# ---- register_readout ----
File: config.mk
export PLATFORM = sky130hd
export DESIGN_NAME = register_readout
export DESIGN_NICKNAME = d
export VERILOG_FILES = /design/src/rtl/register_readout.sv
export SDC_FILE = /design/constraint.sdc
export NUM_CORES = 1
export LEC_CHECK = 0
export ABC_AREA = 1
export CORE_MARGIN = 1
export CORE_UTILIZATION = 35
export CTS_CLUSTER_DIAMETER = 150
export DETAILED_ROUTE_END_ITERATION = 7
export MAX_ROUTING_LAYER = met4
export PLACE_DENSITY_LB_ADDON = 0.05
export SYNTH_ARGS = -nofsm -noshare
export SYNTH_HDL_FRONTEND = slang
export SYNTH_SLANG_ARGS = --single-unit
File: constraint.sdc
create_clock -name CLK -period 1.6 [get_ports CLK]
set_input_delay 0.16 -clock CLK [delete_from_list [all_inputs] [get_ports CLK]]
set_output_delay 0.16 -clock CLK [all_outputs]
set_load 0.005 [all_outputs]
File: src/rtl/register_readout.sv
// Register readout serializer: fetches a register byte at the pointer address and
// shifts it out MSB first, optionally bursting through consecutive addresses.
//
// state | meaning
// IDLE  | waiting for ReadStart, SDO held low
// FETCH | one cycle; captures RegData for the current RegAddr and presents its MSB
// SHIFT | each ShiftEn advances one bit; the last pulse completes the byte
module register_readout #(
    parameter int AddressWidth = 8,
    parameter int DataWidth    = 8
) (
    input  logic                    CLK,
    input  logic                    _RST,
    input  logic [AddressWidth-1:0] AddressBus,
    input  logic [DataWidth-1:0]    RegData,
    input  logic                    ReadStart,
    input  logic                    ShiftEn,
    input  logic                    Burst,
    input  logic                    Abort,
    output logic [AddressWidth-1:0] RegAddr,
    output logic                    SDO,
    output logic [AddressWidth-1:0] NewAddress,
    output logic                    AddressLoad,
    output logic                    ByteDone,
    output logic                    Busy
);

    localparam int CountWidth = (DataWidth > 1) ? $clog2(DataWidth) : 1;

    typedef enum logic [1:0] {
        IDLE  = 2'd0,
        FETCH = 2'd1,
        SHIFT = 2'd2
    } state_t;

    state_t                  state, stateNext;
    logic [DataWidth-1:0]    shiftReg, shiftNext;
    logic [CountWidth-1:0]   bitCount, countNext;
    logic [AddressWidth-1:0] regAddrNext, newAddrNext, addrPlusOne;
    logic                    sdoNext, addrLoadNext, byteDoneNext;

    assign addrPlusOne = RegAddr + AddressWidth'(1);
    assign Busy        = (state != IDLE);

    always_ff @(posedge CLK or negedge _RST) begin
        if (!_RST) begin
            state       <= IDLE;
            shiftReg    <= '0;
            bitCount    <= '0;
            RegAddr     <= '0;
            NewAddress  <= '0;
            SDO         <= 1'b0;
            AddressLoad <= 1'b0;
            ByteDone    <= 1'b0;
        end else begin
            state       <= stateNext;
            shiftReg    <= shiftNext;
            bitCount    <= countNext;
            RegAddr     <= regAddrNext;
            NewAddress  <= newAddrNext;
            SDO         <= sdoNext;
            AddressLoad <= addrLoadNext;
            ByteDone    <= byteDoneNext;
        end
    end

    always_comb begin
        stateNext    = state;
        shiftNext    = shiftReg;
        countNext    = bitCount;
        regAddrNext  = RegAddr;
        newAddrNext  = NewAddress;
        sdoNext      = SDO;
        addrLoadNext = 1'b0;
        byteDoneNext = 1'b0;

        // Abort wins over everything and leaves both address outputs untouched
        if (Abort) begin
            stateNext = IDLE;
            sdoNext   = 1'b0;
        end else begin
            case (state)
                IDLE: begin
                    sdoNext = 1'b0;
                    if (ReadStart) begin
                        regAddrNext = AddressBus;
                        stateNext   = FETCH;
                    end
                end
                FETCH: begin
                    shiftNext = RegData;
                    countNext = CountWidth'(DataWidth - 1);
                    sdoNext   = RegData[DataWidth-1];
                    stateNext = SHIFT;
                end
                SHIFT: begin
                    if (ShiftEn) begin
                        if (bitCount != '0) begin
                            shiftNext = shiftReg << 1;
                            sdoNext   = shiftNext[DataWidth-1];
                            countNext = bitCount - CountWidth'(1);
                        end else begin
                            byteDoneNext = 1'b1;
                            addrLoadNext = 1'b1;
                            regAddrNext  = addrPlusOne;
                            newAddrNext  = addrPlusOne;
                            if (Burst) begin
                                stateNext = FETCH;
                            end else begin
                                stateNext = IDLE;
                                sdoNext   = 1'b0;
                            end
                        end
                    end
                end
                default: begin
                    stateNext = IDLE;
                    sdoNext   = 1'b0;
                end
            endcase
        end
    end

endmodule

# ---- operand_select_sequencer ----
==> config.mk <==
export PLATFORM = sky130hd
export DESIGN_NAME = operand_select_sequencer
export DESIGN_NICKNAME = d
export VERILOG_FILES = /design/src/rtl/operand_select_sequencer.sv
export SDC_FILE = /design/constraint.sdc
export NUM_CORES = 1
export LEC_CHECK = 0
export CAP_MARGIN = 20
export CELL_PAD_IN_SITES_DETAIL_PLACEMENT = 0
export CELL_PAD_IN_SITES_GLOBAL_PLACEMENT = 2
export CORE_MARGIN = 1
export CORE_UTILIZATION = 47
export DETAILED_ROUTE_END_ITERATION = 6
export HOLD_SLACK_MARGIN = 0.12
export PLACE_DENSITY = 0.78
export SYNTH_ARGS = -nofsm -noshare
export SYNTH_HDL_FRONTEND = slang
export SYNTH_SLANG_ARGS = --single-unit
==> constraint.sdc <==
create_clock -name CLK -period 3.1 [get_ports CLK]
set_clock_uncertainty 0.2 [all_clocks]
set_input_delay 0.93 -clock CLK [delete_from_list [all_inputs] [get_ports CLK]]
set_output_delay 0.93 -clock CLK [all_outputs]
set_load 0.02 [all_outputs]
==> src/rtl/operand_select_sequencer.sv <==
// operand_select_sequencer: steps a writable micro-program to drive the operand-select bus and temp write enables.
// Optional step-limit abort is enabled by defining OPSEQ_STEP_LIMIT_EN.
module operand_select_sequencer #(
  parameter int DEPTH     = 16,
  parameter int AW        = 4,
  parameter int MAX_STEPS = 64
) (
  input  logic          CLK,
  input  logic          RST,
  input  logic          prog_we,
  input  logic [AW-1:0] prog_addr,
  input  logic [12:0]   prog_data,
  input  logic          start,
  input  logic [AW-1:0] start_addr,
  input  logic          hold,
  output logic [8:0]    SEL,
  output logic [3:0]    t_we,
  output logic          busy,
  output logic          done,
  output logic          err
);
  typedef enum logic [1:0] {IDLE, RUN, DONE} state_t;
  state_t        state_q, state_d;
  logic [AW-1:0] pc_q, pc_d;
  logic [8:0]    sel_q, sel_d;
  logic [3:0]    twe_q, twe_d;
  logic [12:0]   mem [DEPTH];
  logic [12:0]   entry;
  assign entry = mem[pc_q];
  // Program memory has no reset so a loaded program survives RST.
  always_ff @(posedge CLK)
    if (prog_we && state_q != RUN) mem[prog_addr] <= prog_data;
`ifdef OPSEQ_STEP_LIMIT_EN
  localparam int CW = $clog2(MAX_STEPS + 1);
  logic [CW-1:0] cnt_q, cnt_d;
  logic          err_q, err_d;
`endif
  always_comb begin
    state_d = state_q;
    pc_d    = pc_q;
    sel_d   = sel_q;
    twe_d   = 4'b0;
    unique case (state_q)
      IDLE: begin
        sel_d = '0;
        if (start) begin
          state_d = RUN;
          pc_d    = start_addr;
        end
      end
      RUN: if (!hold) begin
        sel_d   = entry[8:0];
        twe_d   = entry[11] ? 4'(1) << entry[10:9] : 4'b0;
        pc_d    = pc_q + 1'b1;
        state_d = entry[12] ? DONE : RUN;
      end
      default: begin
        sel_d   = '0;
        state_d = IDLE;
      end
    endcase
`ifdef OPSEQ_STEP_LIMIT_EN
    cnt_d = cnt_q;
    err_d = err_q;
    if (state_q == IDLE && start) begin
      cnt_d = '0;
      err_d = 1'b0;
    end
    // Abort once MAX_STEPS steps have been presented without reaching LAST.
    if (state_q == RUN) begin
      if (cnt_q == CW'(MAX_STEPS)) begin
        state_d = IDLE;
        sel_d   = '0;
        twe_d   = 4'b0;
        err_d   = 1'b1;
      end else if (!hold) cnt_d = cnt_q + 1'b1;
    end
`endif
  end
  always_ff @(posedge CLK or posedge RST)
    if (RST) begin
      state_q <= IDLE;
      pc_q    <= '0;
      sel_q   <= '0;
      twe_q   <= '0;
    end else begin
      state_q <= state_d;
      pc_q    <= pc_d;
      sel_q   <= sel_d;
      twe_q   <= twe_d;
    end
`ifdef OPSEQ_STEP_LIMIT_EN
  always_ff @(posedge CLK or posedge RST)
    if (RST) begin
      cnt_q <= '0;
      err_q <= 1'b0;
    end else begin
      cnt_q <= cnt_d;
      err_q <= err_d;
    end
  assign err = err_q;
`else
  assign err = 1'b0;
`endif
  assign SEL  = sel_q;
  assign t_we = twe_q;
  assign busy = state_q == RUN;
  assign done = state_q == DONE;
endmodule

==> notes/layouts.md <==
Pictures saved along the way, in no particular order.

Placement by cell class.
Fill, decap, tap and diode cells in grey.
shot_01.png
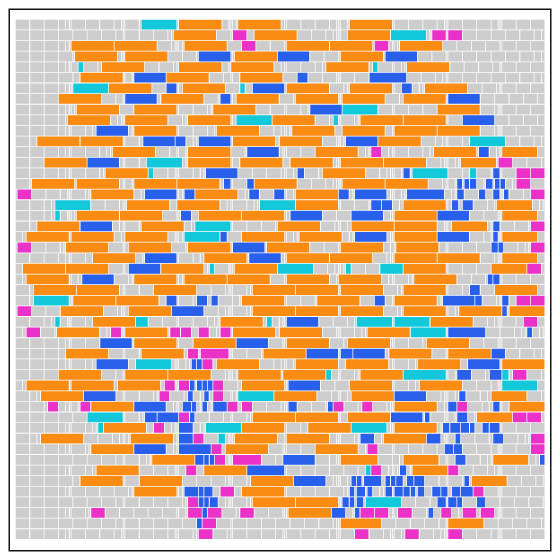
shot_02.png
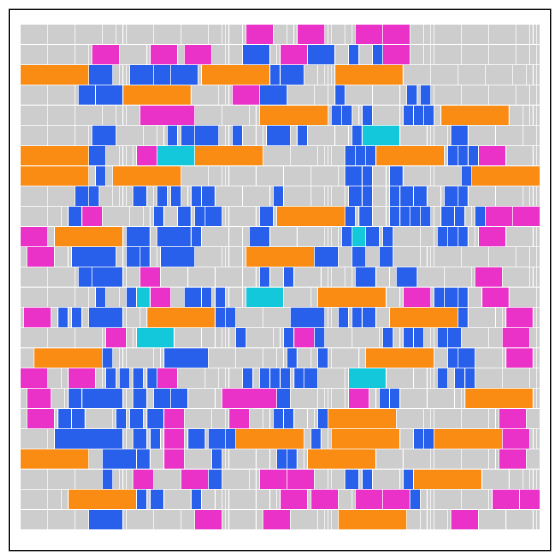
| picture | from |
|---|---|
| shot_01.png | operand_select_sequencer |
| shot_02.png | register_readout |
The one with the most cells is shot_01.png.

Figure 1. Signal wires by layer (operand_select_sequencer).
Bar = 50 µm. Only two layers are drawn.
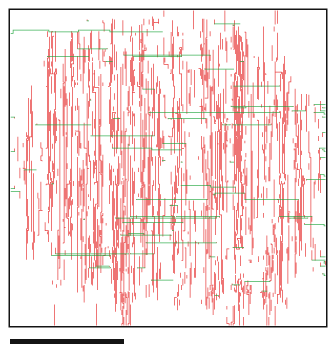
Green marks M3, wire length 920 µm. Red marks M2, wire length 9030 µm.
drt total wl: 18300 µm
routed length per instance: 24.2 µm

==> out/metrics.cfg, operand_select_sequencer <==
[global_routing]
use_met2 = 0.338
first_global_vias = 4562
grt_overflow = 0
grt_pass1_wl_um = 28400

[floorplanning]
rows = 49
io_pins = 42
die_h_um = 138
core_area_mm2 = 0.0181
well_tap_count = 229

[drt]
top_layer_used = met4
drt_first_pass_iters = 6
dr_wl_met2_um = 9030
vias_per_cell = 5.79
num_vias = 4369
post-route-drc-count = 12

[finish]
inv_count = 3
antenna_cells = 0
n_all_buffers = 74
num-clock-buffers = 30
nNetsFinal = 536
layoutNonFillerInstCount = 755
layout.cells.most_common = edfxtp_1
largestClassByArea = flip-flops and latches
fin_util = 0.571
largest_reg_flops = 208
final_cell_area_mm2 = 0.0103
largest_register = mem

[critical_path]
r2r_cells = 6
cp-startpoint = state_q[1]
cp_max_fo = 8
cpPeakStageDelay_ns = 0.63
critPathTopFamily = buffers and inverters
crit_end = busy
rr_startpoint = pc_q[0]
regToRegEndpoint = SEL[0]

[synthesis]
area_leaders = edfxtp_1, mux4_2, dfrtp_1
synth_area_per_cell_um2 = 20.2
synth.distinct_cells = 36
largest_area_cell = edfxtp_1
ys_async_sr_fraction = 0.0837
synth_nets = 459
common_cells = edfxtp_1, mux4_2, nor2_1
yosysMostFrequentCell = edfxtp_1
syn_inst = 432
ff_type = edfxtp_1
numSynthFlops = 227
synth_top_area_share = 0.714

[timing]
worstMarginPinSlew_ns = 0.823
period_used_share = 0.969
rsz0062_at_grt = false
period_needed_ns = 3.00

[flow_run]
log.warning_count = 26

[outcome]
violations = design-rule violations
outcome = finished, violations left

[placement]
post-dp-hpwl_um = 11400
postPlaceCellArea_mm2 = 0.00961

[clock_network]
cts-root-buf = clkbuf_16
clock-sinks = 227
cts_made_buffers = 24
clockBufferDepth = 3

[hold_path]
worstHoldEndpoint = state_q[0]

[power]
ir_drop_uv = 478

==> operand_select_sequencer: report_power, final <==
part | switching [mW] | internal (mW) | leakage, nW
clock network | 1.10 | 1.51 | 0.351
logic | 1.14 | 1.08 | 0.929
registers | 0.196 | 3.50 | 2.12
total | 2.44 | 6.08 | 3.40
==> operand_select_sequencer: logic make-up (layout without fill, tap and decap cells) <==
group,Yosys count,count (layout),synth area share
flops,227,227,0.769
simple gates,67,67,0.0353
compound gates,55,55,0.0412
mux,55,55,0.138
buf+inv,26,120,0.0152
fa+ha+maj,1,1,0.00143
other cells,1,1,0.000429
Figure 2. Clock routing (register_readout).
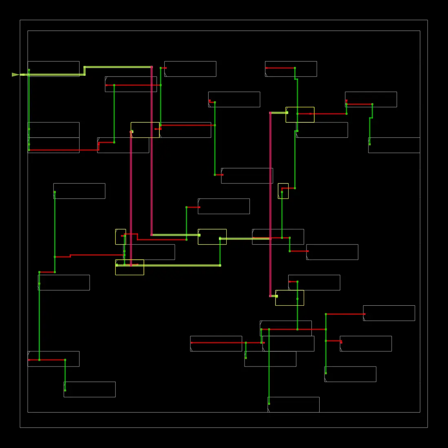
total CTS buffers: 5
Clk. pwr: 582 µW
Final Skew: 0.00327 ns
Clock buffer cells: 5
flop count: 30

==> out/metrics.cfg, register_readout <==
[critical_path]
path_buffers = 3
rr_startpoint = state[1]
critPathKind = flop to flop
r2r_cells = 9
cp.depth = 9

[power]
p_comb_frac = 0.497
powerDensity_mw_per_mm2 = 1540

[timing]
hold_viol = 0
period_used_share = 0.935

[drt]
num_vias = 1565

[placement]
post-dp-hpwl_um = 2990
postPlaceCellArea_mm2 = 0.00232

[synthesis]
synth_top_area_share = 0.430
simple_gate_share = 0.291
top_logic_kind = simple AND/OR/NAND/NOR gates
synth_nets = 248

[finish]
drive_gt1_frac = 0.178
nNetsFinal = 305

[global_routing]
grt_overflow = 0
grt_antenna_before_repair = 0

[outcome]
outcome = completed

## register_readout: power by group through the flow
stage | Combinational, mW | Sequential, mW | Clock, mW
final | 1.85 | 1.30 | 0.582
after CTS | 1.87 | 1.31 | 0.608
after detailed placement | 1.84 | 1.32 | 0
after global placement | 1.84 | 1.32 | 0
after global routing | 2.10 | 1.35 | 0.638
after floorplan | 1.06 | 1.30 | 0
## register_readout: cell type report
type	instances	area [µm²]
fill	493	2330
multi-input combinational	160	876
clock inverter	2	10.0
timing repair buffer	57	554
clock buffer	5	68.8
sequential	30	751
inverter	21	78.8
tap	67	83.8

# ---- pipe_hazard_ctrl ----
Figure 3. Signal wires by layer (pipe_hazard_ctrl).
Bar = 20 µm. Only two layers are drawn.
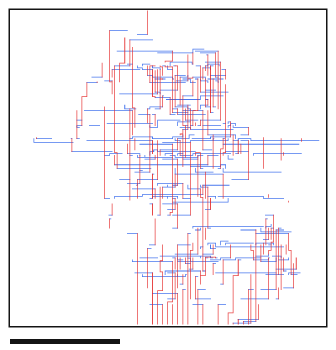

===== config.mk =====
export PLATFORM = sky130hd
export DESIGN_NAME = pipe_hazard_ctrl
export DESIGN_NICKNAME = d
export VERILOG_FILES = /design/src/rtl/hazard_pkg.sv /design/src/rtl/load_use_detect.sv /design/src/rtl/pipe_hazard_ctrl.sv
export SDC_FILE = /design/constraint.sdc
export NUM_CORES = 1
export LEC_CHECK = 0
export ABC_AREA = 1
export ABC_CLOCK_PERIOD_IN_PS = 2500
export CAP_MARGIN = 40
export CORE_UTILIZATION = 23
export DETAILED_ROUTE_END_ITERATION = 16
export SKIP_LAST_GASP = 1
export SYNTH_ARGS = -nofsm -noshare
export SYNTH_HDL_FRONTEND = slang
export SYNTH_SLANG_ARGS = --single-unit

===== constraint.sdc =====
create_clock -name clk -period 2.5 [get_ports clk]
set_input_delay 0.625 -clock clk [delete_from_list [all_inputs] [get_ports clk]]
set_output_delay 0.625 -clock clk [all_outputs]
set_load 0.005 [all_outputs]

===== src/rtl/hazard_pkg.sv =====
// rtl/hazard_pkg.sv - shared state encoding and defaults for the pipeline hazard controller
package hazard_pkg;

  typedef enum logic [1:0] {
    RUN  = 2'd0,
    MDU  = 2'd1,
    HALT = 2'd2
  } hz_state_e;

  // Default total EX occupancy of a multi-cycle op
  localparam int MDU_CYCLES_DEF = 4;

  // Wide enough for MDU_CYCLES-2 at the largest legal MDU_CYCLES (16)
  localparam int MDU_CNT_W = 4;

endpackage


===== src/rtl/load_use_detect.sv =====
// rtl/load_use_detect.sv - combinational load-use hazard comparator
module load_use_detect #(
  parameter int REG_AW = 4
) (
  input  logic              ex_mem_read_i,
  input  logic [REG_AW-1:0] ex_rd_i,
  input  logic [REG_AW-1:0] id_rs1_i,
  input  logic [REG_AW-1:0] id_rs2_i,
  input  logic              id_uses_rs2_i,
  output logic              load_use_o
);

  // Register 0 is hardwired, so a load targeting it can never create a hazard
  always_comb begin
    load_use_o = ex_mem_read_i && (ex_rd_i != '0) &&
                 ((ex_rd_i == id_rs1_i) || (id_uses_rs2_i && (ex_rd_i == id_rs2_i)));
  end

endmodule


===== src/rtl/pipe_hazard_ctrl.sv =====
// rtl/pipe_hazard_ctrl.sv - stall/flush/halt controller; HAZ_STATS_EN adds stall/flush counters
module pipe_hazard_ctrl
  import hazard_pkg::*;
#(
  parameter int REG_AW     = 4,
  parameter int MDU_CYCLES = MDU_CYCLES_DEF,
  parameter int STAT_W     = 16
) (
  input  logic              clk,
  input  logic              rst,
  input  logic [REG_AW-1:0] id_rs1,
  input  logic [REG_AW-1:0] id_rs2,
  input  logic              id_uses_rs2,
  input  logic              id_mdu_op,
  input  logic              id_halt,
  input  logic              ex_mem_read,
  input  logic [REG_AW-1:0] ex_rd,
  input  logic              ex_branch_taken,
  input  logic              resume,
  output logic              pc_write,
  output logic              ifid_write,
  output logic              ifid_flush,
  output logic              idex_nop,
  output logic              halted,
  output logic              mdu_busy
`ifdef HAZ_STATS_EN
  ,
  output logic [STAT_W-1:0] stall_cnt,
  output logic [STAT_W-1:0] flush_cnt
`endif
);

  hz_state_e              state_q, state_d;
  logic [MDU_CNT_W-1:0]   cnt_q, cnt_d;
  logic                   load_use;

  load_use_detect #(.REG_AW(REG_AW)) u_lud (
    .ex_mem_read_i (ex_mem_read),
    .ex_rd_i       (ex_rd),
    .id_rs1_i      (id_rs1),
    .id_rs2_i      (id_rs2),
    .id_uses_rs2_i (id_uses_rs2),
    .load_use_o    (load_use)
  );

  // Next-state and pipeline-control decode; reset forces the free-running defaults
  always_comb begin
    state_d    = state_q;
    cnt_d      = cnt_q;
    pc_write   = 1'b1;
    ifid_write = 1'b1;
    ifid_flush = 1'b0;
    idex_nop   = 1'b0;
    halted     = 1'b0;
    mdu_busy   = 1'b0;
    case (state_q)
      RUN: begin
        if (ex_branch_taken) begin
          ifid_flush = 1'b1;
          idex_nop   = 1'b1;
        end else if (load_use) begin
          pc_write   = 1'b0;
          ifid_write = 1'b0;
          idex_nop   = 1'b1;
        end else if (id_halt) begin
          pc_write   = 1'b0;
          ifid_write = 1'b0;
          idex_nop   = 1'b1;
          state_d    = HALT;
        end else if (id_mdu_op) begin
          cnt_d   = MDU_CNT_W'(MDU_CYCLES - 2);
          state_d = MDU;
        end
      end
      MDU: begin
        pc_write   = 1'b0;
        ifid_write = 1'b0;
        idex_nop   = 1'b1;
        mdu_busy   = 1'b1;
        if (cnt_q == '0) begin
          state_d = RUN;
        end else begin
          cnt_d = cnt_q - 1'b1;
        end
      end
      HALT: begin
        pc_write   = 1'b0;
        ifid_write = 1'b0;
        idex_nop   = 1'b1;
        halted     = 1'b1;
        if (resume) begin
          state_d = RUN;
        end
      end
      default: begin
        state_d = RUN;
        cnt_d   = '0;
      end
    endcase
    if (!rst) begin
      pc_write   = 1'b1;
      ifid_write = 1'b1;
      ifid_flush = 1'b0;
      idex_nop   = 1'b0;
      halted     = 1'b0;
      mdu_busy   = 1'b0;
    end
  end

  // State and multi-cycle countdown registers
  always_ff @(posedge clk or negedge rst) begin
    if (!rst) begin
      state_q <= RUN;
      cnt_q   <= '0;
    end else begin
      state_q <= state_d;
      cnt_q   <= cnt_d;
    end
  end

`ifdef HAZ_STATS_EN
  logic [STAT_W-1:0] stall_cnt_q, flush_cnt_q;

  // Saturating counts of front-end stall cycles and flush cycles
  always_ff @(posedge clk or negedge rst) begin
    if (!rst) begin
      stall_cnt_q <= '0;
      flush_cnt_q <= '0;
    end else begin
      if (!ifid_write && (stall_cnt_q != '1)) begin
        stall_cnt_q <= stall_cnt_q + STAT_W'(1);
      end
      if (ifid_flush && (flush_cnt_q != '1)) begin
        flush_cnt_q <= flush_cnt_q + STAT_W'(1);
      end
    end
  end

  assign stall_cnt = stall_cnt_q;
  assign flush_cnt = flush_cnt_q;
`endif

endmodule


# ---- uart_rx_byte ----
<file path="src/rtl/uart_pkg.sv">
// Shared constants for the 8N1 byte receiver: default timing, FSM state
// codes and the 3-sample majority helper.
package uart_pkg;

  localparam int DEF_CLKS_PER_BIT = 434;  // 50 MHz / 115200
  localparam int DEF_IDLE_BITS    = 20;

  localparam logic [2:0] ST_IDLE      = 3'd0;
  localparam logic [2:0] ST_START     = 3'd1;
  localparam logic [2:0] ST_DATA      = 3'd2;
  localparam logic [2:0] ST_STOP      = 3'd3;
  localparam logic [2:0] ST_WAIT_HIGH = 3'd4;

  function automatic logic maj3(input logic a, input logic b, input logic c);
    return (a & b) | (a & c) | (b & c);
  endfunction

endpackage

</file>
<file path="src/rtl/uart_rx_byte_sync_vote.sv">
// Line conditioning for the receiver: 2-FF synchroniser, one-cycle delayed
// copy for edge detection, and the three mid-bit samples reduced to a vote.
module uart_sync_vote
  import uart_pkg::*;
(
  input  logic sys_clk,
  input  logic sys_rst,
  input  logic uart_rxd,
  input  logic sample_first,  // cnt = HALF-1
  input  logic sample_mid,    // cnt = HALF
  output logic rxs,
  output logic fall,
  output logic vote
);

  logic meta;
  logic prev;
  logic samp_a;
  logic samp_b;

  // Synchronise the asynchronous line and keep the previous synchronised value.
  // NOTE: these flops reset to 1 (idle level) so leaving reset never looks
  // like a start edge; non-blocking assignments keep the chain a true shift.
  always_ff @(posedge sys_clk or posedge sys_rst) begin
    if (sys_rst) begin
      meta <= 1'b1;
      rxs  <= 1'b1;
      prev <= 1'b1;
    end else begin
      meta <= uart_rxd;
      rxs  <= meta;
      prev <= rxs;
    end
  end

  // Hold the first two of the three mid-bit samples.
  always_ff @(posedge sys_clk or posedge sys_rst) begin
    if (sys_rst) begin
      samp_a <= 1'b1;
      samp_b <= 1'b1;
    end else begin
      if (sample_first) samp_a <= rxs;
      if (sample_mid)   samp_b <= rxs;
    end
  end

  // The third sample is the live rxs, so vote is valid in the HALF+1 cycle.
  assign vote = maj3(samp_a, samp_b, rxs);
  assign fall = prev & ~rxs;

endmodule

</file>
<file path="src/rtl/uart_rx_byte.sv">
// 8N1 LSB-first byte receiver feeding the frame analyser. Rejects false
// starts by mid-bit majority vote, reports framing errors once per low
// episode, and pulses rx_idle after a quiet gap following a good byte.
module uart_rx_byte
  import uart_pkg::*;
#(
  parameter int CLKS_PER_BIT = DEF_CLKS_PER_BIT,
  parameter int IDLE_BITS    = DEF_IDLE_BITS
) (
  input  logic       sys_clk,
  input  logic       sys_rst,
  input  logic       uart_rxd,
  output logic       rx_flag,
  output logic [7:0] rx_data,
  output logic       rx_err,
  output logic       rx_idle,
  output logic       rx_busy
);

  localparam int HALF       = CLKS_PER_BIT / 2;
  localparam int CW         = $clog2(CLKS_PER_BIT);
  localparam int IDLE_LIMIT = IDLE_BITS * CLKS_PER_BIT;
  localparam int IW         = $clog2(IDLE_LIMIT + 1);

  localparam logic [CW-1:0] CNT_FIRST = CW'(HALF - 1);
  localparam logic [CW-1:0] CNT_MID   = CW'(HALF);
  localparam logic [CW-1:0] CNT_VOTE  = CW'(HALF + 1);
  localparam logic [CW-1:0] CNT_LAST  = CW'(CLKS_PER_BIT - 1);
  localparam logic [IW-1:0] IDLE_FIRE = IW'(IDLE_LIMIT - 1);
  localparam logic [IW-1:0] IDLE_MAX  = IW'(IDLE_LIMIT);

  logic [2:0]    state;
  logic [CW-1:0] cnt;
  logic [2:0]    bitidx;
  logic [7:0]    shift;
  logic [IW-1:0] idle_cnt;
  logic          idle_armed;

  logic rxs;
  logic fall;
  logic vote;
  logic in_frame;
  logic vote_now;
  logic wrap;

  assign in_frame = (state == ST_START) || (state == ST_DATA) || (state == ST_STOP);
  assign vote_now = in_frame && (cnt == CNT_VOTE);
  assign wrap     = (cnt == CNT_LAST);
  assign rx_busy  = (state != ST_IDLE);

  uart_sync_vote u_sync_vote (
    .sys_clk      (sys_clk),
    .sys_rst      (sys_rst),
    .uart_rxd     (uart_rxd),
    .sample_first (in_frame && (cnt == CNT_FIRST)),
    .sample_mid   (in_frame && (cnt == CNT_MID)),
    .rxs          (rxs),
    .fall         (fall),
    .vote         (vote)
  );

  // Frame FSM: bit timing, data shifting and the flag/error pulses.
  always_ff @(posedge sys_clk or posedge sys_rst) begin
    if (sys_rst) begin
      state   <= ST_IDLE;
      cnt     <= '0;
      bitidx  <= '0;
      shift   <= '0;
      rx_flag <= 1'b0;
      rx_err  <= 1'b0;
      rx_data <= '0;
    end else begin
      rx_flag <= 1'b0;
      rx_err  <= 1'b0;
      case (state)
        ST_IDLE: begin
          cnt    <= '0;
          bitidx <= '0;
          if (fall) state <= ST_START;
        end
        ST_START: begin
          if (vote_now && vote) begin
            // Start bit did not hold through mid-bit: glitch, not a frame.
            cnt   <= '0;
            state <= ST_IDLE;
          end else if (wrap) begin
            cnt    <= '0;
            bitidx <= '0;
            state  <= ST_DATA;
          end else begin
            cnt <= cnt + CW'(1);
          end
        end
        ST_DATA: begin
          if (vote_now) shift[bitidx] <= vote;
          if (wrap) begin
            cnt    <= '0;
            bitidx <= bitidx + 3'd1;
            if (bitidx == 3'd7) state <= ST_STOP;
          end else begin
            cnt <= cnt + CW'(1);
          end
        end
        ST_STOP: begin
          if (vote_now) begin
            // Leave mid stop bit so the next start edge is never missed.
            cnt <= '0;
            if (vote) begin
              rx_data <= shift;
              rx_flag <= 1'b1;
              state   <= ST_IDLE;
            end else begin
              rx_err <= 1'b1;
              state  <= ST_WAIT_HIGH;
            end
          end else begin
            cnt <= cnt + CW'(1);
          end
        end
        ST_WAIT_HIGH: begin
          cnt <= '0;
          if (rxs) state <= ST_IDLE;
        end
        default: state <= ST_IDLE;
      endcase
    end
  end

  // Idle-gap detector: armed by a good byte, fires once per gap, saturates.
  always_ff @(posedge sys_clk or posedge sys_rst) begin
    if (sys_rst) begin
      idle_cnt   <= '0;
      idle_armed <= 1'b0;
      rx_idle    <= 1'b0;
    end else begin
      rx_idle <= 1'b0;
      if ((state == ST_IDLE) && fall) begin
        idle_cnt <= '0;
      end else if ((state == ST_STOP) && vote_now) begin
        // A good stop arms the detector; a framing error disarms it.
        idle_cnt   <= '0;
        idle_armed <= vote;
      end else if ((state == ST_IDLE) && rxs && (idle_cnt != IDLE_MAX)) begin
        idle_cnt <= idle_cnt + IW'(1);
        if ((idle_cnt == IDLE_FIRE) && idle_armed) begin
          rx_idle    <= 1'b1;
          idle_armed <= 1'b0;
        end
      end
    end
  end

endmodule
</file>
<file path="config.mk">
export PLATFORM = sky130hd
export DESIGN_NAME = uart_rx_byte
export DESIGN_NICKNAME = d
export VERILOG_FILES = /design/src/rtl/uart_pkg.sv /design/src/rtl/uart_rx_byte_sync_vote.sv /design/src/rtl/uart_rx_byte.sv
export SDC_FILE = /design/constraint.sdc
export NUM_CORES = 1
export LEC_CHECK = 0
export CAP_MARGIN = 30
export CORE_MARGIN = 3
export CORE_UTILIZATION = 40
export DETAILED_ROUTE_END_ITERATION = 10
export PLACE_DENSITY = 0.59
export SYNTH_ARGS = -nofsm -noshare
export SYNTH_HDL_FRONTEND = slang
export SYNTH_SLANG_ARGS = --single-unit
</file>
<file path="constraint.sdc">
create_clock -name sys_clk -period 5.41 [get_ports sys_clk]
set_clock_uncertainty 0.2 [all_clocks]
set_input_delay 0.8115 -clock sys_clk [delete_from_list [all_inputs] [get_ports sys_clk]]
set_output_delay 0.8115 -clock sys_clk [all_outputs]
set_load 0.02 [all_outputs]
</file>
# ---- hs_backend ----
--- src/rtl/hs_backend_pkg.sv ---
// Shared definitions for the hs_backend instruction backend: opcodes, FSM
// states and instruction field extraction for any register-index width.
package hs_backend_pkg;

    localparam logic [1:0] OP_NOP  = 2'b00;
    localparam logic [1:0] OP_ADD  = 2'b01;
    localparam logic [1:0] OP_SET  = 2'b10;
    localparam logic [1:0] OP_NAND = 2'b11;

    typedef enum logic [1:0] {
        ST_IDLE   = 2'd0,
        ST_EXEC   = 2'd1,
        ST_ACK_HI = 2'd2
    } state_e;

    // Extractors work on a zero-extended instruction so one set of functions
    // serves every NREG; callers narrow the result to their own RIDX_W.
    localparam int unsigned MAX_RIDX_W = 8;
    localparam int unsigned MAX_INST_W = 2 + 3 * MAX_RIDX_W;

    typedef logic [MAX_INST_W-1:0] inst_wide_t;
    typedef logic [MAX_RIDX_W-1:0] ridx_wide_t;

    function automatic inst_wide_t field_mask(input int unsigned ridx_w);
        return (inst_wide_t'(1) << ridx_w) - inst_wide_t'(1);
    endfunction

    function automatic logic [1:0] field_op(input inst_wide_t inst, input int unsigned ridx_w);
        return 2'((inst >> (3 * ridx_w)) & inst_wide_t'(3));
    endfunction

    function automatic ridx_wide_t field_rs1(input inst_wide_t inst, input int unsigned ridx_w);
        return ridx_wide_t'((inst >> (2 * ridx_w)) & field_mask(ridx_w));
    endfunction

    function automatic ridx_wide_t field_rs2(input inst_wide_t inst, input int unsigned ridx_w);
        return ridx_wide_t'((inst >> ridx_w) & field_mask(ridx_w));
    endfunction

    function automatic ridx_wide_t field_rd(input inst_wide_t inst, input int unsigned ridx_w);
        return ridx_wide_t'(inst & field_mask(ridx_w));
    endfunction

endpackage

--- src/rtl/hs_backend_alu.sv ---
// Combinational execute unit: maps opcode and operands to the value written
// back and whether a write happens at all.
module hs_backend_alu
    import hs_backend_pkg::*;
#(
    parameter int DATA_W = 8,
    parameter int IMM_W  = 4
) (
    input  logic [1:0]        op_i,
    input  logic [DATA_W-1:0] rs1_val_i,
    input  logic [DATA_W-1:0] rs2_val_i,
    input  logic [IMM_W-1:0]  imm_i,
    output logic [DATA_W-1:0] result_o,
    output logic              we_o
);

    always_comb begin
        // NOTE: both outputs get a default before the case so no path leaves
        // them unassigned; a missing default here would infer latches.
        result_o = '0;
        we_o     = 1'b0;
        case (op_i)
            OP_ADD: begin
                result_o = rs1_val_i + rs2_val_i;
                we_o     = 1'b1;
            end
            OP_SET: begin
                result_o = DATA_W'(imm_i);
                we_o     = 1'b1;
            end
            OP_NAND: begin
                result_o = ~(rs1_val_i & rs2_val_i);
                we_o     = 1'b1;
            end
            default: begin
                result_o = '0;
                we_o     = 1'b0;
            end
        endcase
    end

endmodule

--- src/rtl/hs_backend.sv ---
// 4-phase req/ack instruction backend with NREG x DATA_W register file and
// retire counter. Optional retire trace port with `define HS_BACKEND_TRACE_EN.
module hs_backend
    import hs_backend_pkg::*;
#(
    parameter  int DATA_W      = 8,
    parameter  int NREG        = 4,
    parameter  int PC_W        = 8,
    parameter  int SYNC_STAGES = 2,
    localparam int RIDX_W      = $clog2(NREG),
    localparam int INST_W      = 2 + 3 * RIDX_W
) (
    input  logic                   clk,
    input  logic                   rst_n,
    input  logic                   ipacket_req,
    output logic                   ipacket_ack,
    input  logic [PC_W-1:0]        ipacket_pc,
    input  logic [INST_W-1:0]      ipacket_inst,
    output logic [NREG*DATA_W-1:0] dbg_regs,
    output logic [15:0]            retire_cnt
`ifdef HS_BACKEND_TRACE_EN
    ,
    output logic                   retire_valid,
    output logic [PC_W-1:0]        retire_pc,
    output logic [RIDX_W-1:0]      retire_rd,
    output logic [DATA_W-1:0]      retire_data
`endif
);

    logic req_s;

    generate
        if (SYNC_STAGES == 0) begin : g_no_sync
            assign req_s = ipacket_req;
        end else begin : g_sync
            logic [SYNC_STAGES-1:0] sync_q;

            // NOTE: sequential state uses <= so every flop samples pre-edge
            // values; blocking = would collapse the chain in simulation.
            always_ff @(posedge clk) begin
                if (!rst_n) sync_q <= '0;
                else        sync_q <= SYNC_STAGES'({sync_q, ipacket_req});
            end

            assign req_s = sync_q[SYNC_STAGES-1];
        end
    endgenerate

    state_e                         state_q, state_d;
    logic                           ack_q, ack_d;
    logic [INST_W-1:0]              inst_q, inst_d;
    logic [15:0]                    cnt_q, cnt_d;
    logic [NREG-1:0][DATA_W-1:0]    regs_q, regs_d;

    logic [1:0]        op;
    logic [RIDX_W-1:0] rs1_idx, rs2_idx, rd_idx;
    logic [DATA_W-1:0] alu_result;
    logic              alu_we;

    assign op      = field_op(inst_wide_t'(inst_q), RIDX_W);
    assign rs1_idx = RIDX_W'(field_rs1(inst_wide_t'(inst_q), RIDX_W));
    assign rs2_idx = RIDX_W'(field_rs2(inst_wide_t'(inst_q), RIDX_W));
    assign rd_idx  = RIDX_W'(field_rd(inst_wide_t'(inst_q), RIDX_W));

    hs_backend_alu #(
        .DATA_W (DATA_W),
        .IMM_W  (2 * RIDX_W)
    ) u_alu (
        .op_i      (op),
        .rs1_val_i (regs_q[rs1_idx]),
        .rs2_val_i (regs_q[rs2_idx]),
        .imm_i     ({rs1_idx, rs2_idx}),
        .result_o  (alu_result),
        .we_o      (alu_we)
    );

`ifdef HS_BACKEND_TRACE_EN
    logic [PC_W-1:0]   pc_q, pc_d;
    logic              trace_valid_q, trace_valid_d;
    logic [PC_W-1:0]   trace_pc_q, trace_pc_d;
    logic [RIDX_W-1:0] trace_rd_q, trace_rd_d;
    logic [DATA_W-1:0] trace_data_q, trace_data_d;
`else
    logic unused_pc;
    assign unused_pc = ^ipacket_pc;
`endif

    always_comb begin
        state_d = state_q;
        ack_d   = 1'b0;
        inst_d  = inst_q;
        cnt_d   = cnt_q;
        regs_d  = regs_q;
`ifdef HS_BACKEND_TRACE_EN
        pc_d          = pc_q;
        trace_valid_d = 1'b0;
        trace_pc_d    = trace_pc_q;
        trace_rd_d    = trace_rd_q;
        trace_data_d  = trace_data_q;
`endif
        case (state_q)
            ST_IDLE: begin
                if (req_s) begin
                    inst_d  = ipacket_inst;
`ifdef HS_BACKEND_TRACE_EN
                    pc_d    = ipacket_pc;
`endif
                    state_d = ST_EXEC;
                end
            end
            // Retires regardless of req_s: a req drop here is a feeder
            // protocol error and the packet still completes.
            ST_EXEC: begin
                if (alu_we) regs_d[rd_idx] = alu_result;
                cnt_d   = cnt_q + 16'd1;
                ack_d   = 1'b1;
                state_d = ST_ACK_HI;
`ifdef HS_BACKEND_TRACE_EN
                trace_valid_d = 1'b1;
                trace_pc_d    = pc_q;
                trace_rd_d    = alu_we ? rd_idx : '0;
                trace_data_d  = alu_we ? alu_result : '0;
`endif
            end
            ST_ACK_HI: begin
                if (req_s) ack_d   = 1'b1;
                else       state_d = ST_IDLE;
            end
            default: state_d = ST_IDLE;
        endcase
    end

    always_ff @(posedge clk) begin
        if (!rst_n) begin
            state_q <= ST_IDLE;
            ack_q   <= 1'b0;
            inst_q  <= '0;
            cnt_q   <= '0;
            // NOTE: the register file is flops observable on dbg_regs, so it
            // is reset; a RAM-style array would normally be left unreset.
            regs_q  <= '0;
`ifdef HS_BACKEND_TRACE_EN
            pc_q          <= '0;
            trace_valid_q <= 1'b0;
            trace_pc_q    <= '0;
            trace_rd_q    <= '0;
            trace_data_q  <= '0;
`endif
        end else begin
            state_q <= state_d;
            ack_q   <= ack_d;
            inst_q  <= inst_d;
            cnt_q   <= cnt_d;
            regs_q  <= regs_d;
`ifdef HS_BACKEND_TRACE_EN
            pc_q          <= pc_d;
            trace_valid_q <= trace_valid_d;
            trace_pc_q    <= trace_pc_d;
            trace_rd_q    <= trace_rd_d;
            trace_data_q  <= trace_data_d;
`endif
        end
    end

    assign ipacket_ack = ack_q;
    assign dbg_regs    = regs_q;
    assign retire_cnt  = cnt_q;

`ifdef HS_BACKEND_TRACE_EN
    assign retire_valid = trace_valid_q;
    assign retire_pc    = trace_pc_q;
    assign retire_rd    = trace_rd_q;
    assign retire_data  = trace_data_q;
`endif

endmodule

--- config.mk ---
export PLATFORM = sky130hd
export DESIGN_NAME = hs_backend
export DESIGN_NICKNAME = d
export VERILOG_FILES = /design/src/rtl/hs_backend_pkg.sv /design/src/rtl/hs_backend_alu.sv /design/src/rtl/hs_backend.sv
export SDC_FILE = /design/constraint.sdc
export NUM_CORES = 1
export LEC_CHECK = 0
export ABC_AREA = 1
export CELL_PAD_IN_SITES_DETAIL_PLACEMENT = 0
export CELL_PAD_IN_SITES_GLOBAL_PLACEMENT = 1
export CORE_ASPECT_RATIO = 1.5
export CORE_MARGIN = 1.5
export CORE_UTILIZATION = 39
export CTS_CLUSTER_DIAMETER = 40
export DETAILED_ROUTE_END_ITERATION = 12
export PLACE_DENSITY_LB_ADDON = 0.1
export SKIP_CTS_REPAIR_TIMING = 1
export SLEW_MARGIN = 20
export SYNTH_ARGS = -nofsm -noshare
export SYNTH_HDL_FRONTEND = slang
export SYNTH_SLANG_ARGS = --single-unit
--- constraint.sdc ---
create_clock -name clk -period 5.65 [get_ports clk]
set_clock_uncertainty 0.05 [all_clocks]
set_input_delay 1.13 -clock clk [delete_from_list [all_inputs] [get_ports clk]]
set_output_delay 1.13 -clock clk [all_outputs]
set_load 0.05 [all_outputs]
# ---- simd_dmem_readback ----
## src/rtl/simd_dmem_readback_pkg.sv

```systemverilog
// Shared definitions for the PE DMEM readback engine: defaults, state encoding, lane width helper.
// Optional checksum accumulator is enabled by defining DEF_DMEM_READBACK_CHECKSUM_EN.
`ifndef DEF_PE_DATA_WIDTH
`define DEF_PE_DATA_WIDTH 32
`endif
`ifndef DEF_PE_NUM
`define DEF_PE_NUM 8
`endif
`ifndef DEF_PE_D_MEM_ADDR_WIDTH
`define DEF_PE_D_MEM_ADDR_WIDTH 10
`endif

package simd_dmem_readback_pkg;

  function automatic int lane_w(input int n);
    return (n > 1) ? $clog2(n) : 1;
  endfunction

  localparam int DEF_DATA_WIDTH  = `DEF_PE_DATA_WIDTH;
  localparam int DEF_NUM         = `DEF_PE_NUM;
  localparam int DEF_WADDR_WIDTH = `DEF_PE_D_MEM_ADDR_WIDTH;
  localparam int DEF_LANE_W      = lane_w(DEF_NUM);

  localparam logic [2:0] ST_IDLE  = 3'd0;
  localparam logic [2:0] ST_RD    = 3'd1;
  localparam logic [2:0] ST_CAP   = 3'd2;
  localparam logic [2:0] ST_DRAIN = 3'd3;
  localparam logic [2:0] ST_DONE  = 3'd4;

endpackage

```

## src/rtl/simd_dmem_readback_row_serializer.sv

```systemverilog
// Row buffer plus lane serializer: captures one DMEM row and hands it out lane by lane
// over a registered valid/ready stream.
module simd_dmem_row_serializer #(
  parameter int DATA_WIDTH  = 32,
  parameter int PE_NUM      = 8,
  parameter int WADDR_WIDTH = 10,
  parameter int LANE_W      = 3
) (
  input  logic                         clk,
  input  logic                         rst,
  input  logic                         load,
  input  logic                         flush,
  input  logic [PE_NUM*DATA_WIDTH-1:0] row_data,
  input  logic [WADDR_WIDTH-1:0]       row_addr,
  input  logic                         ready,
  output logic                         valid,
  output logic [DATA_WIDTH-1:0]        data,
  output logic [LANE_W-1:0]            lane,
  output logic [WADDR_WIDTH-1:0]       addr,
  output logic                         last_lane_accepted
);
  localparam logic [LANE_W-1:0] LAST_LANE = LANE_W'(PE_NUM - 1);

  logic [DATA_WIDTH-1:0]  row_in    [PE_NUM];
  logic [DATA_WIDTH-1:0]  row_buf_q [PE_NUM];
  logic [DATA_WIDTH-1:0]  row_buf_d [PE_NUM];
  logic [LANE_W-1:0]      lane_q, lane_d, lane_next;
  logic                   valid_q, valid_d;
  logic [DATA_WIDTH-1:0]  data_q, data_d;
  logic [WADDR_WIDTH-1:0] addr_q, addr_d;
  logic                   xfer;

  genvar gi;
  generate
    for (gi = 0; gi < PE_NUM; gi++) begin : g_unpack
      assign row_in[gi] = row_data[DATA_WIDTH*gi +: DATA_WIDTH];
    end
  endgenerate

  assign xfer               = valid_q && ready;
  assign last_lane_accepted = xfer && (lane_q == LAST_LANE);
  assign lane_next          = lane_q + 1'b1;

  // Output word is preloaded from the buffer so data never passes through a mux after the flops.
  always_comb begin
    row_buf_d = row_buf_q;
    lane_d    = lane_q;
    valid_d   = valid_q;
    data_d    = data_q;
    addr_d    = addr_q;
    if (flush) begin
      valid_d = 1'b0;
    end else if (load) begin
      row_buf_d = row_in;
      lane_d    = '0;
      valid_d   = 1'b1;
      data_d    = row_in[0];
      addr_d    = row_addr;
    end else if (xfer) begin
      if (lane_q == LAST_LANE) begin
        valid_d = 1'b0;
      end else begin
        lane_d = lane_next;
        data_d = row_buf_q[lane_next];
      end
    end
  end

  always_ff @(posedge clk or posedge rst) begin
    if (rst) begin
      for (int i = 0; i < PE_NUM; i++) row_buf_q[i] <= '0;
      lane_q  <= '0;
      valid_q <= 1'b0;
      data_q  <= '0;
      addr_q  <= '0;
    end else begin
      row_buf_q <= row_buf_d;
      lane_q    <= lane_d;
      valid_q   <= valid_d;
      data_q    <= data_d;
      addr_q    <= addr_d;
    end
  end

  assign valid = valid_q;
  assign data  = data_q;
  assign lane  = lane_q;
  assign addr  = addr_q;

endmodule

```

## src/rtl/simd_dmem_readback.sv

```systemverilog
// PE DMEM readback engine: reads rows over the bus port and streams them out lane by lane.
// Define DEF_DMEM_READBACK_CHECKSUM_EN to enable the running checksum on oChecksum.
import simd_dmem_readback_pkg::*;

module simd_dmem_readback #(
  parameter int DATA_WIDTH  = DEF_DATA_WIDTH,
  parameter int PE_NUM      = DEF_NUM,
  parameter int WADDR_WIDTH = DEF_WADDR_WIDTH
) (
  input  logic                               iClk,
  input  logic                               iReset,
  input  logic                               iStart,
  input  logic                               iAbort,
  input  logic [WADDR_WIDTH-1:0]             iBase_Addr,
  input  logic [WADDR_WIDTH:0]               iWord_Count,
  output logic                               oBusy,
  output logic                               oDone,
  output logic [PE_NUM-1:0]                  oBus_DMEM_Valid,
  output logic [PE_NUM*(WADDR_WIDTH+2)-1:0]  oBus_DMEM_Address,
  output logic [PE_NUM-1:0]                  oBus_DMEM_Write_Enable,
  input  logic [PE_NUM*DATA_WIDTH-1:0]       iBus_DMEM_Read_Data,
  output logic                               oStream_Valid,
  output logic [DATA_WIDTH-1:0]              oStream_Data,
  output logic [lane_w(PE_NUM)-1:0]          oStream_PE,
  output logic [WADDR_WIDTH-1:0]             oStream_Addr,
  input  logic                               iStream_Ready,
  output logic [DATA_WIDTH-1:0]              oChecksum
);
  localparam int LANE_W = lane_w(PE_NUM);

  logic [2:0]             state_q, state_d;
  logic [WADDR_WIDTH-1:0] base_q, base_d;
  logic [WADDR_WIDTH:0]   count_q, count_d;
  logic [WADDR_WIDTH:0]   row_q, row_d, row_inc;
  logic [WADDR_WIDTH-1:0] rd_addr_q, rd_addr_d;
  logic                   busy_q, busy_d, done_q, done_d, bus_valid_q, bus_valid_d;
  logic                   last_lane_accepted, load, flush;

  assign row_inc = row_q + 1'b1;
  assign load    = (state_q == ST_CAP) && !iAbort;
  assign flush   = (state_q != ST_IDLE) && iAbort;

  always_ff @(posedge iClk or posedge iReset) begin
    if (iReset) begin
      state_q   <= ST_IDLE;
      base_q    <= '0;
      count_q   <= '0;
      row_q     <= '0;
      rd_addr_q <= '0;
    end else begin
      state_q   <= state_d;
      base_q    <= base_d;
      count_q   <= count_d;
      row_q     <= row_d;
      rd_addr_q <= rd_addr_d;
    end
  end

  always_comb begin
    state_d   = state_q;
    base_d    = base_q;
    count_d   = count_q;
    row_d     = row_q;
    rd_addr_d = rd_addr_q;
    case (state_q)
      ST_IDLE: if (iStart) begin
        base_d    = iBase_Addr;
        count_d   = iWord_Count;
        row_d     = '0;
        rd_addr_d = iBase_Addr;
        state_d   = (iWord_Count == '0) ? ST_DONE : ST_RD;
      end
      ST_RD:    state_d = ST_CAP;
      ST_CAP:   state_d = ST_DRAIN;
      ST_DRAIN: if (last_lane_accepted) begin
        row_d = row_inc;
        if (row_inc == count_q) begin
          state_d = ST_DONE;
        end else begin
          state_d   = ST_RD;
          rd_addr_d = base_q + row_inc[WADDR_WIDTH-1:0];
        end
      end
      ST_DONE:  state_d = ST_IDLE;
      default:  state_d = ST_IDLE;
    endcase
    if (flush) state_d = ST_IDLE;
  end

  // Status outputs are registered from the next state so they line up with the state they describe.
  always_comb begin
    busy_d      = (state_d != ST_IDLE);
    done_d      = (state_d == ST_DONE);
    bus_valid_d = (state_d == ST_RD);
  end

  always_ff @(posedge iClk or posedge iReset) begin
    if (iReset) begin
      busy_q      <= 1'b0;
      done_q      <= 1'b0;
      bus_valid_q <= 1'b0;
    end else begin
      busy_q      <= busy_d;
      done_q      <= done_d;
      bus_valid_q <= bus_valid_d;
    end
  end

  assign oBusy                  = busy_q;
  assign oDone                  = done_q;
  assign oBus_DMEM_Valid        = {PE_NUM{bus_valid_q}};
  assign oBus_DMEM_Write_Enable = '0;

  genvar gi;
  generate
    for (gi = 0; gi < PE_NUM; gi++) begin : g_addr
      assign oBus_DMEM_Address[(WADDR_WIDTH+2)*gi +: (WADDR_WIDTH+2)] = {rd_addr_q, 2'b00};
    end
  endgenerate

  simd_dmem_row_serializer #(
    .DATA_WIDTH (DATA_WIDTH),
    .PE_NUM     (PE_NUM),
    .WADDR_WIDTH(WADDR_WIDTH),
    .LANE_W     (LANE_W)
  ) u_serializer (
    .clk               (iClk),
    .rst               (iReset),
    .load              (load),
    .flush             (flush),
    .row_data          (iBus_DMEM_Read_Data),
    .row_addr          (rd_addr_q),
    .ready             (iStream_Ready),
    .valid             (oStream_Valid),
    .data              (oStream_Data),
    .lane              (oStream_PE),
    .addr              (oStream_Addr),
    .last_lane_accepted(last_lane_accepted)
  );

`ifdef DEF_DMEM_READBACK_CHECKSUM_EN
  logic [DATA_WIDTH-1:0] csum_q, csum_d;

  always_comb begin
    csum_d = csum_q;
    if ((state_q == ST_IDLE) && iStart) csum_d = '0;
    else if (oStream_Valid && iStream_Ready) csum_d = csum_q + oStream_Data;
  end

  always_ff @(posedge iClk or posedge iReset) begin
    if (iReset) csum_q <= '0;
    else        csum_q <= csum_d;
  end

  assign oChecksum = csum_q;
`else
  assign oChecksum = '0;
`endif

endmodule
```

## config.mk

```make
export PLATFORM = sky130hd
export DESIGN_NAME = simd_dmem_readback
export DESIGN_NICKNAME = d
export VERILOG_FILES = /design/src/rtl/simd_dmem_readback_pkg.sv /design/src/rtl/simd_dmem_readback_row_serializer.sv /design/src/rtl/simd_dmem_readback.sv
export SDC_FILE = /design/constraint.sdc
export NUM_CORES = 1
export LEC_CHECK = 0
export CAP_MARGIN = 40
export CORE_MARGIN = 3
export CORE_UTILIZATION = 44
export DETAILED_ROUTE_END_ITERATION = 10
export PLACE_DENSITY = 0.78
export RECOVER_POWER = 100
export SYNTH_ARGS = -nofsm -noshare
export SYNTH_HDL_FRONTEND = slang
export SYNTH_SLANG_ARGS = --single-unit
```

## constraint.sdc

```tcl
create_clock -name iClk -period 12.3 [get_ports iClk]
set_input_delay 2.46 -clock iClk [delete_from_list [all_inputs] [get_ports iClk]]
set_output_delay 2.46 -clock iClk [all_outputs]
set_load 0.01 [all_outputs]
```

Figure 4. Clock wires, drivers and flops (uart_rx_byte).
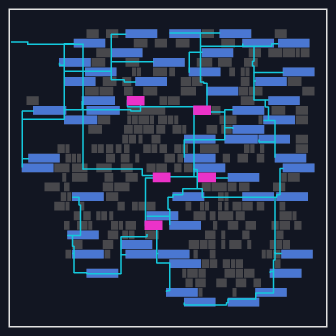
Magenta marks clock-net drivers, count 5. Cyan marks clock wires, length 667 µm. Blue marks flip-flops, count 54.
There are 6 routed clock nets.
Clock power frac: 0.306
Clk Latency, worst-skew pair: 0.30 ns

Figure 5. Floorplan with the power grid (uart_rx_byte).
Bar = 20 µm. Pins as bars on the die edge.
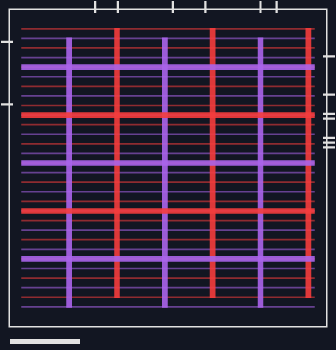
Purple marks VSS. Red marks VDD.
6 straps on met4. 5 straps on met5. 30 met1 rails follow the rows. 15 signal pins sit on the boundary. The core has 29 rows.
DIE WIDTH: 89.7 µm
Max VDD drop: 189 µV

==> out/metrics.cfg, uart_rx_byte <==
[power]
power_leader = registers
leakagePower_nw = 1.35

[critical_path]
r2r_cells = 4

[finish]
ff_count = 54
nNetsFinal = 282
combGateArea_mm2 = 0.00134
clock_area_frac = 0.0377
final_cell_area_mm2 = 0.00312

[synthesis]
synth_warnings = 0
synth_nets = 271
syn_inst = 260

[placement]
io_buffers = 14
postPlaceCellArea_mm2 = 0.00300

[outcome]
outcome = completed

[global_routing]
grt_antenna_before_repair = 0
grt_max_degree = 55

[hold_path]
hold_depth = 0

[timing]
hold_viol = 0
finalSetupViolCount = 0

[floorplanning]
well_tap_count = 93

[drt]
drt_iter0_drc = 87

[clock_network]
clock-sinks = 54

[flow_run]
log.warning_count = 30

## uart_rx_byte: per-layer routing
metal  up-vias  track usage  part of all wire
li1        976            -                 -
met1       944        0.194              0.52
met2        19        0.212              0.44
met3         2       0.0301             0.026
met4         0       0.0406            0.0070
met5         -            0                 0
## uart_rx_byte: registers in the layout (all words and copies together), names as in the netlist, 3 cells and up
signal    flops
bitidx        3
shift         8
rx_data       8
cnt           9
idle_cnt     14
state         3
## uart_rx_byte: critical path, cell delays in order (launching register included)
cell	delay, ns
dfrtp_1	0.57
or3_1	0.46
clkdlybuf4s50_1	0.56
Figure 6. Clock wires, drivers and flops (pipe_hazard_ctrl).
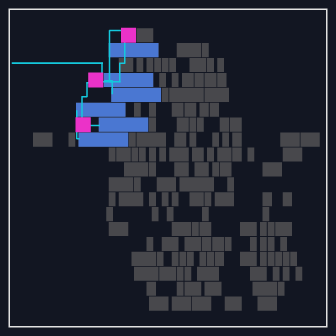
Cyan marks clock wires, length 71.3 µm. Blue marks flip-flops, count 6. Magenta marks clock-net drivers, count 3.
There are 4 routed clock nets.
Clk Latency, worst-skew pair: 0.23 ns
Clk. pwr: 82.4 µW
Final Skew: 0.00286 ns

## Picture notes: Figure 3
Blue marks M1, wire length 790 µm. Red marks M2, wire length 828 µm.
drt total wl: 1710 µm
Vias: 770

==> out/metrics.cfg, pipe_hazard_ctrl <==
[finish]
logic_gates = 84
final_cell_area_mm2 = 0.00105
antenna_cells = 0
fin_util = 0.368
drive_gt1_frac = 0.179
layoutNonFillerInstCount = 176
n_all_buffers = 30
flop_area_um2 = 150

[power]
power_switching_uw = 380
power.internal_uw = 436
comb_cell_power_uw = 558
powerDensity_mw_per_mm2 = 777
power_uw = 816

[placement]
io_buffers = 25
post-dp-hpwl_um = 1470

[drt]
antenna_left = 0
dr_wl_met2_um = 827
post-route-drc-count = 2

[critical_path]
cpPeakStageDelay_ns = 0.51
crit_top_cell = clkdlybuf4s50_1
r2r_cells = 8
crit_slowest_cell = clkdlybuf4s50_1

[synthesis]
simple_gate_share = 0.453
common_cells = nand2_1, inv_1, nor2_1
synth_warnings = 0
synth_nets = 140
synth_top_area_share = 0.211

[clock_network]
htreeDepth = 1

[timing]
hold_viol = 0
fmax_mhz = 410
rsz0062_at_grt = false

[outcome]
outcome = finished, violations left
violations = design-rule violations

[global_routing]
use_met2 = 0.169
met3_usage = 0.0313
grt_overflow = 0

[floorplanning]
well_tap_count = 31

## pipe_hazard_ctrl: worst reg2reg max path, stage by stage, from the launching register on
cell,delay [ns]
dfrtp_1,0.38
inv_1,0.08
ha_2,0.24
inv_1,0.12
nor3_1,0.05
a211oi_1,0.37
nand3_2,0.13
nand2_1,0.07
nand2_1,0.05
## pipe_hazard_ctrl: registers in the layout, indices dropped and copies added, names as in the netlist
name	cells
cnt_q	4
state_q	2
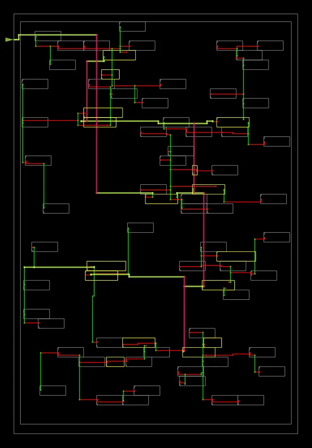
Figure 7: hs_backend, clock routing.
total CTS buffers: 9
Clk. pwr: 659 µW
Clock buffer cells: 13

==> out/metrics.cfg, hs_backend <==
[power]
power.internal_mw = 1.03
ir_drop_uv = 171

[drt]
antenna_left = 0
drt_first_pass_iters = 4
num_vias = 3531
wl_met3_um = 505

[critical_path]
crit_top_cell = inv_1
cp.depth = 13
cp-start-kind = flop
end_kind = flop
cpPeakStageDelay_ns = 0.73
regToRegEndpoint = dbg_regs[4]

[synthesis]
numSynthFlops = 61
synth.distinct_cells = 33

[placement]
postPlaceCellArea_mm2 = 0.00413

[outcome]
outcome = completed

[timing]
hold_viol = 0
fin_tns_setup_ns = 0
period_needed_ns = 3.26

[finish]
drive_gt1_frac = 0.0585
syn_to_final_growth_pct = 27.9
final_cell_area_mm2 = 0.00449
antenna_cells = 0

[global_routing]
met3_usage = 0.0483
use_met1 = 0.261
grt_antenna_before_repair = 0
grt_overflow = 0

[clock_network]
clockBufferDepth = 2
clk_pin_slew_ns = 0.05
cts_tree = yes

[floorplanning]
rows = 42

[hs_backend: cell type report]
class	count	share of cell area
Clock buffer	13	0.0602
Clock inverter	3	0.0201
Inverter	73	0.0610
Multi-Input combinational cell	371	0.423
Sequential cell	61	0.272
Tap cell	110	0.0307
Timing Repair Buffer	60	0.133
[hs_backend: power groups by stage]
stage	logic, mW	registers (mW)	clock network (mW)
after floorplan	0.196	0.531	0
after global placement	0.303	0.501	0
after detailed placement	0.308	0.502	0
after CTS	0.310	0.494	0.673
after global routing	0.347	0.498	0.697
final	0.309	0.493	0.659
Figure 8. Clock wires, drivers and flops (simd_dmem_readback).
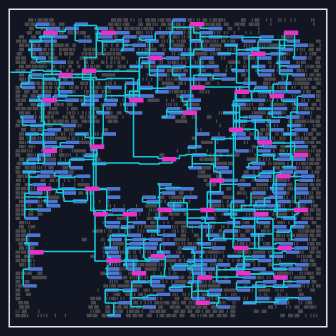
Magenta marks clock-net drivers, count 40. Cyan marks clock wires, length 4690 µm. Blue marks flip-flops, count 350.
Position of the flops: spread over the die. There are 41 routed clock nets.
Clk. pwr: 1.20 mW
Clock power frac: 0.220

==> out/metrics.cfg, simd_dmem_readback <==
[outcome]
outcome = finished, violations left
violations = max-capacitance violations, max-slew violations

[placement]
gp_congestion = 0.873
postPlaceCellArea_mm2 = 0.0210

[flow_run]
drv_cap = 6
log.warning_count = 38

[synthesis]
numSynthFlops = 350
ys_cells = 1785
synth_warnings = 0
yosysMostFrequentCell = nand2_1
common_cells = nand2_1, dfrtp_1, buf_4
area_leaders = dfrtp_1, nand2_1, mux4_2
synth.distinct_cells = 63
syn_inst = 1785
yosysSeqAreaShare = 0.510

[finish]
seq_share = 0.393
largestClassByArea = flip-flops and latches
combGateArea_mm2 = 0.00722
num-clock-buffers = 58
flop_area_mm2 = 0.00876
layout.cells.most_common = nand2_1
lay_top_cells = nand2_1, dfrtp_1, clkdlybuf4s50_1
final_cell_area_mm2 = 0.0223
largest_register = u_serializer.row_buf_q

[timing]
final_max_slew_viol_count = 402
period_needed_ns = 7.90
fin_tns_setup_ns = 0
period_used_share = 0.642
finClkSkew_ns = 0.0249

[floorplanning]
die_x_um = 204
fp_util = 0.451
well_tap_count = 511

[power]
power_mw = 5.48
power.internal_mw = 3.56
power_leader = combinational logic
p_comb_frac = 0.410
seq_power_share = 0.370

[drt]
dr_wl_met2_um = 23800
drt_iter0_drc = 884
wl_met3_um = 3910

[critical_path]
cp-start-kind = primary input
rr_startpoint = state_q[2]
cp_max_fo = 236
crit_top_cell = nand2_1
cp.depth = 5
path_buffers = 2
regToRegEndpoint = u_serializer.row_buf_q[71]
crit_end = u_serializer.row_buf_q[71]
cp-startpoint = iAbort
worstPathRequired_ns = 12.77
r2r_cells = 4
critPathTopFamily = buffers and inverters
crit_chain = dlygate4sd3_1 -> or4b_1 -> clkbuf_2 -> nand2_1 -> nand2_1
arrival_ns = 8.37

[global_routing]
grt_busiest_layer = met2
grt_max_degree = 237
grt_overflow = 0
first_global_vias = 14100

[hold_path]
hold_depth = 2
hold_start = u_serializer.row_buf_q[179]

[clock_network]
htreeDepth = 2

[simd_dmem_readback: metrics by stage]
step,std cells,worst slack [ns]
3_5_place_dp,2549,7.07
3_3_place_gp,2546,6.93
2_1_floorplan,1840,0.133
6_report,2627,4.40
5_1_grt,2625,4.10
4_1_cts,2620,7.65
[simd_dmem_readback: logic make-up after synthesis]
family / share of synthesized area
mux: 0.136
buf+inv: 0.0829
flops: 0.510
xor+xnor: 0.0180
simple gates: 0.210
compound gates: 0.0328
other cells: 0.000218
fa+ha+maj: 0.00990

# ---- mips_mc_control ----
Figure 9. Clock wires, drivers and flops (mips_mc_control).
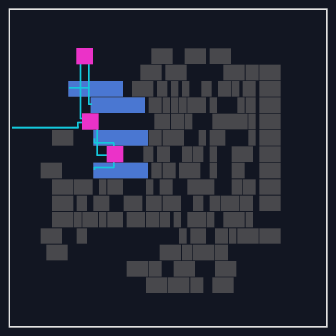

===== src/rtl/mips_mc_control_pkg.sv =====
// Shared encodings for the multicycle MIPS main control: FSM states, ALUOp/pc_src/alu_src_b codes,
// opcode/funct values and the control word driven by the decoder.
package mips_mc_control_pkg;

  typedef enum logic [3:0] {
    ST_RESET  = 4'd0,
    ST_FETCH  = 4'd1,
    ST_DECODE = 4'd2,
    ST_MEMADR = 4'd3,
    ST_MEMRD  = 4'd4,
    ST_MEMWB  = 4'd5,
    ST_MEMWR  = 4'd6,
    ST_RTEXE  = 4'd7,
    ST_RTWB   = 4'd8,
    ST_ITEXE  = 4'd9,
    ST_ITWB   = 4'd10,
    ST_BRANCH = 4'd11,
    ST_JUMP   = 4'd12,
    ST_JREG   = 4'd13
  } state_e;

  localparam logic [1:0] ALUOP_ADD   = 2'b00;
  localparam logic [1:0] ALUOP_SUB   = 2'b01;
  localparam logic [1:0] ALUOP_FUNCT = 2'b10;
  localparam logic [1:0] ALUOP_IMM   = 2'b11;

  localparam logic [1:0] PCSRC_ALU    = 2'b00;
  localparam logic [1:0] PCSRC_ALUOUT = 2'b01;
  localparam logic [1:0] PCSRC_JUMP   = 2'b10;
  localparam logic [1:0] PCSRC_REGA   = 2'b11;

  localparam logic [1:0] SRCB_REGB   = 2'b00;
  localparam logic [1:0] SRCB_FOUR   = 2'b01;
  localparam logic [1:0] SRCB_IMM    = 2'b10;
  localparam logic [1:0] SRCB_BRANCH = 2'b11;

  localparam logic [5:0] OP_RTYPE = 6'h00;
  localparam logic [5:0] OP_J     = 6'h02;
  localparam logic [5:0] OP_BEQ   = 6'h04;
  localparam logic [5:0] OP_BNE   = 6'h05;
  localparam logic [5:0] OP_ADDI  = 6'h08;
  localparam logic [5:0] OP_SLTI  = 6'h0A;
  localparam logic [5:0] OP_ANDI  = 6'h0C;
  localparam logic [5:0] OP_ORI   = 6'h0D;
  localparam logic [5:0] OP_XORI  = 6'h0E;
  localparam logic [5:0] OP_LW    = 6'h23;
  localparam logic [5:0] OP_SW    = 6'h2B;

  localparam logic [5:0] FN_SLL = 6'h00;
  localparam logic [5:0] FN_SRL = 6'h02;
  localparam logic [5:0] FN_SRA = 6'h03;
  localparam logic [5:0] FN_JR  = 6'h08;
  localparam logic [5:0] FN_ADD = 6'h20;
  localparam logic [5:0] FN_SUB = 6'h22;
  localparam logic [5:0] FN_AND = 6'h24;
  localparam logic [5:0] FN_OR  = 6'h25;
  localparam logic [5:0] FN_XOR = 6'h26;
  localparam logic [5:0] FN_NOR = 6'h27;
  localparam logic [5:0] FN_SLT = 6'h2A;

  typedef struct packed {
    logic       mem_req;
    logic       mem_write;
    logic       i_or_d;
    logic       ir_write;
    logic       pc_en;
    logic [1:0] pc_src;
    logic       alu_src_a;
    logic [1:0] alu_src_b;
    logic       imm_zext;
    logic [1:0] alu_op;
    logic       reg_dst;
    logic       mem_to_reg;
    logic       reg_write;
    logic       illegal_op;
  } ctrl_t;

  localparam int CTRL_W = $bits(ctrl_t);

  function automatic logic op_is_itype(input logic [5:0] op);
    return op inside {OP_ADDI, OP_SLTI, OP_ANDI, OP_ORI, OP_XORI};
  endfunction

  // Logical immediates take a zero-extended operand; arithmetic ones sign-extend.
  function automatic logic op_is_logic_imm(input logic [5:0] op);
    return op inside {OP_ANDI, OP_ORI, OP_XORI};
  endfunction

  function automatic logic op_supported(input logic [5:0] op);
    return op_is_itype(op) ||
           (op inside {OP_RTYPE, OP_J, OP_BEQ, OP_BNE, OP_LW, OP_SW});
  endfunction

  function automatic logic funct_supported(input logic [5:0] fn);
    return fn inside {FN_ADD, FN_SUB, FN_SLL, FN_SRL, FN_SRA, FN_AND,
                      FN_OR, FN_XOR, FN_NOR, FN_SLT, FN_JR};
  endfunction

endpackage


===== src/rtl/mips_mc_ctrl_decode.sv =====
// Combinational control-word decode from the registered FSM state plus op_code/funct/zero/mem_ready.
// With MIPS_MEM_HANDSHAKE_EN defined, FETCH only loads IR and advances PC in the mem_ready cycle.
module mips_mc_ctrl_decode
  import mips_mc_control_pkg::*;
(
  input  logic [3:0]        state_i,
  input  logic [5:0]        op_code_i,
  input  logic [5:0]        funct_i,
  input  logic              zero_i,
  input  logic              mem_ready_i,
  output logic [CTRL_W-1:0] ctrl_o
);

  state_e st;
  ctrl_t  c;
  logic   fetch_done;

  assign st = state_e'(state_i);

`ifdef MIPS_MEM_HANDSHAKE_EN
  assign fetch_done = mem_ready_i;
`else
  logic unused_mem_ready;
  assign unused_mem_ready = mem_ready_i;
  assign fetch_done       = 1'b1;
`endif

  always_comb begin
    c = '0;
    case (st)
      ST_FETCH: begin
        c.mem_req   = 1'b1;
        c.i_or_d    = 1'b0;
        c.alu_src_a = 1'b0;
        c.alu_src_b = SRCB_FOUR;
        c.alu_op    = ALUOP_ADD;
        c.pc_src    = PCSRC_ALU;
        c.ir_write  = fetch_done;
        c.pc_en     = fetch_done;
      end
      ST_DECODE: begin
        // Branch target is computed speculatively here so BRANCH can use ALUOut.
        c.alu_src_a  = 1'b0;
        c.alu_src_b  = SRCB_BRANCH;
        c.alu_op     = ALUOP_ADD;
        c.illegal_op = ~op_supported(op_code_i);
      end
      ST_MEMADR: begin
        c.alu_src_a = 1'b1;
        c.alu_src_b = SRCB_IMM;
        c.alu_op    = ALUOP_ADD;
      end
      ST_MEMRD: begin
        c.mem_req = 1'b1;
        c.i_or_d  = 1'b1;
      end
      ST_MEMWB: begin
        c.reg_write  = 1'b1;
        c.mem_to_reg = 1'b1;
        c.reg_dst    = 1'b0;
      end
      ST_MEMWR: begin
        c.mem_req   = 1'b1;
        c.mem_write = 1'b1;
        c.i_or_d    = 1'b1;
      end
      ST_RTEXE: begin
        c.alu_src_a  = 1'b1;
        c.alu_src_b  = SRCB_REGB;
        c.alu_op     = ALUOP_FUNCT;
        c.illegal_op = ~funct_supported(funct_i);
      end
      ST_RTWB: begin
        c.reg_write = 1'b1;
        c.reg_dst   = 1'b1;
      end
      ST_ITEXE: begin
        c.alu_src_a = 1'b1;
        c.alu_src_b = SRCB_IMM;
        c.alu_op    = ALUOP_IMM;
        c.imm_zext  = op_is_logic_imm(op_code_i);
      end
      ST_ITWB: begin
        c.reg_write = 1'b1;
        c.reg_dst   = 1'b0;
      end
      ST_BRANCH: begin
        c.alu_src_a = 1'b1;
        c.alu_src_b = SRCB_REGB;
        c.alu_op    = ALUOP_SUB;
        c.pc_src    = PCSRC_ALUOUT;
        c.pc_en     = (op_code_i == OP_BNE) ? ~zero_i : zero_i;
      end
      ST_JUMP: begin
        c.pc_src = PCSRC_JUMP;
        c.pc_en  = 1'b1;
      end
      ST_JREG: begin
        c.pc_src = PCSRC_REGA;
        c.pc_en  = 1'b1;
      end
      default: c = '0;
    endcase
  end

  assign ctrl_o = c;

endmodule


===== src/rtl/mips_mc_control.sv =====
// Main control FSM for the multicycle MIPS datapath: state register and next-state logic only.
// MIPS_MEM_HANDSHAKE_EN defined: FETCH/MEMRD/MEMWR wait for mem_ready; otherwise each lasts one cycle.
module mips_mc_control
  import mips_mc_control_pkg::*;
(
  input  logic       clk,
  input  logic       rstb,
  input  logic [5:0] op_code,
  input  logic [5:0] funct,
  input  logic       zero,
  input  logic       mem_ready,
  output logic       mem_req,
  output logic       mem_write,
  output logic       i_or_d,
  output logic       ir_write,
  output logic       pc_en,
  output logic [1:0] pc_src,
  output logic       alu_src_a,
  output logic [1:0] alu_src_b,
  output logic       imm_zext,
  output logic [1:0] alu_op,
  output logic       reg_dst,
  output logic       mem_to_reg,
  output logic       reg_write,
  output logic       illegal_op,
  output logic [3:0] state
);

  state_e state_q, state_d;
  ctrl_t  ctrl;
  logic   mem_done;

`ifdef MIPS_MEM_HANDSHAKE_EN
  assign mem_done = mem_ready;
`else
  assign mem_done = 1'b1;
`endif

  always_comb begin
    state_d = state_q;
    case (state_q)
      ST_RESET:  state_d = ST_FETCH;
      ST_FETCH:  state_d = mem_done ? ST_DECODE : ST_FETCH;
      ST_DECODE: begin
        if (op_code == OP_LW || op_code == OP_SW)       state_d = ST_MEMADR;
        else if (op_code == OP_RTYPE)                   state_d = (funct == FN_JR) ? ST_JREG : ST_RTEXE;
        else if (op_is_itype(op_code))                  state_d = ST_ITEXE;
        else if (op_code == OP_BEQ || op_code == OP_BNE) state_d = ST_BRANCH;
        else if (op_code == OP_J)                       state_d = ST_JUMP;
        else                                            state_d = ST_FETCH;
      end
      ST_MEMADR: state_d = (op_code == OP_SW) ? ST_MEMWR : ST_MEMRD;
      ST_MEMRD:  state_d = mem_done ? ST_MEMWB : ST_MEMRD;
      ST_MEMWR:  state_d = mem_done ? ST_FETCH : ST_MEMWR;
      ST_RTEXE:  state_d = ST_RTWB;
      ST_ITEXE:  state_d = ST_ITWB;
      ST_MEMWB, ST_RTWB, ST_ITWB, ST_BRANCH, ST_JUMP, ST_JREG: state_d = ST_FETCH;
      default:   state_d = ST_FETCH;
    endcase
  end

  always_ff @(posedge clk or negedge rstb) begin
    if (!rstb) state_q <= ST_RESET;
    else       state_q <= state_d;
  end

  mips_mc_ctrl_decode u_decode (
    .state_i     (state_q),
    .op_code_i   (op_code),
    .funct_i     (funct),
    .zero_i      (zero),
    .mem_ready_i (mem_ready),
    .ctrl_o      (ctrl)
  );

  assign mem_req    = ctrl.mem_req;
  assign mem_write  = ctrl.mem_write;
  assign i_or_d     = ctrl.i_or_d;
  assign ir_write   = ctrl.ir_write;
  assign pc_en      = ctrl.pc_en;
  assign pc_src     = ctrl.pc_src;
  assign alu_src_a  = ctrl.alu_src_a;
  assign alu_src_b  = ctrl.alu_src_b;
  assign imm_zext   = ctrl.imm_zext;
  assign alu_op     = ctrl.alu_op;
  assign reg_dst    = ctrl.reg_dst;
  assign mem_to_reg = ctrl.mem_to_reg;
  assign reg_write  = ctrl.reg_write;
  assign illegal_op = ctrl.illegal_op;
  assign state      = state_q;

endmodule


===== config.mk =====
export PLATFORM = sky130hd
export DESIGN_NAME = mips_mc_control
export DESIGN_NICKNAME = d
export VERILOG_FILES = /design/src/rtl/mips_mc_control_pkg.sv /design/src/rtl/mips_mc_ctrl_decode.sv /design/src/rtl/mips_mc_control.sv
export SDC_FILE = /design/constraint.sdc
export NUM_CORES = 1
export LEC_CHECK = 0
export CAP_MARGIN = 15
export CORE_MARGIN = 5
export CORE_UTILIZATION = 30
export DETAILED_ROUTE_END_ITERATION = 6
export PLACE_DENSITY = 0.82
export SLEW_MARGIN = 10
export SYNTH_ARGS = -nofsm -noshare
export SYNTH_HDL_FRONTEND = slang
export SYNTH_SLANG_ARGS = --single-unit

===== constraint.sdc =====
create_clock -name clk -period 2.9 [get_ports clk]
set_clock_uncertainty 0.1 [all_clocks]
set_input_delay 0.29 -clock clk [delete_from_list [all_inputs] [get_ports clk]]
set_output_delay 0.29 -clock clk [all_outputs]
set_load 0.01 [all_outputs]

# ---- fpu_int_to_float ----
===== src/rtl/fpu_pkg.sv =====
// Shared FPU definitions: IEEE-754 single-precision field widths and the
// int-to-float conversion state encoding.
package fpu_pkg;

  localparam int FP_BIAS   = 127;
  localparam int FP_EXP_W  = 8;
  localparam int FP_MANT_W = 23;
  localparam int INT_W     = 32;

  typedef enum logic [1:0] {
    IDLE  = 2'd0,
    NORM  = 2'd1,
    ROUND = 2'd2
  } state_e;

endpackage


===== src/rtl/count_leading_zeros.sv =====
// Combinational leading-zero counter over a 2**BITS wide word.
// o_zero flags an all-zero input; o_count is 0 in that case.
module count_leading_zeros #(
  parameter int BITS = 5
) (
  input  logic [(1<<BITS)-1:0] i_data,
  output logic [BITS-1:0]      o_count,
  output logic                 o_zero
);

  localparam int W = 1 << BITS;

  // Scan upward so the most significant set bit is the last one to assign.
  always_comb begin
    o_count = '0;
    o_zero  = 1'b1;
    for (int i = 0; i < W; i++) begin
      if (i_data[i]) begin
        o_count = BITS'(W - 1 - i);
        o_zero  = 1'b0;
      end
    end
  end

endmodule


===== src/rtl/fpu_int_to_float.sv =====
// 32-bit integer (signed or unsigned) to IEEE-754 single conversion with
// round-to-nearest-even, sequenced IDLE -> NORM -> ROUND over one shared
// leading-zero counter.
//
// Handshake: start is sampled only on a rising edge where ready=1 (state
// IDLE); a start at any other time is dropped. done pulses for exactly one
// cycle when result/inexact take their new value, and that done cycle is
// also an IDLE cycle, so a new start there is accepted.
module fpu_int_to_float
  import fpu_pkg::*;
(
  input  logic        clk,
  input  logic        clear,
  input  logic        start,
  input  logic        is_signed,
  input  logic [31:0] a,
  output logic        ready,
  output logic        done,
  output logic [31:0] result,
  output logic        inexact,
  output logic [1:0]  dbg_state
);

  localparam logic [FP_EXP_W-1:0] EXP_TOP = FP_EXP_W'(FP_BIAS + INT_W - 1);

  state_e                r_state;
  logic                  r_ready;
  logic                  r_done;
  logic [31:0]           r_result;
  logic                  r_inexact;
  logic                  r_sign;
  logic [INT_W-1:0]      r_mag;
  logic [4:0]            r_lz;
  logic                  r_zero;
  logic [INT_W-1:0]      r_shifted;

  logic                  w_neg;
  logic [INT_W-1:0]      w_mag;
  logic [4:0]            w_lz;
  logic                  w_zero;
  logic [INT_W-1:0]      w_shifted;
  logic [FP_MANT_W-1:0]  w_mant;
  logic                  w_guard;
  logic                  w_sticky;
  logic                  w_round_up;
  logic [FP_MANT_W:0]    w_mant_inc;
  logic                  w_carry;
  logic [FP_EXP_W-1:0]   w_exp;
  logic [31:0]           w_result;
  logic                  w_inexact;
  logic                  w_unused;

  // Operand capture: magnitude in 32 bits, so -2^31 maps to 0x80000000.
  assign w_neg = is_signed & a[31];
  assign w_mag = w_neg ? (~a + 32'd1) : a;

  count_leading_zeros #(.BITS(5)) u_clz (
    .i_data  (r_mag),
    .o_count (w_lz),
    .o_zero  (w_zero)
  );

  assign w_shifted = r_mag << w_lz;

  // Rounding from the normalized word; bit 31 is the implicit leading one.
  assign w_mant     = r_shifted[30:8];
  assign w_guard    = r_shifted[7];
  assign w_sticky   = |r_shifted[6:0];
  assign w_round_up = w_guard & (w_sticky | w_mant[0]);
  assign w_mant_inc = {1'b0, w_mant} + {{FP_MANT_W{1'b0}}, w_round_up};
  assign w_carry    = w_mant_inc[FP_MANT_W];
  assign w_exp      = EXP_TOP - {3'b000, r_lz} + {{(FP_EXP_W-1){1'b0}}, w_carry};
  assign w_inexact  = r_zero ? 1'b0 : (w_guard | w_sticky);
  assign w_result   = r_zero ? 32'h0000_0000
                             : {r_sign, w_exp, w_carry ? {FP_MANT_W{1'b0}} : w_mant_inc[FP_MANT_W-1:0]};

  // The leading one is implied by normalization and never read directly.
  assign w_unused = r_shifted[31];

  // Conversion sequencer with registered handshake and result outputs.
  always_ff @(posedge clk) begin
    if (clear) begin
      r_state   <= IDLE;
      r_ready   <= 1'b1;
      r_done    <= 1'b0;
      r_result  <= '0;
      r_inexact <= 1'b0;
      r_sign    <= 1'b0;
      r_mag     <= '0;
      r_lz      <= '0;
      r_zero    <= 1'b0;
      r_shifted <= '0;
    end else begin
      case (r_state)
        IDLE: begin
          r_done <= 1'b0;
          if (start) begin
            r_sign  <= w_neg;
            r_mag   <= w_mag;
            r_ready <= 1'b0;
            r_state <= NORM;
          end
        end
        NORM: begin
          r_lz      <= w_lz;
          r_zero    <= w_zero;
          r_shifted <= w_shifted;
          r_state   <= ROUND;
        end
        ROUND: begin
          r_result  <= w_result;
          r_inexact <= w_inexact;
          r_done    <= 1'b1;
          r_ready   <= 1'b1;
          r_state   <= IDLE;
        end
        default: begin
          r_ready <= 1'b1;
          r_done  <= 1'b0;
          r_state <= IDLE;
        end
      endcase
    end
  end

  assign ready     = r_ready;
  assign done      = r_done;
  assign result    = r_result;
  assign inexact   = r_inexact;
  assign dbg_state = r_state;

endmodule

===== config.mk =====
export PLATFORM = sky130hd
export DESIGN_NAME = fpu_int_to_float
export DESIGN_NICKNAME = d
export VERILOG_FILES = /design/src/rtl/fpu_pkg.sv /design/src/rtl/count_leading_zeros.sv /design/src/rtl/fpu_int_to_float.sv
export SDC_FILE = /design/constraint.sdc
export NUM_CORES = 1
export LEC_CHECK = 0
export CORE_MARGIN = 4
export CORE_UTILIZATION = 25
export CTS_CLUSTER_DIAMETER = 50
export DETAILED_ROUTE_END_ITERATION = 10
export PLACE_DENSITY = 0.41
export SYNTH_ARGS = -nofsm -noshare
export SYNTH_HDL_FRONTEND = slang
export SYNTH_SLANG_ARGS = --single-unit
export TNS_END_PERCENT = 5

===== constraint.sdc =====
create_clock -name clk -period 3.34 [get_ports clk]
set_input_delay 0.668 -clock clk [delete_from_list [all_inputs] [get_ports clk]]
set_output_delay 0.668 -clock clk [all_outputs]
set_load 0.01 [all_outputs]

# ---- fb_port_arbiter ----
==> src/rtl/fb_port_arbiter.sv <==
// fb_port_arbiter: shares one single-port framebuffer RAM between the VGA
// scan-out reader (absolute priority) and a host pixel-writer whose requests
// are queued in a small in-order FIFO and issued in slots video leaves free.
//
// Optional feature: define FB_ARB_HOST_READ_EN to enable host reads. When it
// is undefined, host reads complete the handshake but are discarded, and
// host_rvalid/host_q are tied to 0.
//
// Ports:
//   CLOCK_50, reset       clock, synchronous active-low reset
//   vid_req/vid_adr       video read request (always accepted)
//   vid_valid/vid_q       video read result, 2 cycles after the request
//   host_valid/host_ready host request handshake
//   host_we/adr/d         host request payload
//   host_rvalid/host_q    host read result
//   fifo_level            host FIFO occupancy (0..DEPTH)
//   ram_adr/ram_d/ram_we  registered RAM controls
//   ram_q                 RAM read data for the address currently on ram_adr
module fb_port_arbiter #(
    parameter int unsigned DW    = 24,
    parameter int unsigned AW    = 16,
    parameter int unsigned DEPTH = 4
) (
    input  logic                     CLOCK_50,
    input  logic                     reset,
    input  logic                     vid_req,
    input  logic [AW-1:0]            vid_adr,
    output logic                     vid_valid,
    output logic [DW-1:0]            vid_q,
    input  logic                     host_valid,
    output logic                     host_ready,
    input  logic                     host_we,
    input  logic [AW-1:0]            host_adr,
    input  logic [DW-1:0]            host_d,
    output logic                     host_rvalid,
    output logic [DW-1:0]            host_q,
    output logic [$clog2(DEPTH):0]   fifo_level,
    output logic [AW-1:0]            ram_adr,
    output logic [DW-1:0]            ram_d,
    output logic                     ram_we,
    input  logic [DW-1:0]            ram_q
);

    localparam int unsigned PW = $clog2(DEPTH);
    localparam int unsigned LW = PW + 1;

    typedef struct packed {
        logic          we;
        logic [AW-1:0] adr;
        logic [DW-1:0] d;
    } entry_t;

    entry_t          fifo_mem [DEPTH];
    logic [PW-1:0]   wr_ptr;
    logic [PW-1:0]   rd_ptr;
    logic            vid_t1;

    logic            push_c;
    logic            pop_c;
    logic [LW-1:0]   level_nxt_c;
    entry_t          head_c;

    // Handshake, slot choice and next occupancy
    always_comb begin
        push_c      = 1'b0;
        pop_c       = 1'b0;
        level_nxt_c = fifo_level;
        head_c      = fifo_mem[rd_ptr];
`ifdef FB_ARB_HOST_READ_EN
        push_c      = host_valid & host_ready;
`else
        // Reads are acknowledged but never stored
        push_c      = host_valid & host_ready & host_we;
`endif
        // Video owns the slot whenever it asks; the FIFO only drains otherwise
        pop_c       = ~vid_req & (fifo_level != LW'(0));
        level_nxt_c = fifo_level + LW'(push_c) - LW'(pop_c);
    end

    // FIFO storage; no reset needed, validity is tracked by the pointers
    always_ff @(posedge CLOCK_50) begin
        if (reset && push_c) begin
            fifo_mem[wr_ptr] <= '{we: host_we, adr: host_adr, d: host_d};
        end
    end

    // Pointers, RAM controls and the tag pipeline
    always_ff @(posedge CLOCK_50) begin
        if (!reset) begin
            wr_ptr     <= '0;
            rd_ptr     <= '0;
            fifo_level <= '0;
            host_ready <= 1'b0;
            ram_adr    <= '0;
            ram_d      <= '0;
            ram_we     <= 1'b0;
            vid_t1     <= 1'b0;
            vid_valid  <= 1'b0;
            vid_q      <= '0;
        end else begin
            if (push_c) begin
                wr_ptr <= wr_ptr + PW'(1);
            end
            if (pop_c) begin
                rd_ptr <= rd_ptr + PW'(1);
            end
            fifo_level <= level_nxt_c;
            // A full FIFO refuses a push even when a pop frees space this cycle
            host_ready <= (level_nxt_c < LW'(DEPTH));

            if (vid_req) begin
                ram_adr <= vid_adr;
                ram_we  <= 1'b0;
            end else if (pop_c) begin
                ram_adr <= head_c.adr;
                ram_we  <= head_c.we;
                if (head_c.we) begin
                    ram_d <= head_c.d;
                end
            end else begin
                ram_we  <= 1'b0;
            end

            vid_t1    <= vid_req;
            vid_valid <= vid_t1;
            if (vid_t1) begin
                vid_q <= ram_q;
            end
        end
    end

`ifdef FB_ARB_HOST_READ_EN
    logic hrd_t1;

    // Host read tag stage
    always_ff @(posedge CLOCK_50) begin
        if (!reset) begin
            hrd_t1      <= 1'b0;
            host_rvalid <= 1'b0;
            host_q      <= '0;
        end else begin
            hrd_t1      <= pop_c & ~head_c.we;
            host_rvalid <= hrd_t1;
            if (hrd_t1) begin
                host_q <= ram_q;
            end
        end
    end
`else
    assign host_rvalid = 1'b0;
    assign host_q      = '0;
`endif

endmodule

==> config.mk <==
export PLATFORM = sky130hd
export DESIGN_NAME = fb_port_arbiter
export DESIGN_NICKNAME = d
export VERILOG_FILES = /design/src/rtl/fb_port_arbiter.sv
export SDC_FILE = /design/constraint.sdc
export NUM_CORES = 1
export LEC_CHECK = 0
export CORE_ASPECT_RATIO = 0.75
export CORE_MARGIN = 8
export CORE_UTILIZATION = 46
export CTS_CLUSTER_SIZE = 24
export DETAILED_ROUTE_END_ITERATION = 8
export PLACE_DENSITY = 0.73
export SYNTH_ARGS = -nofsm -noshare
export SYNTH_HDL_FRONTEND = slang
export SYNTH_SLANG_ARGS = --single-unit
==> constraint.sdc <==
create_clock -name CLOCK_50 -period 2.55 [get_ports CLOCK_50]
set_input_delay 0.3825 -clock CLOCK_50 [delete_from_list [all_inputs] [get_ports CLOCK_50]]
set_output_delay 0.3825 -clock CLOCK_50 [all_outputs]
set_load 0.05 [all_outputs]
Figure 10. Placement by cell class (fpu_int_to_float).
Fill, decap, tap and diode cells in grey.
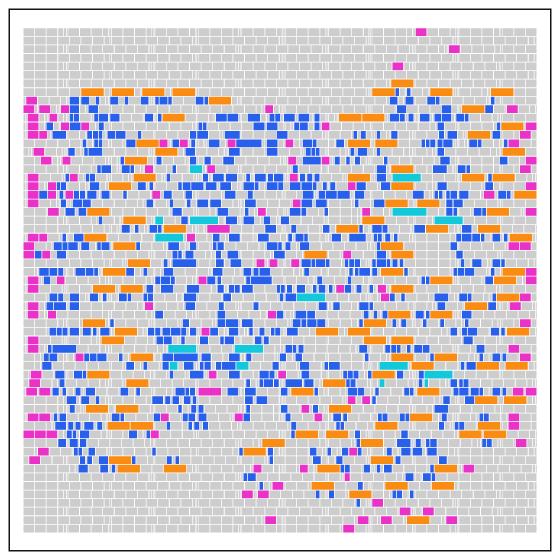
Blue marks remaining logic cells, cells 668, share of their area 54%. Orange marks sequential cells, cells 107, share of their area 27%. Magenta marks remaining buffers and delay cells, cells 129, share of their area 15%. Cyan marks clock drivers and dummy loads, cells 16, share of their area 3.8%.
post-layout instance area: 0.00832 mm²
Site Rows: 59

Figure 11. Signal wires by layer (fpu_int_to_float).
Bar = 50 µm. Only two layers are drawn.
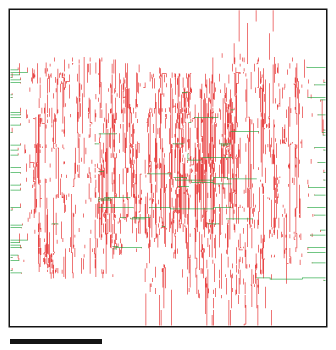
Green marks M3, wire length 636 µm. Red marks M2, wire length 9570 µm.
drt total wl: 20700 µm
routed length per instance: 16.5 µm
overall routing resource usage: 0.143

==> out/metrics.cfg, fpu_int_to_float <==
[hold_path]
hold_start = result[28]

[clock_network]
clock.latency.late_pin_ns = 0.36
clk_pin_slew_ns = 0.07

[finish]
fin_util = 0.317
combGateArea_mm2 = 0.00423
syn_to_final_growth_pct = 24.3
n_all_buffers = 129

[power]
pg_seq_mw = 1.46
power_mw = 4.02
comb_cell_power_mw = 1.44
power_leader = registers
power_switching_mw = 1.47

[floorplanning]
well_tap_count = 335
io_pins = 73

[synthesis]
yosysSeqAreaShare = 0.320
mux_share = 0.0827

[outcome]
outcome = completed

[drt]
vias_per_cell = 5.00

[critical_path]
cp-start-kind = flop
rr_startpoint = r_mag[20]

[timing]
finalSetupViolCount = 0
fin_tns_setup_ns = 0
fmax_mhz = 327

-- fpu_int_to_float: state kept, by name (all words and copies together) (netlist names), 2 cells and up --
signal     cells
dbg_state      2
r_lz           5
r_mag         32
r_shifted     31
result        32
-- fpu_int_to_float: final timing paths --
path	to	slack, ns	cells after the start
max	r_shifted[27]	0.28	10
min	result[28]	0.46	2
max reg2reg	r_shifted[27]	0.28	10
min reg2reg	result[28]	0.46	2
-- fpu_int_to_float: metal layers --
metal / routed length (µm) / GRT usage
met5: 0 / 0
met4: 187 / 0.0258
met3: 635 / 0.0207
met2: 9570 / 0.235
met1: 10300 / 0.202
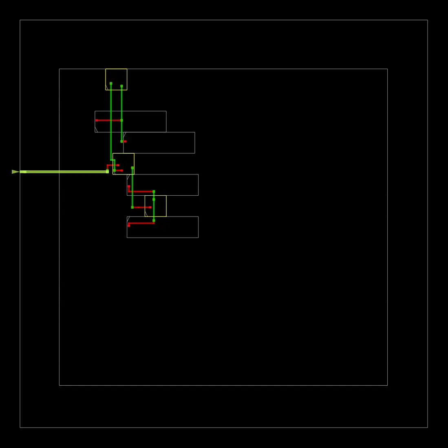
Figure 12: mips_mc_control, clock routing.
flop count: 4
Clk Latency, worst-skew pair: 0.23 ns
Clock buffer cells: 3
Clk. pwr: 65.1 µW
total CTS buffers: 3

About Figure 9:
Cyan marks clock wires, length 55.4 µm. Magenta marks clock-net drivers, count 3. Blue marks flip-flops, count 4.
There are 4 routed clock nets.
Clock power frac: 0.085

==> out/metrics.cfg, mips_mc_control <==
[synthesis]
synth_nets = 96
synth_warnings = 0
ff_type = dfrtp_1
largest_area_cell = dfrtp_1
simple_gate_share = 0.459
syn_inst = 80
numSynthFlops = 4
fa_ha_area_frac = 0
edf_count = 0
synth_area_per_cell_um2 = 6.79

[placement]
postPlaceCellArea_um2 = 915
gp_congestion = 0.840

[critical_path]
cp.depth = 6
r2r_cells = 3
end_kind = output port
cp-start-kind = primary input
rr_startpoint = state[1]

[global_routing]
first_global_vias = 711
grt_pass1_wl_um = 2690
grt.total_usage = 0.124
grt_max_degree = 16
use_met2 = 0.238

[clock_network]
cts-root-buf = clkbuf_4
clock-sinks = 4
cts_resized = 0
cts_tree = yes
clockBufferDepth = 2

[drt]
antenna_left = 0
top_layer_used = met3
dr_wl_met2_um = 892
totalWireLength_um = 1660

[timing]
period_needed_ns = 2.68
fin_tns_setup_ns = 0
rsz0062_at_grt = false
worstMarginPinSlew_ns = 0.401
hold_viol = 0

[outcome]
outcome = completed

[power]
ir_drop_uv = 419
p_comb_frac = 0.728
seq_power_share = 0.187
comb_cell_power_uw = 557

[floorplanning]
rows = 15
die_x_um = 52.5
core_area_mm2 = 0.00173
fp_util = 0.314

[flow_run]
log.warning_count = 27
drv_cap = 0

[finish]
lay_top_cells = clkdlybuf4s50_1, nand2_1, nor2_1
syn_to_final_growth_pct = 72.6
layoutNonFillerInstCount = 140

==> mips_mc_control: final cells by class <==
type	instances	area, µm²	area share
well taps	25	31.3	0.0334
flip-flops and latches	4	100	0.107
clock buffers	3	22.5	0.0240
repair buffers	36	358	0.382
multi-input cells	69	414	0.442
inverters	3	11.3	0.0120
==> mips_mc_control: synthesized netlist by cell type (all sizes together) (2+ instances only) <==
cell    number
nand2b       5
nor2b        5
a21oi        5
nand3        4
nand2       12
o22ai        2
clkbuf       2
nor3b        2
nor3         4
nor2         8
nor4         2
a31oi        2
inv          3
dfrtp        4
buf          2
o32ai        2
Figure 13. Placement by cell class (fb_port_arbiter).
Fill, decap, tap and diode cells in grey.
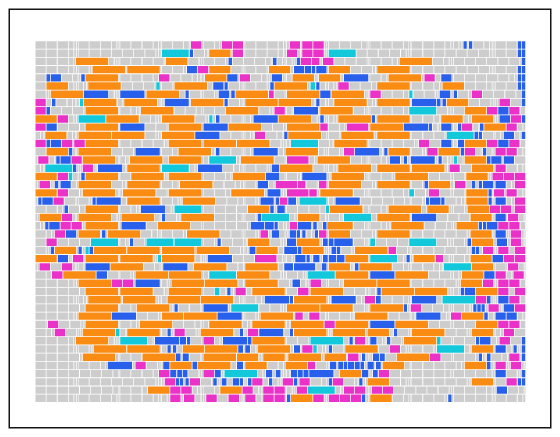
Cyan marks clock drivers and dummy loads, cells 44, share of their area 6.9%. Magenta marks remaining buffers and delay cells, cells 172, share of their area 15%. Blue marks remaining logic cells, cells 295, share of their area 21%. Orange marks sequential cells, cells 241, share of their area 57%.
post-layout instance area: 0.0117 mm²
Core Util, Final: 0.602
Site Rows: 44
flop share of the area: 0.553
core region area: 0.0194 mm²

==> out/metrics.cfg, fb_port_arbiter <==
[power]
power_mw = 10.5
pg_seq_mw = 4.59
power_leader = registers
p_comb_frac = 0.232

[critical_path]
cp-startpoint = fifo_level[1]
cp-start-kind = flop
path_buffers = 1
critPathTopFamily = buffers and inverters
cpPeakStageDelay_ns = 0.89
arrival_ns = 1.86
cp_max_fo = 6

[hold_path]
hold_depth = 3
worstHoldEndpoint = ram_d[7]

[outcome]
outcome = completed

[clock_network]
htreeDepth = 1
clock-sinks = 241
cts_resized = 0
post_cts_buffers = 0
clock.latency.late_pin_ns = 0.50

[global_routing]
grt.total_usage = 0.152
grt_busiest_layer = met2
grt_pass1_wl_um = 29900
use_met2 = 0.265
first_global_vias = 5619

[floorplanning]
io_pins = 180
die_h_um = 138

[placement]
io_buffers = 154
postPlaceCellArea_mm2 = 0.0109
post-place-cells = 961
dp_slack_ns = -0.0849
post-dp-hpwl_um = 12800

[synthesis]
yosysSeqAreaShare = 0.708
synth_warnings = 0
numSynthFlops = 241
common_cells = edfxtp_1, nand2_1, dfxtp_1
syn_inst = 571
edf_count = 164
ff_type = edfxtp_1
largest_area_cell = edfxtp_1
syn_area_mm2 = 0.00914

[finish]
drive_gt1_frac = 0.136
combGateArea_mm2 = 0.00236
syn_to_final_growth_pct = 28.0
layoutNonFillerInstCount = 1005
nNetsFinal = 826
layout.cells.most_common = edfxtp_1

[timing]
period_used_share = 0.880
final_max_slew_viol_count = 0
rsz0062_at_grt = false
period_needed_ns = 2.24

[drt]
drt-wirelength-per-cell_um = 19.1
drt_iter0_drc = 298
antenna_left = 0
totalWireLength_um = 19200

## fb_port_arbiter: kinds of logic after synthesis
group | share of synthesized area
flip-flops | 0.708
AND-OR/OR-AND | 0.0227
other | 0.000410
multiplexers | 0.155
XOR/XNOR | 0.00288
buffers and inverters | 0.0448
adder cells (fa/ha/maj) | 0.0104
AND/OR/NAND/NOR | 0.0564
## fb_port_arbiter: area by class of cell
cell class	count	area share
Sequential cell	241	0.553
Multi-Input combinational cell	287	0.202
Timing Repair Buffer	172	0.148
Clock buffer	31	0.0554
Tap cell	253	0.0271
Clock inverter	13	0.0113
Inverter	8	0.00257

# ---- cpu_exec_unit ----
Figure 14. Clock wires, drivers and flops (cpu_exec_unit).
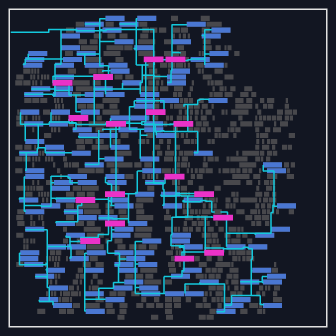

## config.mk

```make
export PLATFORM = sky130hd
export DESIGN_NAME = cpu_exec_unit
export DESIGN_NICKNAME = d
export VERILOG_FILES = /design/src/rtl/cpu_exec_unit_pkg.sv /design/src/rtl/cpu_exec_unit_alu.sv /design/src/rtl/cpu_exec_unit.sv
export SDC_FILE = /design/constraint.sdc
export NUM_CORES = 1
export LEC_CHECK = 0
export CAP_MARGIN = 10
export CORE_MARGIN = 2
export CORE_UTILIZATION = 40
export DETAILED_ROUTE_END_ITERATION = 12
export PLACE_DENSITY_LB_ADDON = 0.15
export SLEW_MARGIN = 5
export SYNTH_ARGS = -nofsm -noshare
export SYNTH_HDL_FRONTEND = slang
export SYNTH_SLANG_ARGS = --single-unit
export TNS_END_PERCENT = 10
```

## constraint.sdc

```tcl
create_clock -name clk -period 2.4 [get_ports clk]
set_input_delay 0.6 -clock clk [delete_from_list [all_inputs] [get_ports clk]]
set_output_delay 0.6 -clock clk [all_outputs]
set_load 0.05 [all_outputs]
```

## src/rtl/cpu_exec_unit_pkg.sv

```systemverilog
// Shared definitions for the execute-stage sequencer: opcode encodings and
// the decode helpers used by both the sequencer and the ALU.
package cpu_exec_unit_pkg;

    localparam int OPC_W = 4;

    // SR-class opcodes take both operands from the register file.
    localparam logic [OPC_W-1:0] OP_INC_SR  = 4'h0;
    localparam logic [OPC_W-1:0] OP_NAND_SR = 4'h1;
    localparam logic [OPC_W-1:0] OP_SRA_SR  = 4'h2;
    localparam logic [OPC_W-1:0] OP_XOR_SR  = 4'h3;

    // BIO-class opcodes take op0 from the BIO bus and also write the result out.
    localparam logic [OPC_W-1:0] OP_INC_BIO  = 4'h8;
    localparam logic [OPC_W-1:0] OP_NAND_BIO = 4'h9;
    localparam logic [OPC_W-1:0] OP_SRA_BIO  = 4'hA;
    localparam logic [OPC_W-1:0] OP_XOR_BIO  = 4'hB;

    // True for the four BIO-class encodings only.
    function automatic logic is_bio_op(input logic [OPC_W-1:0] op);
        case (op)
            OP_INC_BIO, OP_NAND_BIO, OP_SRA_BIO, OP_XOR_BIO: return 1'b1;
            default:                                         return 1'b0;
        endcase
    endfunction

    // True for any of the eight defined encodings.
    function automatic logic is_legal_op(input logic [OPC_W-1:0] op);
        case (op)
            OP_INC_SR, OP_NAND_SR, OP_SRA_SR, OP_XOR_SR,
            OP_INC_BIO, OP_NAND_BIO, OP_SRA_BIO, OP_XOR_BIO: return 1'b1;
            default:                                         return 1'b0;
        endcase
    endfunction

endpackage

```

## src/rtl/cpu_exec_unit_alu.sv

```systemverilog
// Combinational ALU: increment, NAND, arithmetic shift right, XOR.
// SR and BIO variants of an operation compute the same function.
module cpu_exec_unit_alu
    import cpu_exec_unit_pkg::*;
#(
    parameter int DATA_W = 14
) (
    input  logic [DATA_W-1:0] data0,
    input  logic [DATA_W-1:0] data1,
    input  logic [OPC_W-1:0]  opcode,
    output logic [DATA_W-1:0] result
);

    // Operation select; undefined encodings produce zero.
    always_comb begin
        // NOTE: a default assignment ahead of the case keeps every path driven, so no latch is inferred.
        result = '0;
        case (opcode)
            OP_INC_SR,  OP_INC_BIO:  result = data0 + DATA_W'(1);
            OP_NAND_SR, OP_NAND_BIO: result = ~(data0 & data1);
            OP_SRA_SR,  OP_SRA_BIO:  result = $signed(data0) >>> data1;
            OP_XOR_SR,  OP_XOR_BIO:  result = data0 ^ data1;
            default:                 result = '0;
        endcase
    end

endmodule

```

## src/rtl/cpu_exec_unit.sv

```systemverilog
// Execute-stage sequencer: accepts one instruction, fetches operands from the
// register file or the BIO bus, runs the ALU and writes the result back.
module cpu_exec_unit
    import cpu_exec_unit_pkg::*;
#(
    parameter int  DATA_W     = 14,
    parameter int  NREG       = 4,
    parameter int  IO_TIMEOUT = 15,
    localparam int IDX_W      = $clog2(NREG)
) (
    input  logic              clk,
    input  logic              rst_n,
    input  logic              instr_valid,
    output logic              instr_ready,
    input  logic [OPC_W-1:0]  opcode,
    input  logic [IDX_W-1:0]  rs0,
    input  logic [IDX_W-1:0]  rs1,
    input  logic [IDX_W-1:0]  rd,
    output logic              bio_req,
    input  logic              bio_ack,
    input  logic [DATA_W-1:0] bio_rdata,
    output logic              bio_we,
    output logic [DATA_W-1:0] bio_wdata,
    output logic              done,
    output logic [DATA_W-1:0] result,
    output logic              zero,
    output logic              err
);

    typedef enum logic [2:0] {
        S_IDLE,
        S_RD,
        S_IO,
        S_EX,
        S_WB,
        S_ERR
    } state_t;

    localparam int CNT_W = $clog2(IO_TIMEOUT + 1);

    state_t              state_q, state_d;
    logic [OPC_W-1:0]    opc_q;
    logic [IDX_W-1:0]    rs0_q, rs1_q, rd_q;
    logic [DATA_W-1:0]   op0, op1, res, alu_y;
    logic [CNT_W-1:0]    wait_q;
    logic [DATA_W-1:0]   regs [NREG];

    cpu_exec_unit_alu #(
        .DATA_W (DATA_W)
    ) u_alu (
        .data0  (op0),
        .data1  (op1),
        .opcode (opc_q),
        .result (alu_y)
    );

    // State register; reset aborts any operation in flight.
    always_ff @(posedge clk or negedge rst_n) begin
        // NOTE: sequential state uses non-blocking assignment so every flop samples pre-edge values.
        if (!rst_n) state_q <= S_IDLE;
        else        state_q <= state_d;
    end

    // Next-state decode plus the state-derived handshake outputs.
    always_comb begin
        state_d     = state_q;
        instr_ready = 1'b0;
        bio_req     = 1'b0;
        case (state_q)
            S_IDLE: begin
                instr_ready = 1'b1;
                if (instr_valid) state_d = S_RD;
            end
            S_RD: begin
                if (!is_legal_op(opc_q))   state_d = S_ERR;
                else if (is_bio_op(opc_q)) state_d = S_IO;
                else                       state_d = S_EX;
            end
            S_IO: begin
                bio_req = 1'b1;
                if (bio_ack)                                state_d = S_EX;
                else if (wait_q == CNT_W'(IO_TIMEOUT - 1)) state_d = S_ERR;
            end
            S_EX:    state_d = S_WB;
            S_WB:    state_d = S_IDLE;
            S_ERR:   state_d = S_IDLE;
            default: state_d = S_IDLE;
        endcase
    end

    // Datapath: instruction latch, operand fetch, result register, writeback and pulses.
    always_ff @(posedge clk or negedge rst_n) begin
        if (!rst_n) begin
            opc_q     <= '0;
            rs0_q     <= '0;
            rs1_q     <= '0;
            rd_q      <= '0;
            op0       <= '0;
            op1       <= '0;
            res       <= '0;
            wait_q    <= '0;
            result    <= '0;
            zero      <= 1'b0;
            done      <= 1'b0;
            err       <= 1'b0;
            bio_we    <= 1'b0;
            bio_wdata <= '0;
            // NOTE: the register file is architecturally zero after reset, so it is built from resettable flops rather than RAM.
            for (int i = 0; i < NREG; i++) regs[i] <= '0;
        end else begin
            done   <= 1'b0;
            err    <= 1'b0;
            bio_we <= 1'b0;
            case (state_q)
                S_IDLE: begin
                    if (instr_valid) begin
                        opc_q <= opcode;
                        rs0_q <= rs0;
                        rs1_q <= rs1;
                        rd_q  <= rd;
                    end
                end
                S_RD: begin
                    op0    <= regs[rs0_q];
                    op1    <= regs[rs1_q];
                    wait_q <= '0;
                end
                S_IO: begin
                    if (bio_ack) op0    <= bio_rdata;
                    else         wait_q <= wait_q + CNT_W'(1);
                end
                S_EX: res <= alu_y;
                S_WB: begin
                    regs[rd_q] <= res;
                    result     <= res;
                    zero       <= (res == '0);
                    done       <= 1'b1;
                    if (is_bio_op(opc_q)) begin
                        bio_wdata <= res;
                        bio_we    <= 1'b1;
                    end
                end
                S_ERR:   err <= 1'b1;
                default: ;
            endcase
        end
    end

endmodule

```

# ---- sipo_byte_rx ----
===== config.mk =====
export PLATFORM = sky130hd
export DESIGN_NAME = sipo_byte_rx
export DESIGN_NICKNAME = d
export VERILOG_FILES = /design/src/rtl/sipo_byte_rx.sv
export SDC_FILE = /design/constraint.sdc
export NUM_CORES = 1
export LEC_CHECK = 0
export CAP_MARGIN = 0
export CORE_UTILIZATION = 47
export DETAILED_ROUTE_END_ITERATION = 10
export MAX_ROUTING_LAYER = met4
export PLACE_DENSITY = 0.74
export SETUP_SLACK_MARGIN = 0.3
export SLEW_MARGIN = 30
export SYNTH_ARGS = -nofsm -noshare
export SYNTH_HDL_FRONTEND = slang
export SYNTH_SLANG_ARGS = --single-unit
export TNS_END_PERCENT = 5

===== constraint.sdc =====
create_clock -name clk -period 1.85 [get_ports clk]
set_clock_uncertainty 0.05 [all_clocks]
set_input_delay 0.37 -clock clk [delete_from_list [all_inputs] [get_ports clk]]
set_output_delay 0.37 -clock clk [all_outputs]
set_load 0.005 [all_outputs]

===== src/rtl/sipo_byte_rx.sv =====
// sipo_byte_rx: serial-in/parallel-out word assembler with a one-word output slot and overrun flag
module sipo_byte_rx #(
  parameter int WIDTH = 8,
  parameter bit MSB_FIRST = 1'b1,
  localparam int CW = $clog2(WIDTH + 1)
) (
  input  logic             clk,
  input  logic             reset,
  input  logic             en,
  input  logic             clear,
  input  logic             bit_in,
  input  logic             bit_valid,
  input  logic             byte_ack,
  output logic [WIDTH-1:0] data_out,
  output logic             byte_valid,
  output logic             overrun,
  output logic [CW-1:0]    bit_count
);
  typedef enum logic {IDLE, RECV} state_t;
  state_t state, state_d;
  logic [WIDTH-1:0] shreg, shifted, sh_d;
  logic [CW-1:0] cnt_d;
  logic accept, last, take;
  // next receive state; the final bit of a word is folded into the word it completes
  always_comb begin
    accept = en & bit_valid;
    shifted = MSB_FIRST ? {shreg[WIDTH-2:0], bit_in} : {bit_in, shreg[WIDTH-1:1]};
    last = accept && state == RECV && bit_count == CW'(WIDTH - 1);
    state_d = !accept ? state : last ? IDLE : RECV;
    cnt_d = !accept ? bit_count : last ? '0 : bit_count + CW'(1);
    sh_d = accept ? shifted : shreg;
    take = last & (~byte_valid | byte_ack);
  end
  // receive registers and output slot; a completed word wins over a same-cycle ack
  always_ff @(posedge clk) begin
    if (reset) begin
      state <= IDLE;
      shreg <= '0;
      bit_count <= '0;
      data_out <= '0;
      byte_valid <= 1'b0;
      overrun <= 1'b0;
    end else if (clear) begin
      state <= IDLE;
      shreg <= '0;
      bit_count <= '0;
      overrun <= 1'b0;
      byte_valid <= byte_valid & ~byte_ack;
    end else begin
      state <= state_d;
      shreg <= sh_d;
      bit_count <= cnt_d;
      if (take) begin
        data_out <= shifted;
        byte_valid <= 1'b1;
      end else if (last) overrun <= 1'b1;
      else if (byte_ack) byte_valid <= 1'b0;
    end
  end
endmodule


# ---- l3_line_fill_engine ----
<file path="src/rtl/l3_pkg.sv">
// Shared L3 definitions: line geometry and fill-engine state encoding.
// Imported by the fill engine and the L3 cache.
package l3_pkg;

  localparam int L3_DATA_WIDTH  = 32;
  localparam int L3_ADDR_WIDTH  = 32;
  localparam int L3_LINE_SIZE   = 16;
  localparam int BYTES_PER_WORD = L3_DATA_WIDTH / 8;
  localparam int WORDS_PER_LINE = L3_LINE_SIZE / BYTES_PER_WORD;
  localparam int OFFSET_BITS    = $clog2(L3_LINE_SIZE);
  localparam int LINE_BITS      = L3_LINE_SIZE * 8;

  typedef enum logic [2:0] {
    IDLE,
    ISSUE,
    WAIT,
    FILL,
    RESP
  } fill_state_t;

endpackage

</file>
<file path="src/rtl/l3_line_fill_engine.sv">
// L3 miss-side line fill sequencer: reads a line from RAM one word at a
// time, writes it into L3 with a single fill pulse, and returns it upstream.
module l3_line_fill_engine
  import l3_pkg::*;
#(
  parameter int DATA_WIDTH = L3_DATA_WIDTH,
  parameter int ADDR_WIDTH = L3_ADDR_WIDTH,
  parameter int LINE_SIZE  = L3_LINE_SIZE
) (
  input  logic                   clk,
  input  logic                   rst,
  input  logic                   req_valid,
  input  logic [ADDR_WIDTH-1:0]  req_addr,
  input  logic                   req_no_alloc,
  output logic                   req_ready,
  output logic                   ram_rd_en,
  output logic [ADDR_WIDTH-1:0]  ram_addr,
  input  logic                   ram_rd_valid,
  input  logic [DATA_WIDTH-1:0]  ram_rd_data,
  output logic                   fill_en,
  output logic [ADDR_WIDTH-1:0]  fill_addr,
  output logic [LINE_SIZE*8-1:0] fill_data,
  output logic                   fill_mark_valid,
  output logic                   resp_valid,
  input  logic                   resp_ready,
  output logic [LINE_SIZE*8-1:0] resp_data,
  output logic                   busy
);

  localparam int BPW   = DATA_WIDTH / 8;
  localparam int WPL   = LINE_SIZE / BPW;
  localparam int OFF   = $clog2(LINE_SIZE);
  localparam int WSH   = $clog2(BPW);
  localparam int LBITS = LINE_SIZE * 8;
  localparam int BW    = (WPL > 1) ? $clog2(WPL) : 1;
  localparam logic [BW-1:0] LAST = BW'(WPL - 1);

  fill_state_t           state;
  logic [BW-1:0]         beat;
  logic [ADDR_WIDTH-1:0] base;
  logic                  no_alloc;
  logic [LBITS-1:0]      line;
  logic [LBITS-1:0]      line_nxt;
  logic [ADDR_WIDTH-1:0] req_base;

  function automatic logic [ADDR_WIDTH-1:0] beat_addr(
    input logic [ADDR_WIDTH-1:0] b,
    input logic [BW-1:0]         n
  );
    return b + (ADDR_WIDTH'(n) << WSH);
  endfunction

  assign req_base = {req_addr[ADDR_WIDTH-1:OFF], {OFF{1'b0}}};
  assign busy     = ~req_ready;

  // Line buffer with the arriving word merged into the current beat slot.
  always_comb begin
    line_nxt = line;
    line_nxt[beat*DATA_WIDTH +: DATA_WIDTH] = ram_rd_data;
  end

  // Fill FSM with registered handshake, RAM and fill outputs.
  always_ff @(posedge clk) begin
    if (rst) begin
      state           <= IDLE;
      beat            <= '0;
      base            <= '0;
      no_alloc        <= 1'b0;
      line            <= '0;
      req_ready       <= 1'b1;
      ram_rd_en       <= 1'b0;
      ram_addr        <= '0;
      fill_en         <= 1'b0;
      fill_addr       <= '0;
      fill_data       <= '0;
      fill_mark_valid <= 1'b0;
      resp_valid      <= 1'b0;
      resp_data       <= '0;
    end else begin
      ram_rd_en       <= 1'b0;
      fill_en         <= 1'b0;
      fill_mark_valid <= 1'b0;
      unique case (state)
        IDLE: begin
          if (req_valid) begin
            base      <= req_base;
            no_alloc  <= req_no_alloc;
            beat      <= '0;
            ram_rd_en <= 1'b1;
            ram_addr  <= req_base;
            req_ready <= 1'b0;
            state     <= ISSUE;
          end
        end
        ISSUE: begin
          state <= WAIT;
        end
        WAIT: begin
          if (ram_rd_valid) begin
            line <= line_nxt;
            if (beat == LAST) begin
              if (no_alloc) begin
                resp_valid <= 1'b1;
                resp_data  <= line_nxt;
                state      <= RESP;
              end else begin
                fill_en         <= 1'b1;
                fill_mark_valid <= 1'b1;
                fill_addr       <= base;
                fill_data       <= line_nxt;
                state           <= FILL;
              end
            end else begin
              beat      <= beat + 1'b1;
              ram_rd_en <= 1'b1;
              ram_addr  <= beat_addr(base, beat + 1'b1);
              state     <= ISSUE;
            end
          end
        end
        FILL: begin
          resp_valid <= 1'b1;
          resp_data  <= line;
          state      <= RESP;
        end
        RESP: begin
          if (resp_ready) begin
            resp_valid <= 1'b0;
            req_ready  <= 1'b1;
            state      <= IDLE;
          end
        end
        default: state <= IDLE;
      endcase
    end
  end

endmodule

</file>
<file path="config.mk">
export PLATFORM = sky130hd
export DESIGN_NAME = l3_line_fill_engine
export DESIGN_NICKNAME = d
export VERILOG_FILES = /design/src/rtl/l3_pkg.sv /design/src/rtl/l3_line_fill_engine.sv
export SDC_FILE = /design/constraint.sdc
export NUM_CORES = 1
export LEC_CHECK = 0
export CAP_MARGIN = 20
export CORE_MARGIN = 2
export CORE_UTILIZATION = 46
export DETAILED_ROUTE_END_ITERATION = 7
export PLACE_DENSITY = 0.76
export SLEW_MARGIN = 20
export SYNTH_ARGS = -nofsm -noshare
export SYNTH_HDL_FRONTEND = slang
export SYNTH_SLANG_ARGS = --single-unit
</file>
<file path="constraint.sdc">
create_clock -name clk -period 2.4 [get_ports clk]
set_clock_uncertainty 0.1 [all_clocks]
set_input_delay 0.24 -clock clk [delete_from_list [all_inputs] [get_ports clk]]
set_output_delay 0.24 -clock clk [all_outputs]
set_load 0.005 [all_outputs]
</file>
Figure 15. Placement by cell class (cpu_exec_unit).
Fill, decap, tap and diode cells in grey.
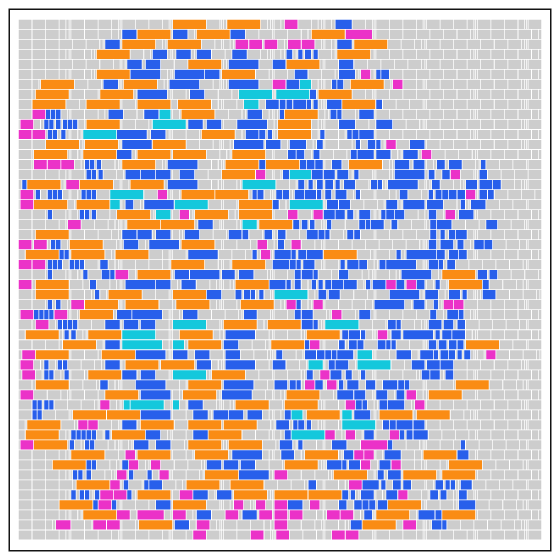
Cyan marks clock drivers and dummy loads, cells 32, share of their area 6.2%. Orange marks sequential cells, cells 147, share of their area 39%. Magenta marks remaining buffers and delay cells, cells 113, share of their area 11%. Blue marks remaining logic cells, cells 539, share of their area 45%.
Site Rows: 52
flop share of the area: 0.372

## Picture notes: Figure 14
Magenta marks clock-net drivers, count 17. Blue marks flip-flops, count 147. Cyan marks clock wires, length 1940 µm.
There are 18 routed clock nets.
Clk. pwr: 2.66 mW
Clock power frac: 0.201
Clk Latency, worst-skew pair: 0.43 ns
Final Skew: 0.0110 ns

==> out/metrics.cfg, cpu_exec_unit <==
[finish]
layout.cells.most_common = dfrtp_1
flop_area_mm2 = 0.00368

[clock_network]
hold_buffers = 0
clock-sinks = 147
htreeDepth = 4

[drt]
num_vias = 6240
drt_first_pass_iters = 5

[global_routing]
use_met2 = 0.357
grt.total_usage = 0.223
met3_usage = 0.0413

[synthesis]
synth_area_per_cell_um2 = 11.0
yosysSeqAreaShare = 0.452
synth_warnings = 0
syn_inst = 741
yosys_area_mm2 = 0.00815
ys_cells = 741
syn_area_mm2 = 0.00815
largest_area_cell = dfrtp_1

[outcome]
outcome = completed

[flow_run]
log.warning_count = 27

[timing]
final_max_slew_viol_count = 0

[power]
power_mw = 13.2

[critical_path]
cp-start-kind = flop
crit_slowest_cell = dfrtp_1
critPathTopFamily = flip-flops

## cpu_exec_unit: power by group through the flow
stage / clock network [mW] / logic, mW / registers (mW)
after floorplan: 0 / 3.73 / 4.56
after CTS: 2.71 / 6.16 / 4.41
after detailed placement: 0 / 6.14 / 4.44
after global routing: 2.83 / 6.64 / 4.56
final: 2.66 / 6.15 / 4.42
after global placement: 0 / 6.08 / 4.40
Figure 16. Signal wires by layer (l3_line_fill_engine).
Bar = 50 µm. Only two layers are drawn.
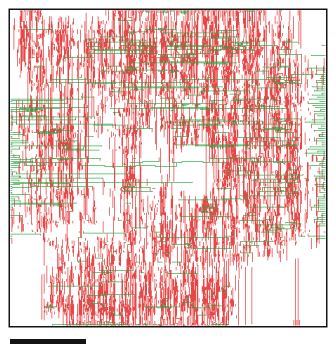
Green marks M3, wire length 5550 µm. Red marks M2, wire length 28.8 mm.
overall routing resource usage: 0.286
Vias: 17400
routed length per instance: 21.4 µm
drt total wl: 64100 µm

Figure 17. Clock routing (l3_line_fill_engine).
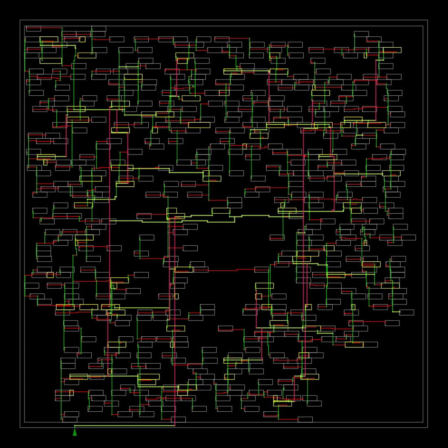
Clock buffer cells: 66
flop count: 478
Clk Latency, worst-skew pair: 0.59 ns
Clk. pwr: 8.24 mW
total CTS buffers: 49

==> out/metrics.cfg, l3_line_fill_engine <==
[timing]
rsz0062_at_grt = true
whs_ns = 0.115
fin_tns_setup_ns = 0
layout_setup_ws_ns = 0.175

[finish]
nNetsFinal = 2496
lay_top_cells = dfxtp_1, clkdlybuf4s50_1, nor2_1
sh_comb_area = 0.333
clock_area_frac = 0.0692
layoutNonFillerInstCount = 2993

[floorplanning]
rows = 74
die_h_um = 207

[synthesis]
area_leaders = dfxtp_1, a211oi_1, nor2_1
fa_ha_area_frac = 0.00330
synth.cellmix.xorXnorShare = 0
ys_cells = 2105

[clock_network]
cts_tree = yes
post_cts_buffers = 0
clock-sinks = 478

[placement]
post-dp-hpwl_um = 41800
dp_slack_ns = 0.136

[critical_path]
rr_startpoint = beat[0]
path_buffers = 2
crit_end = resp_data[115]

[outcome]
outcome = completed

[drt]
drt_iter0_drc = 1381

[global_routing]
grt_pass1_wl_um = 96900
grt_antenna_before_repair = 1

[hold_path]
hold_depth = 3

[power]
seq_power_share = 0.438

==> l3_line_fill_engine: state kept, by name (all words and copies together), names as in the netlist <==
register and flops:
beat 1, state 3, fill_data 128, no_alloc 1, resp_valid 1, ram_rd_en 1
fill_addr 28, resp_data 128, base 28, req_ready 1, fill_mark_valid 1, ram_addr 29
line 128
==> l3_line_fill_engine: layer usage <==
metal	track usage	routed length, µm	vias up
met4	0.187	4300	0
met1	0.354	25500	8204
met3	0.0691	5550	198
li1	-	-	8147
met2	0.444	28800	828
met5	0	0	-
Figure 18. Clock routing (sipo_byte_rx).
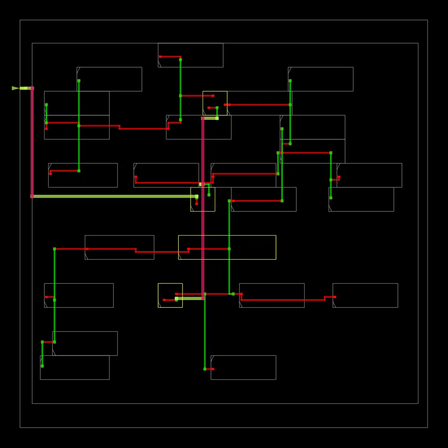
Sink Count: 22
total CTS buffers: 3
flop count: 22

==> out/metrics.cfg, sipo_byte_rx <==
[outcome]
outcome = completed

[timing]
fmax_mhz = 623
final_max_slew_viol_count = 0
rsz0062_at_grt = true

[synthesis]
synth_nets = 106
yosysSeqAreaShare = 0.481
yosysMostFrequentCell = dfxtp_1
simple_gate_share = 0.292
common_cells = dfxtp_1, nand2_1, nand2b_1
synth_top_area_share = 0.481
ys_cells = 98
ff_type = dfxtp_1
largest_area_cell = dfxtp_1
edf_count = 0
numSynthFlops = 22

[hold_path]
hp-class = flop to flop

[power]
power_switching_uw = 178
p_comb_frac = 0.057
clock_power_uw = 372

[drt]
dr_wl_met2_um = 844
wl_met3_um = 47
post-route-drc-count = 0
num_vias = 749
vias_per_cell = 4.99

[finish]
n_all_buffers = 27
largestClassByArea = logic gates
flop_area_um2 = 445
logic_gates = 72
combGateArea_um2 = 452
sh_comb_area = 0.362
top_regs = data_out (8), shreg (7), bit_count (4)
antenna_cells = 0
seq_share = 0.357
num-clock-buffers = 3

[floorplanning]
die_h_um = 46.1
die_x_um = 46.1
rows = 15
io_pins = 21
die_area_mm2 = 0.00213

[critical_path]
crit_chain = clkdlybuf4s50_1
cp-start-kind = flop
critPathTopFamily = buffers and inverters
crit_slowest_cell = clkdlybuf4s50_1
critPathKind = flop to output port
rr_startpoint = bit_count[0]
regToRegEndpoint = data_out[4]
cp_max_fo = 4

[placement]
gp_congestion = 0.817

[global_routing]
grt_antenna_before_repair = 0
grt.total_usage = 0.198
grt_busiest_layer = met2

[clock_network]
cts_tree = yes
clock.latency.late_pin_ns = 0.31
cts-root-buf = clkbuf_4

==> sipo_byte_rx: per-stage QoR <==
| stage | power [mW] | hold WS (ns) | util | cell area, µm² | worst slack, ns |
|---|---|---|---|---|---|
| floorplan | 0.511 | 0.383 | - | 916 | 0.466 |
| CTS | 0.906 | 0.417 | 0.698 | 1240 | 0.240 |
| finish | 0.901 | 0.422 | 0.700 | 1250 | 0.244 |
| global placement | 0.540 | 0.394 | 0.662 | 1180 | 0.0667 |
| detailed placement | 0.541 | 0.399 | 0.662 | 1180 | 0.0509 |
| global route | 0.928 | 0.445 | 0.700 | 1250 | 0.209 |

==> screenshots <==
Floorplan with the power grid.
panel A
Bar = 50 µm. Pins as bars on the die edge.
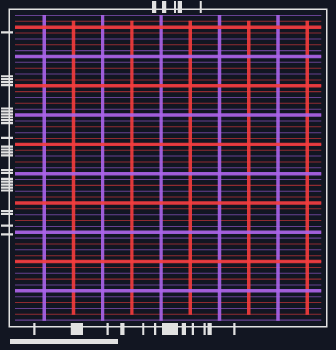
panel B
Bar = 50 µm. Pins as bars on the die edge.
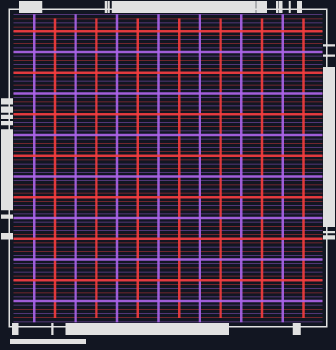
panel C
Bar = 10 µm. Pins as bars on the die edge.
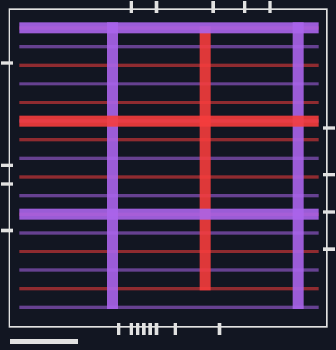
Panel C comes from sipo_byte_rx.
Panel A comes from cpu_exec_unit.
Panel B comes from l3_line_fill_engine.

Key to panel C:
Purple marks VSS. Red marks VDD.
16 met1 rails follow the rows. The core has 15 rows.



==> notes/layouts.md <==
Pictures saved along the way, in no particular order.

Placement by cell class.
Fill, decap, tap and diode cells in grey.
Plate I
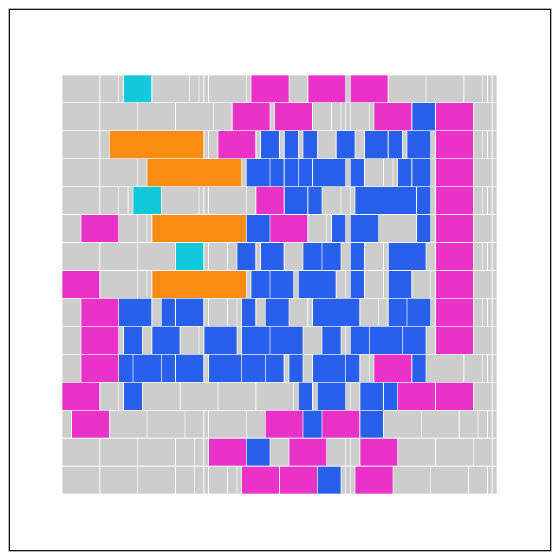
Plate II
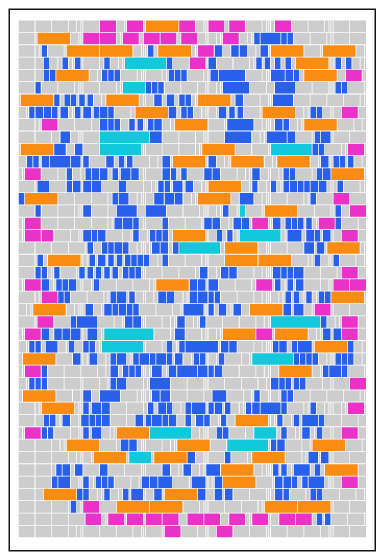
Plate III
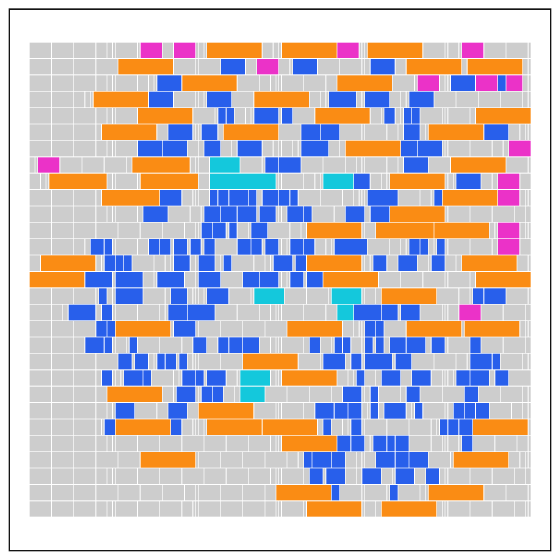
Plate IV
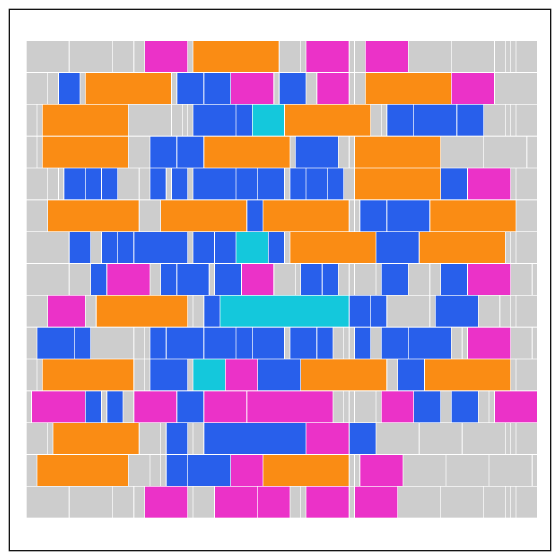
Plate V
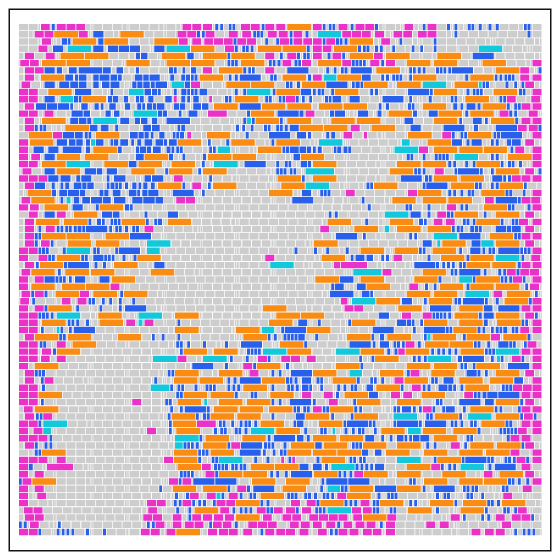
Plate VI
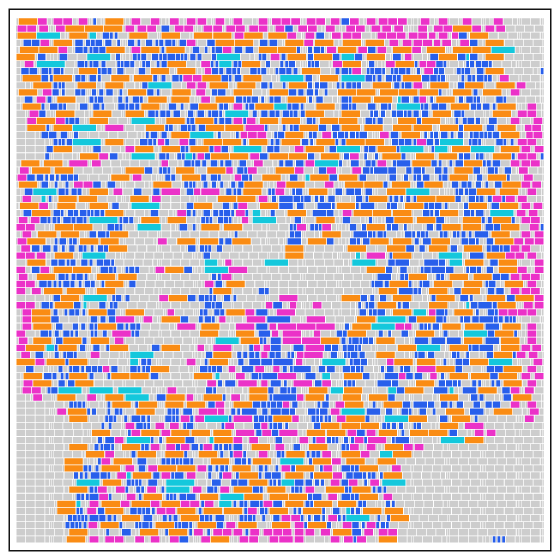
For simd_dmem_readback, see Plate V.
For hs_backend, see Plate II.
For uart_rx_byte, see Plate III.
For sipo_byte_rx, see Plate IV.
For mips_mc_control, see Plate I.
For l3_line_fill_engine, see Plate VI.

Key to Plate I:
Orange marks sequential cells, cells 4, share of their area 11%. Blue marks remaining logic cells, cells 72, share of their area 47%. Magenta marks remaining buffers and delay cells, cells 36, share of their area 40%. Cyan marks clock-net drivers, cells 3, share of their area 2.5%.


==> notes/layouts.md <==
Pictures saved along the way, in no particular order.

Signal wires by layer.
(a)
Bar = 20 µm. Only two layers are drawn.
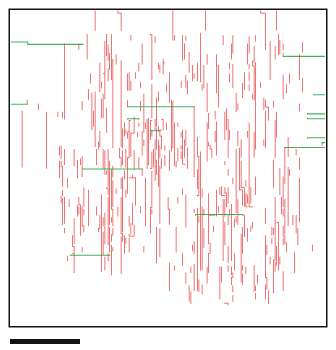
(b)
Bar = 50 µm. Only two layers are drawn.
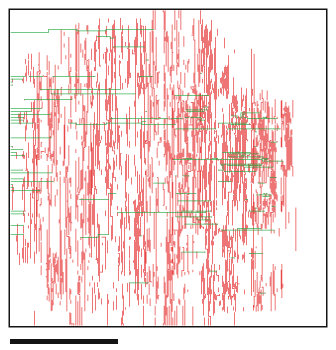
(c)
Bar = 20 µm. Only two layers are drawn.
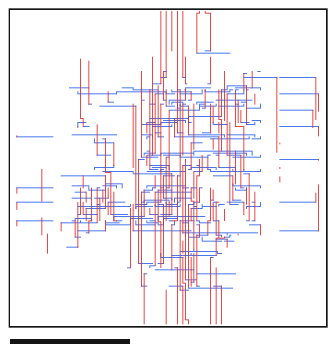
(d)
Bar = 20 µm. Only two layers are drawn.
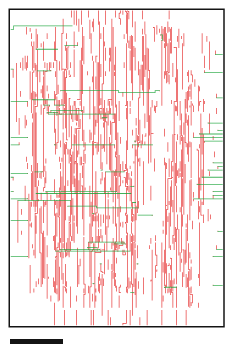
(e)
Bar = 10 µm. Only two layers are drawn.
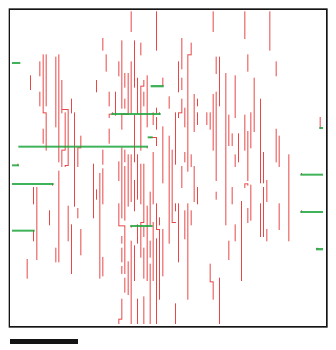
(f)
Bar = 20 µm. Only two layers are drawn.
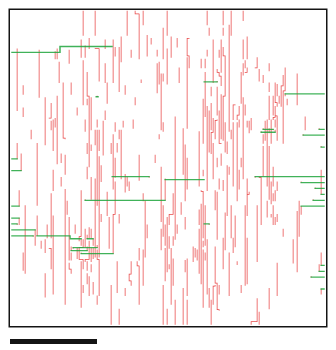
For cpu_exec_unit, see (b).
For sipo_byte_rx, see (e).
For hs_backend, see (d).
For register_readout, see (f).
For uart_rx_byte, see (a).
For mips_mc_control, see (c).

Power and IR drop assume default switching activity.
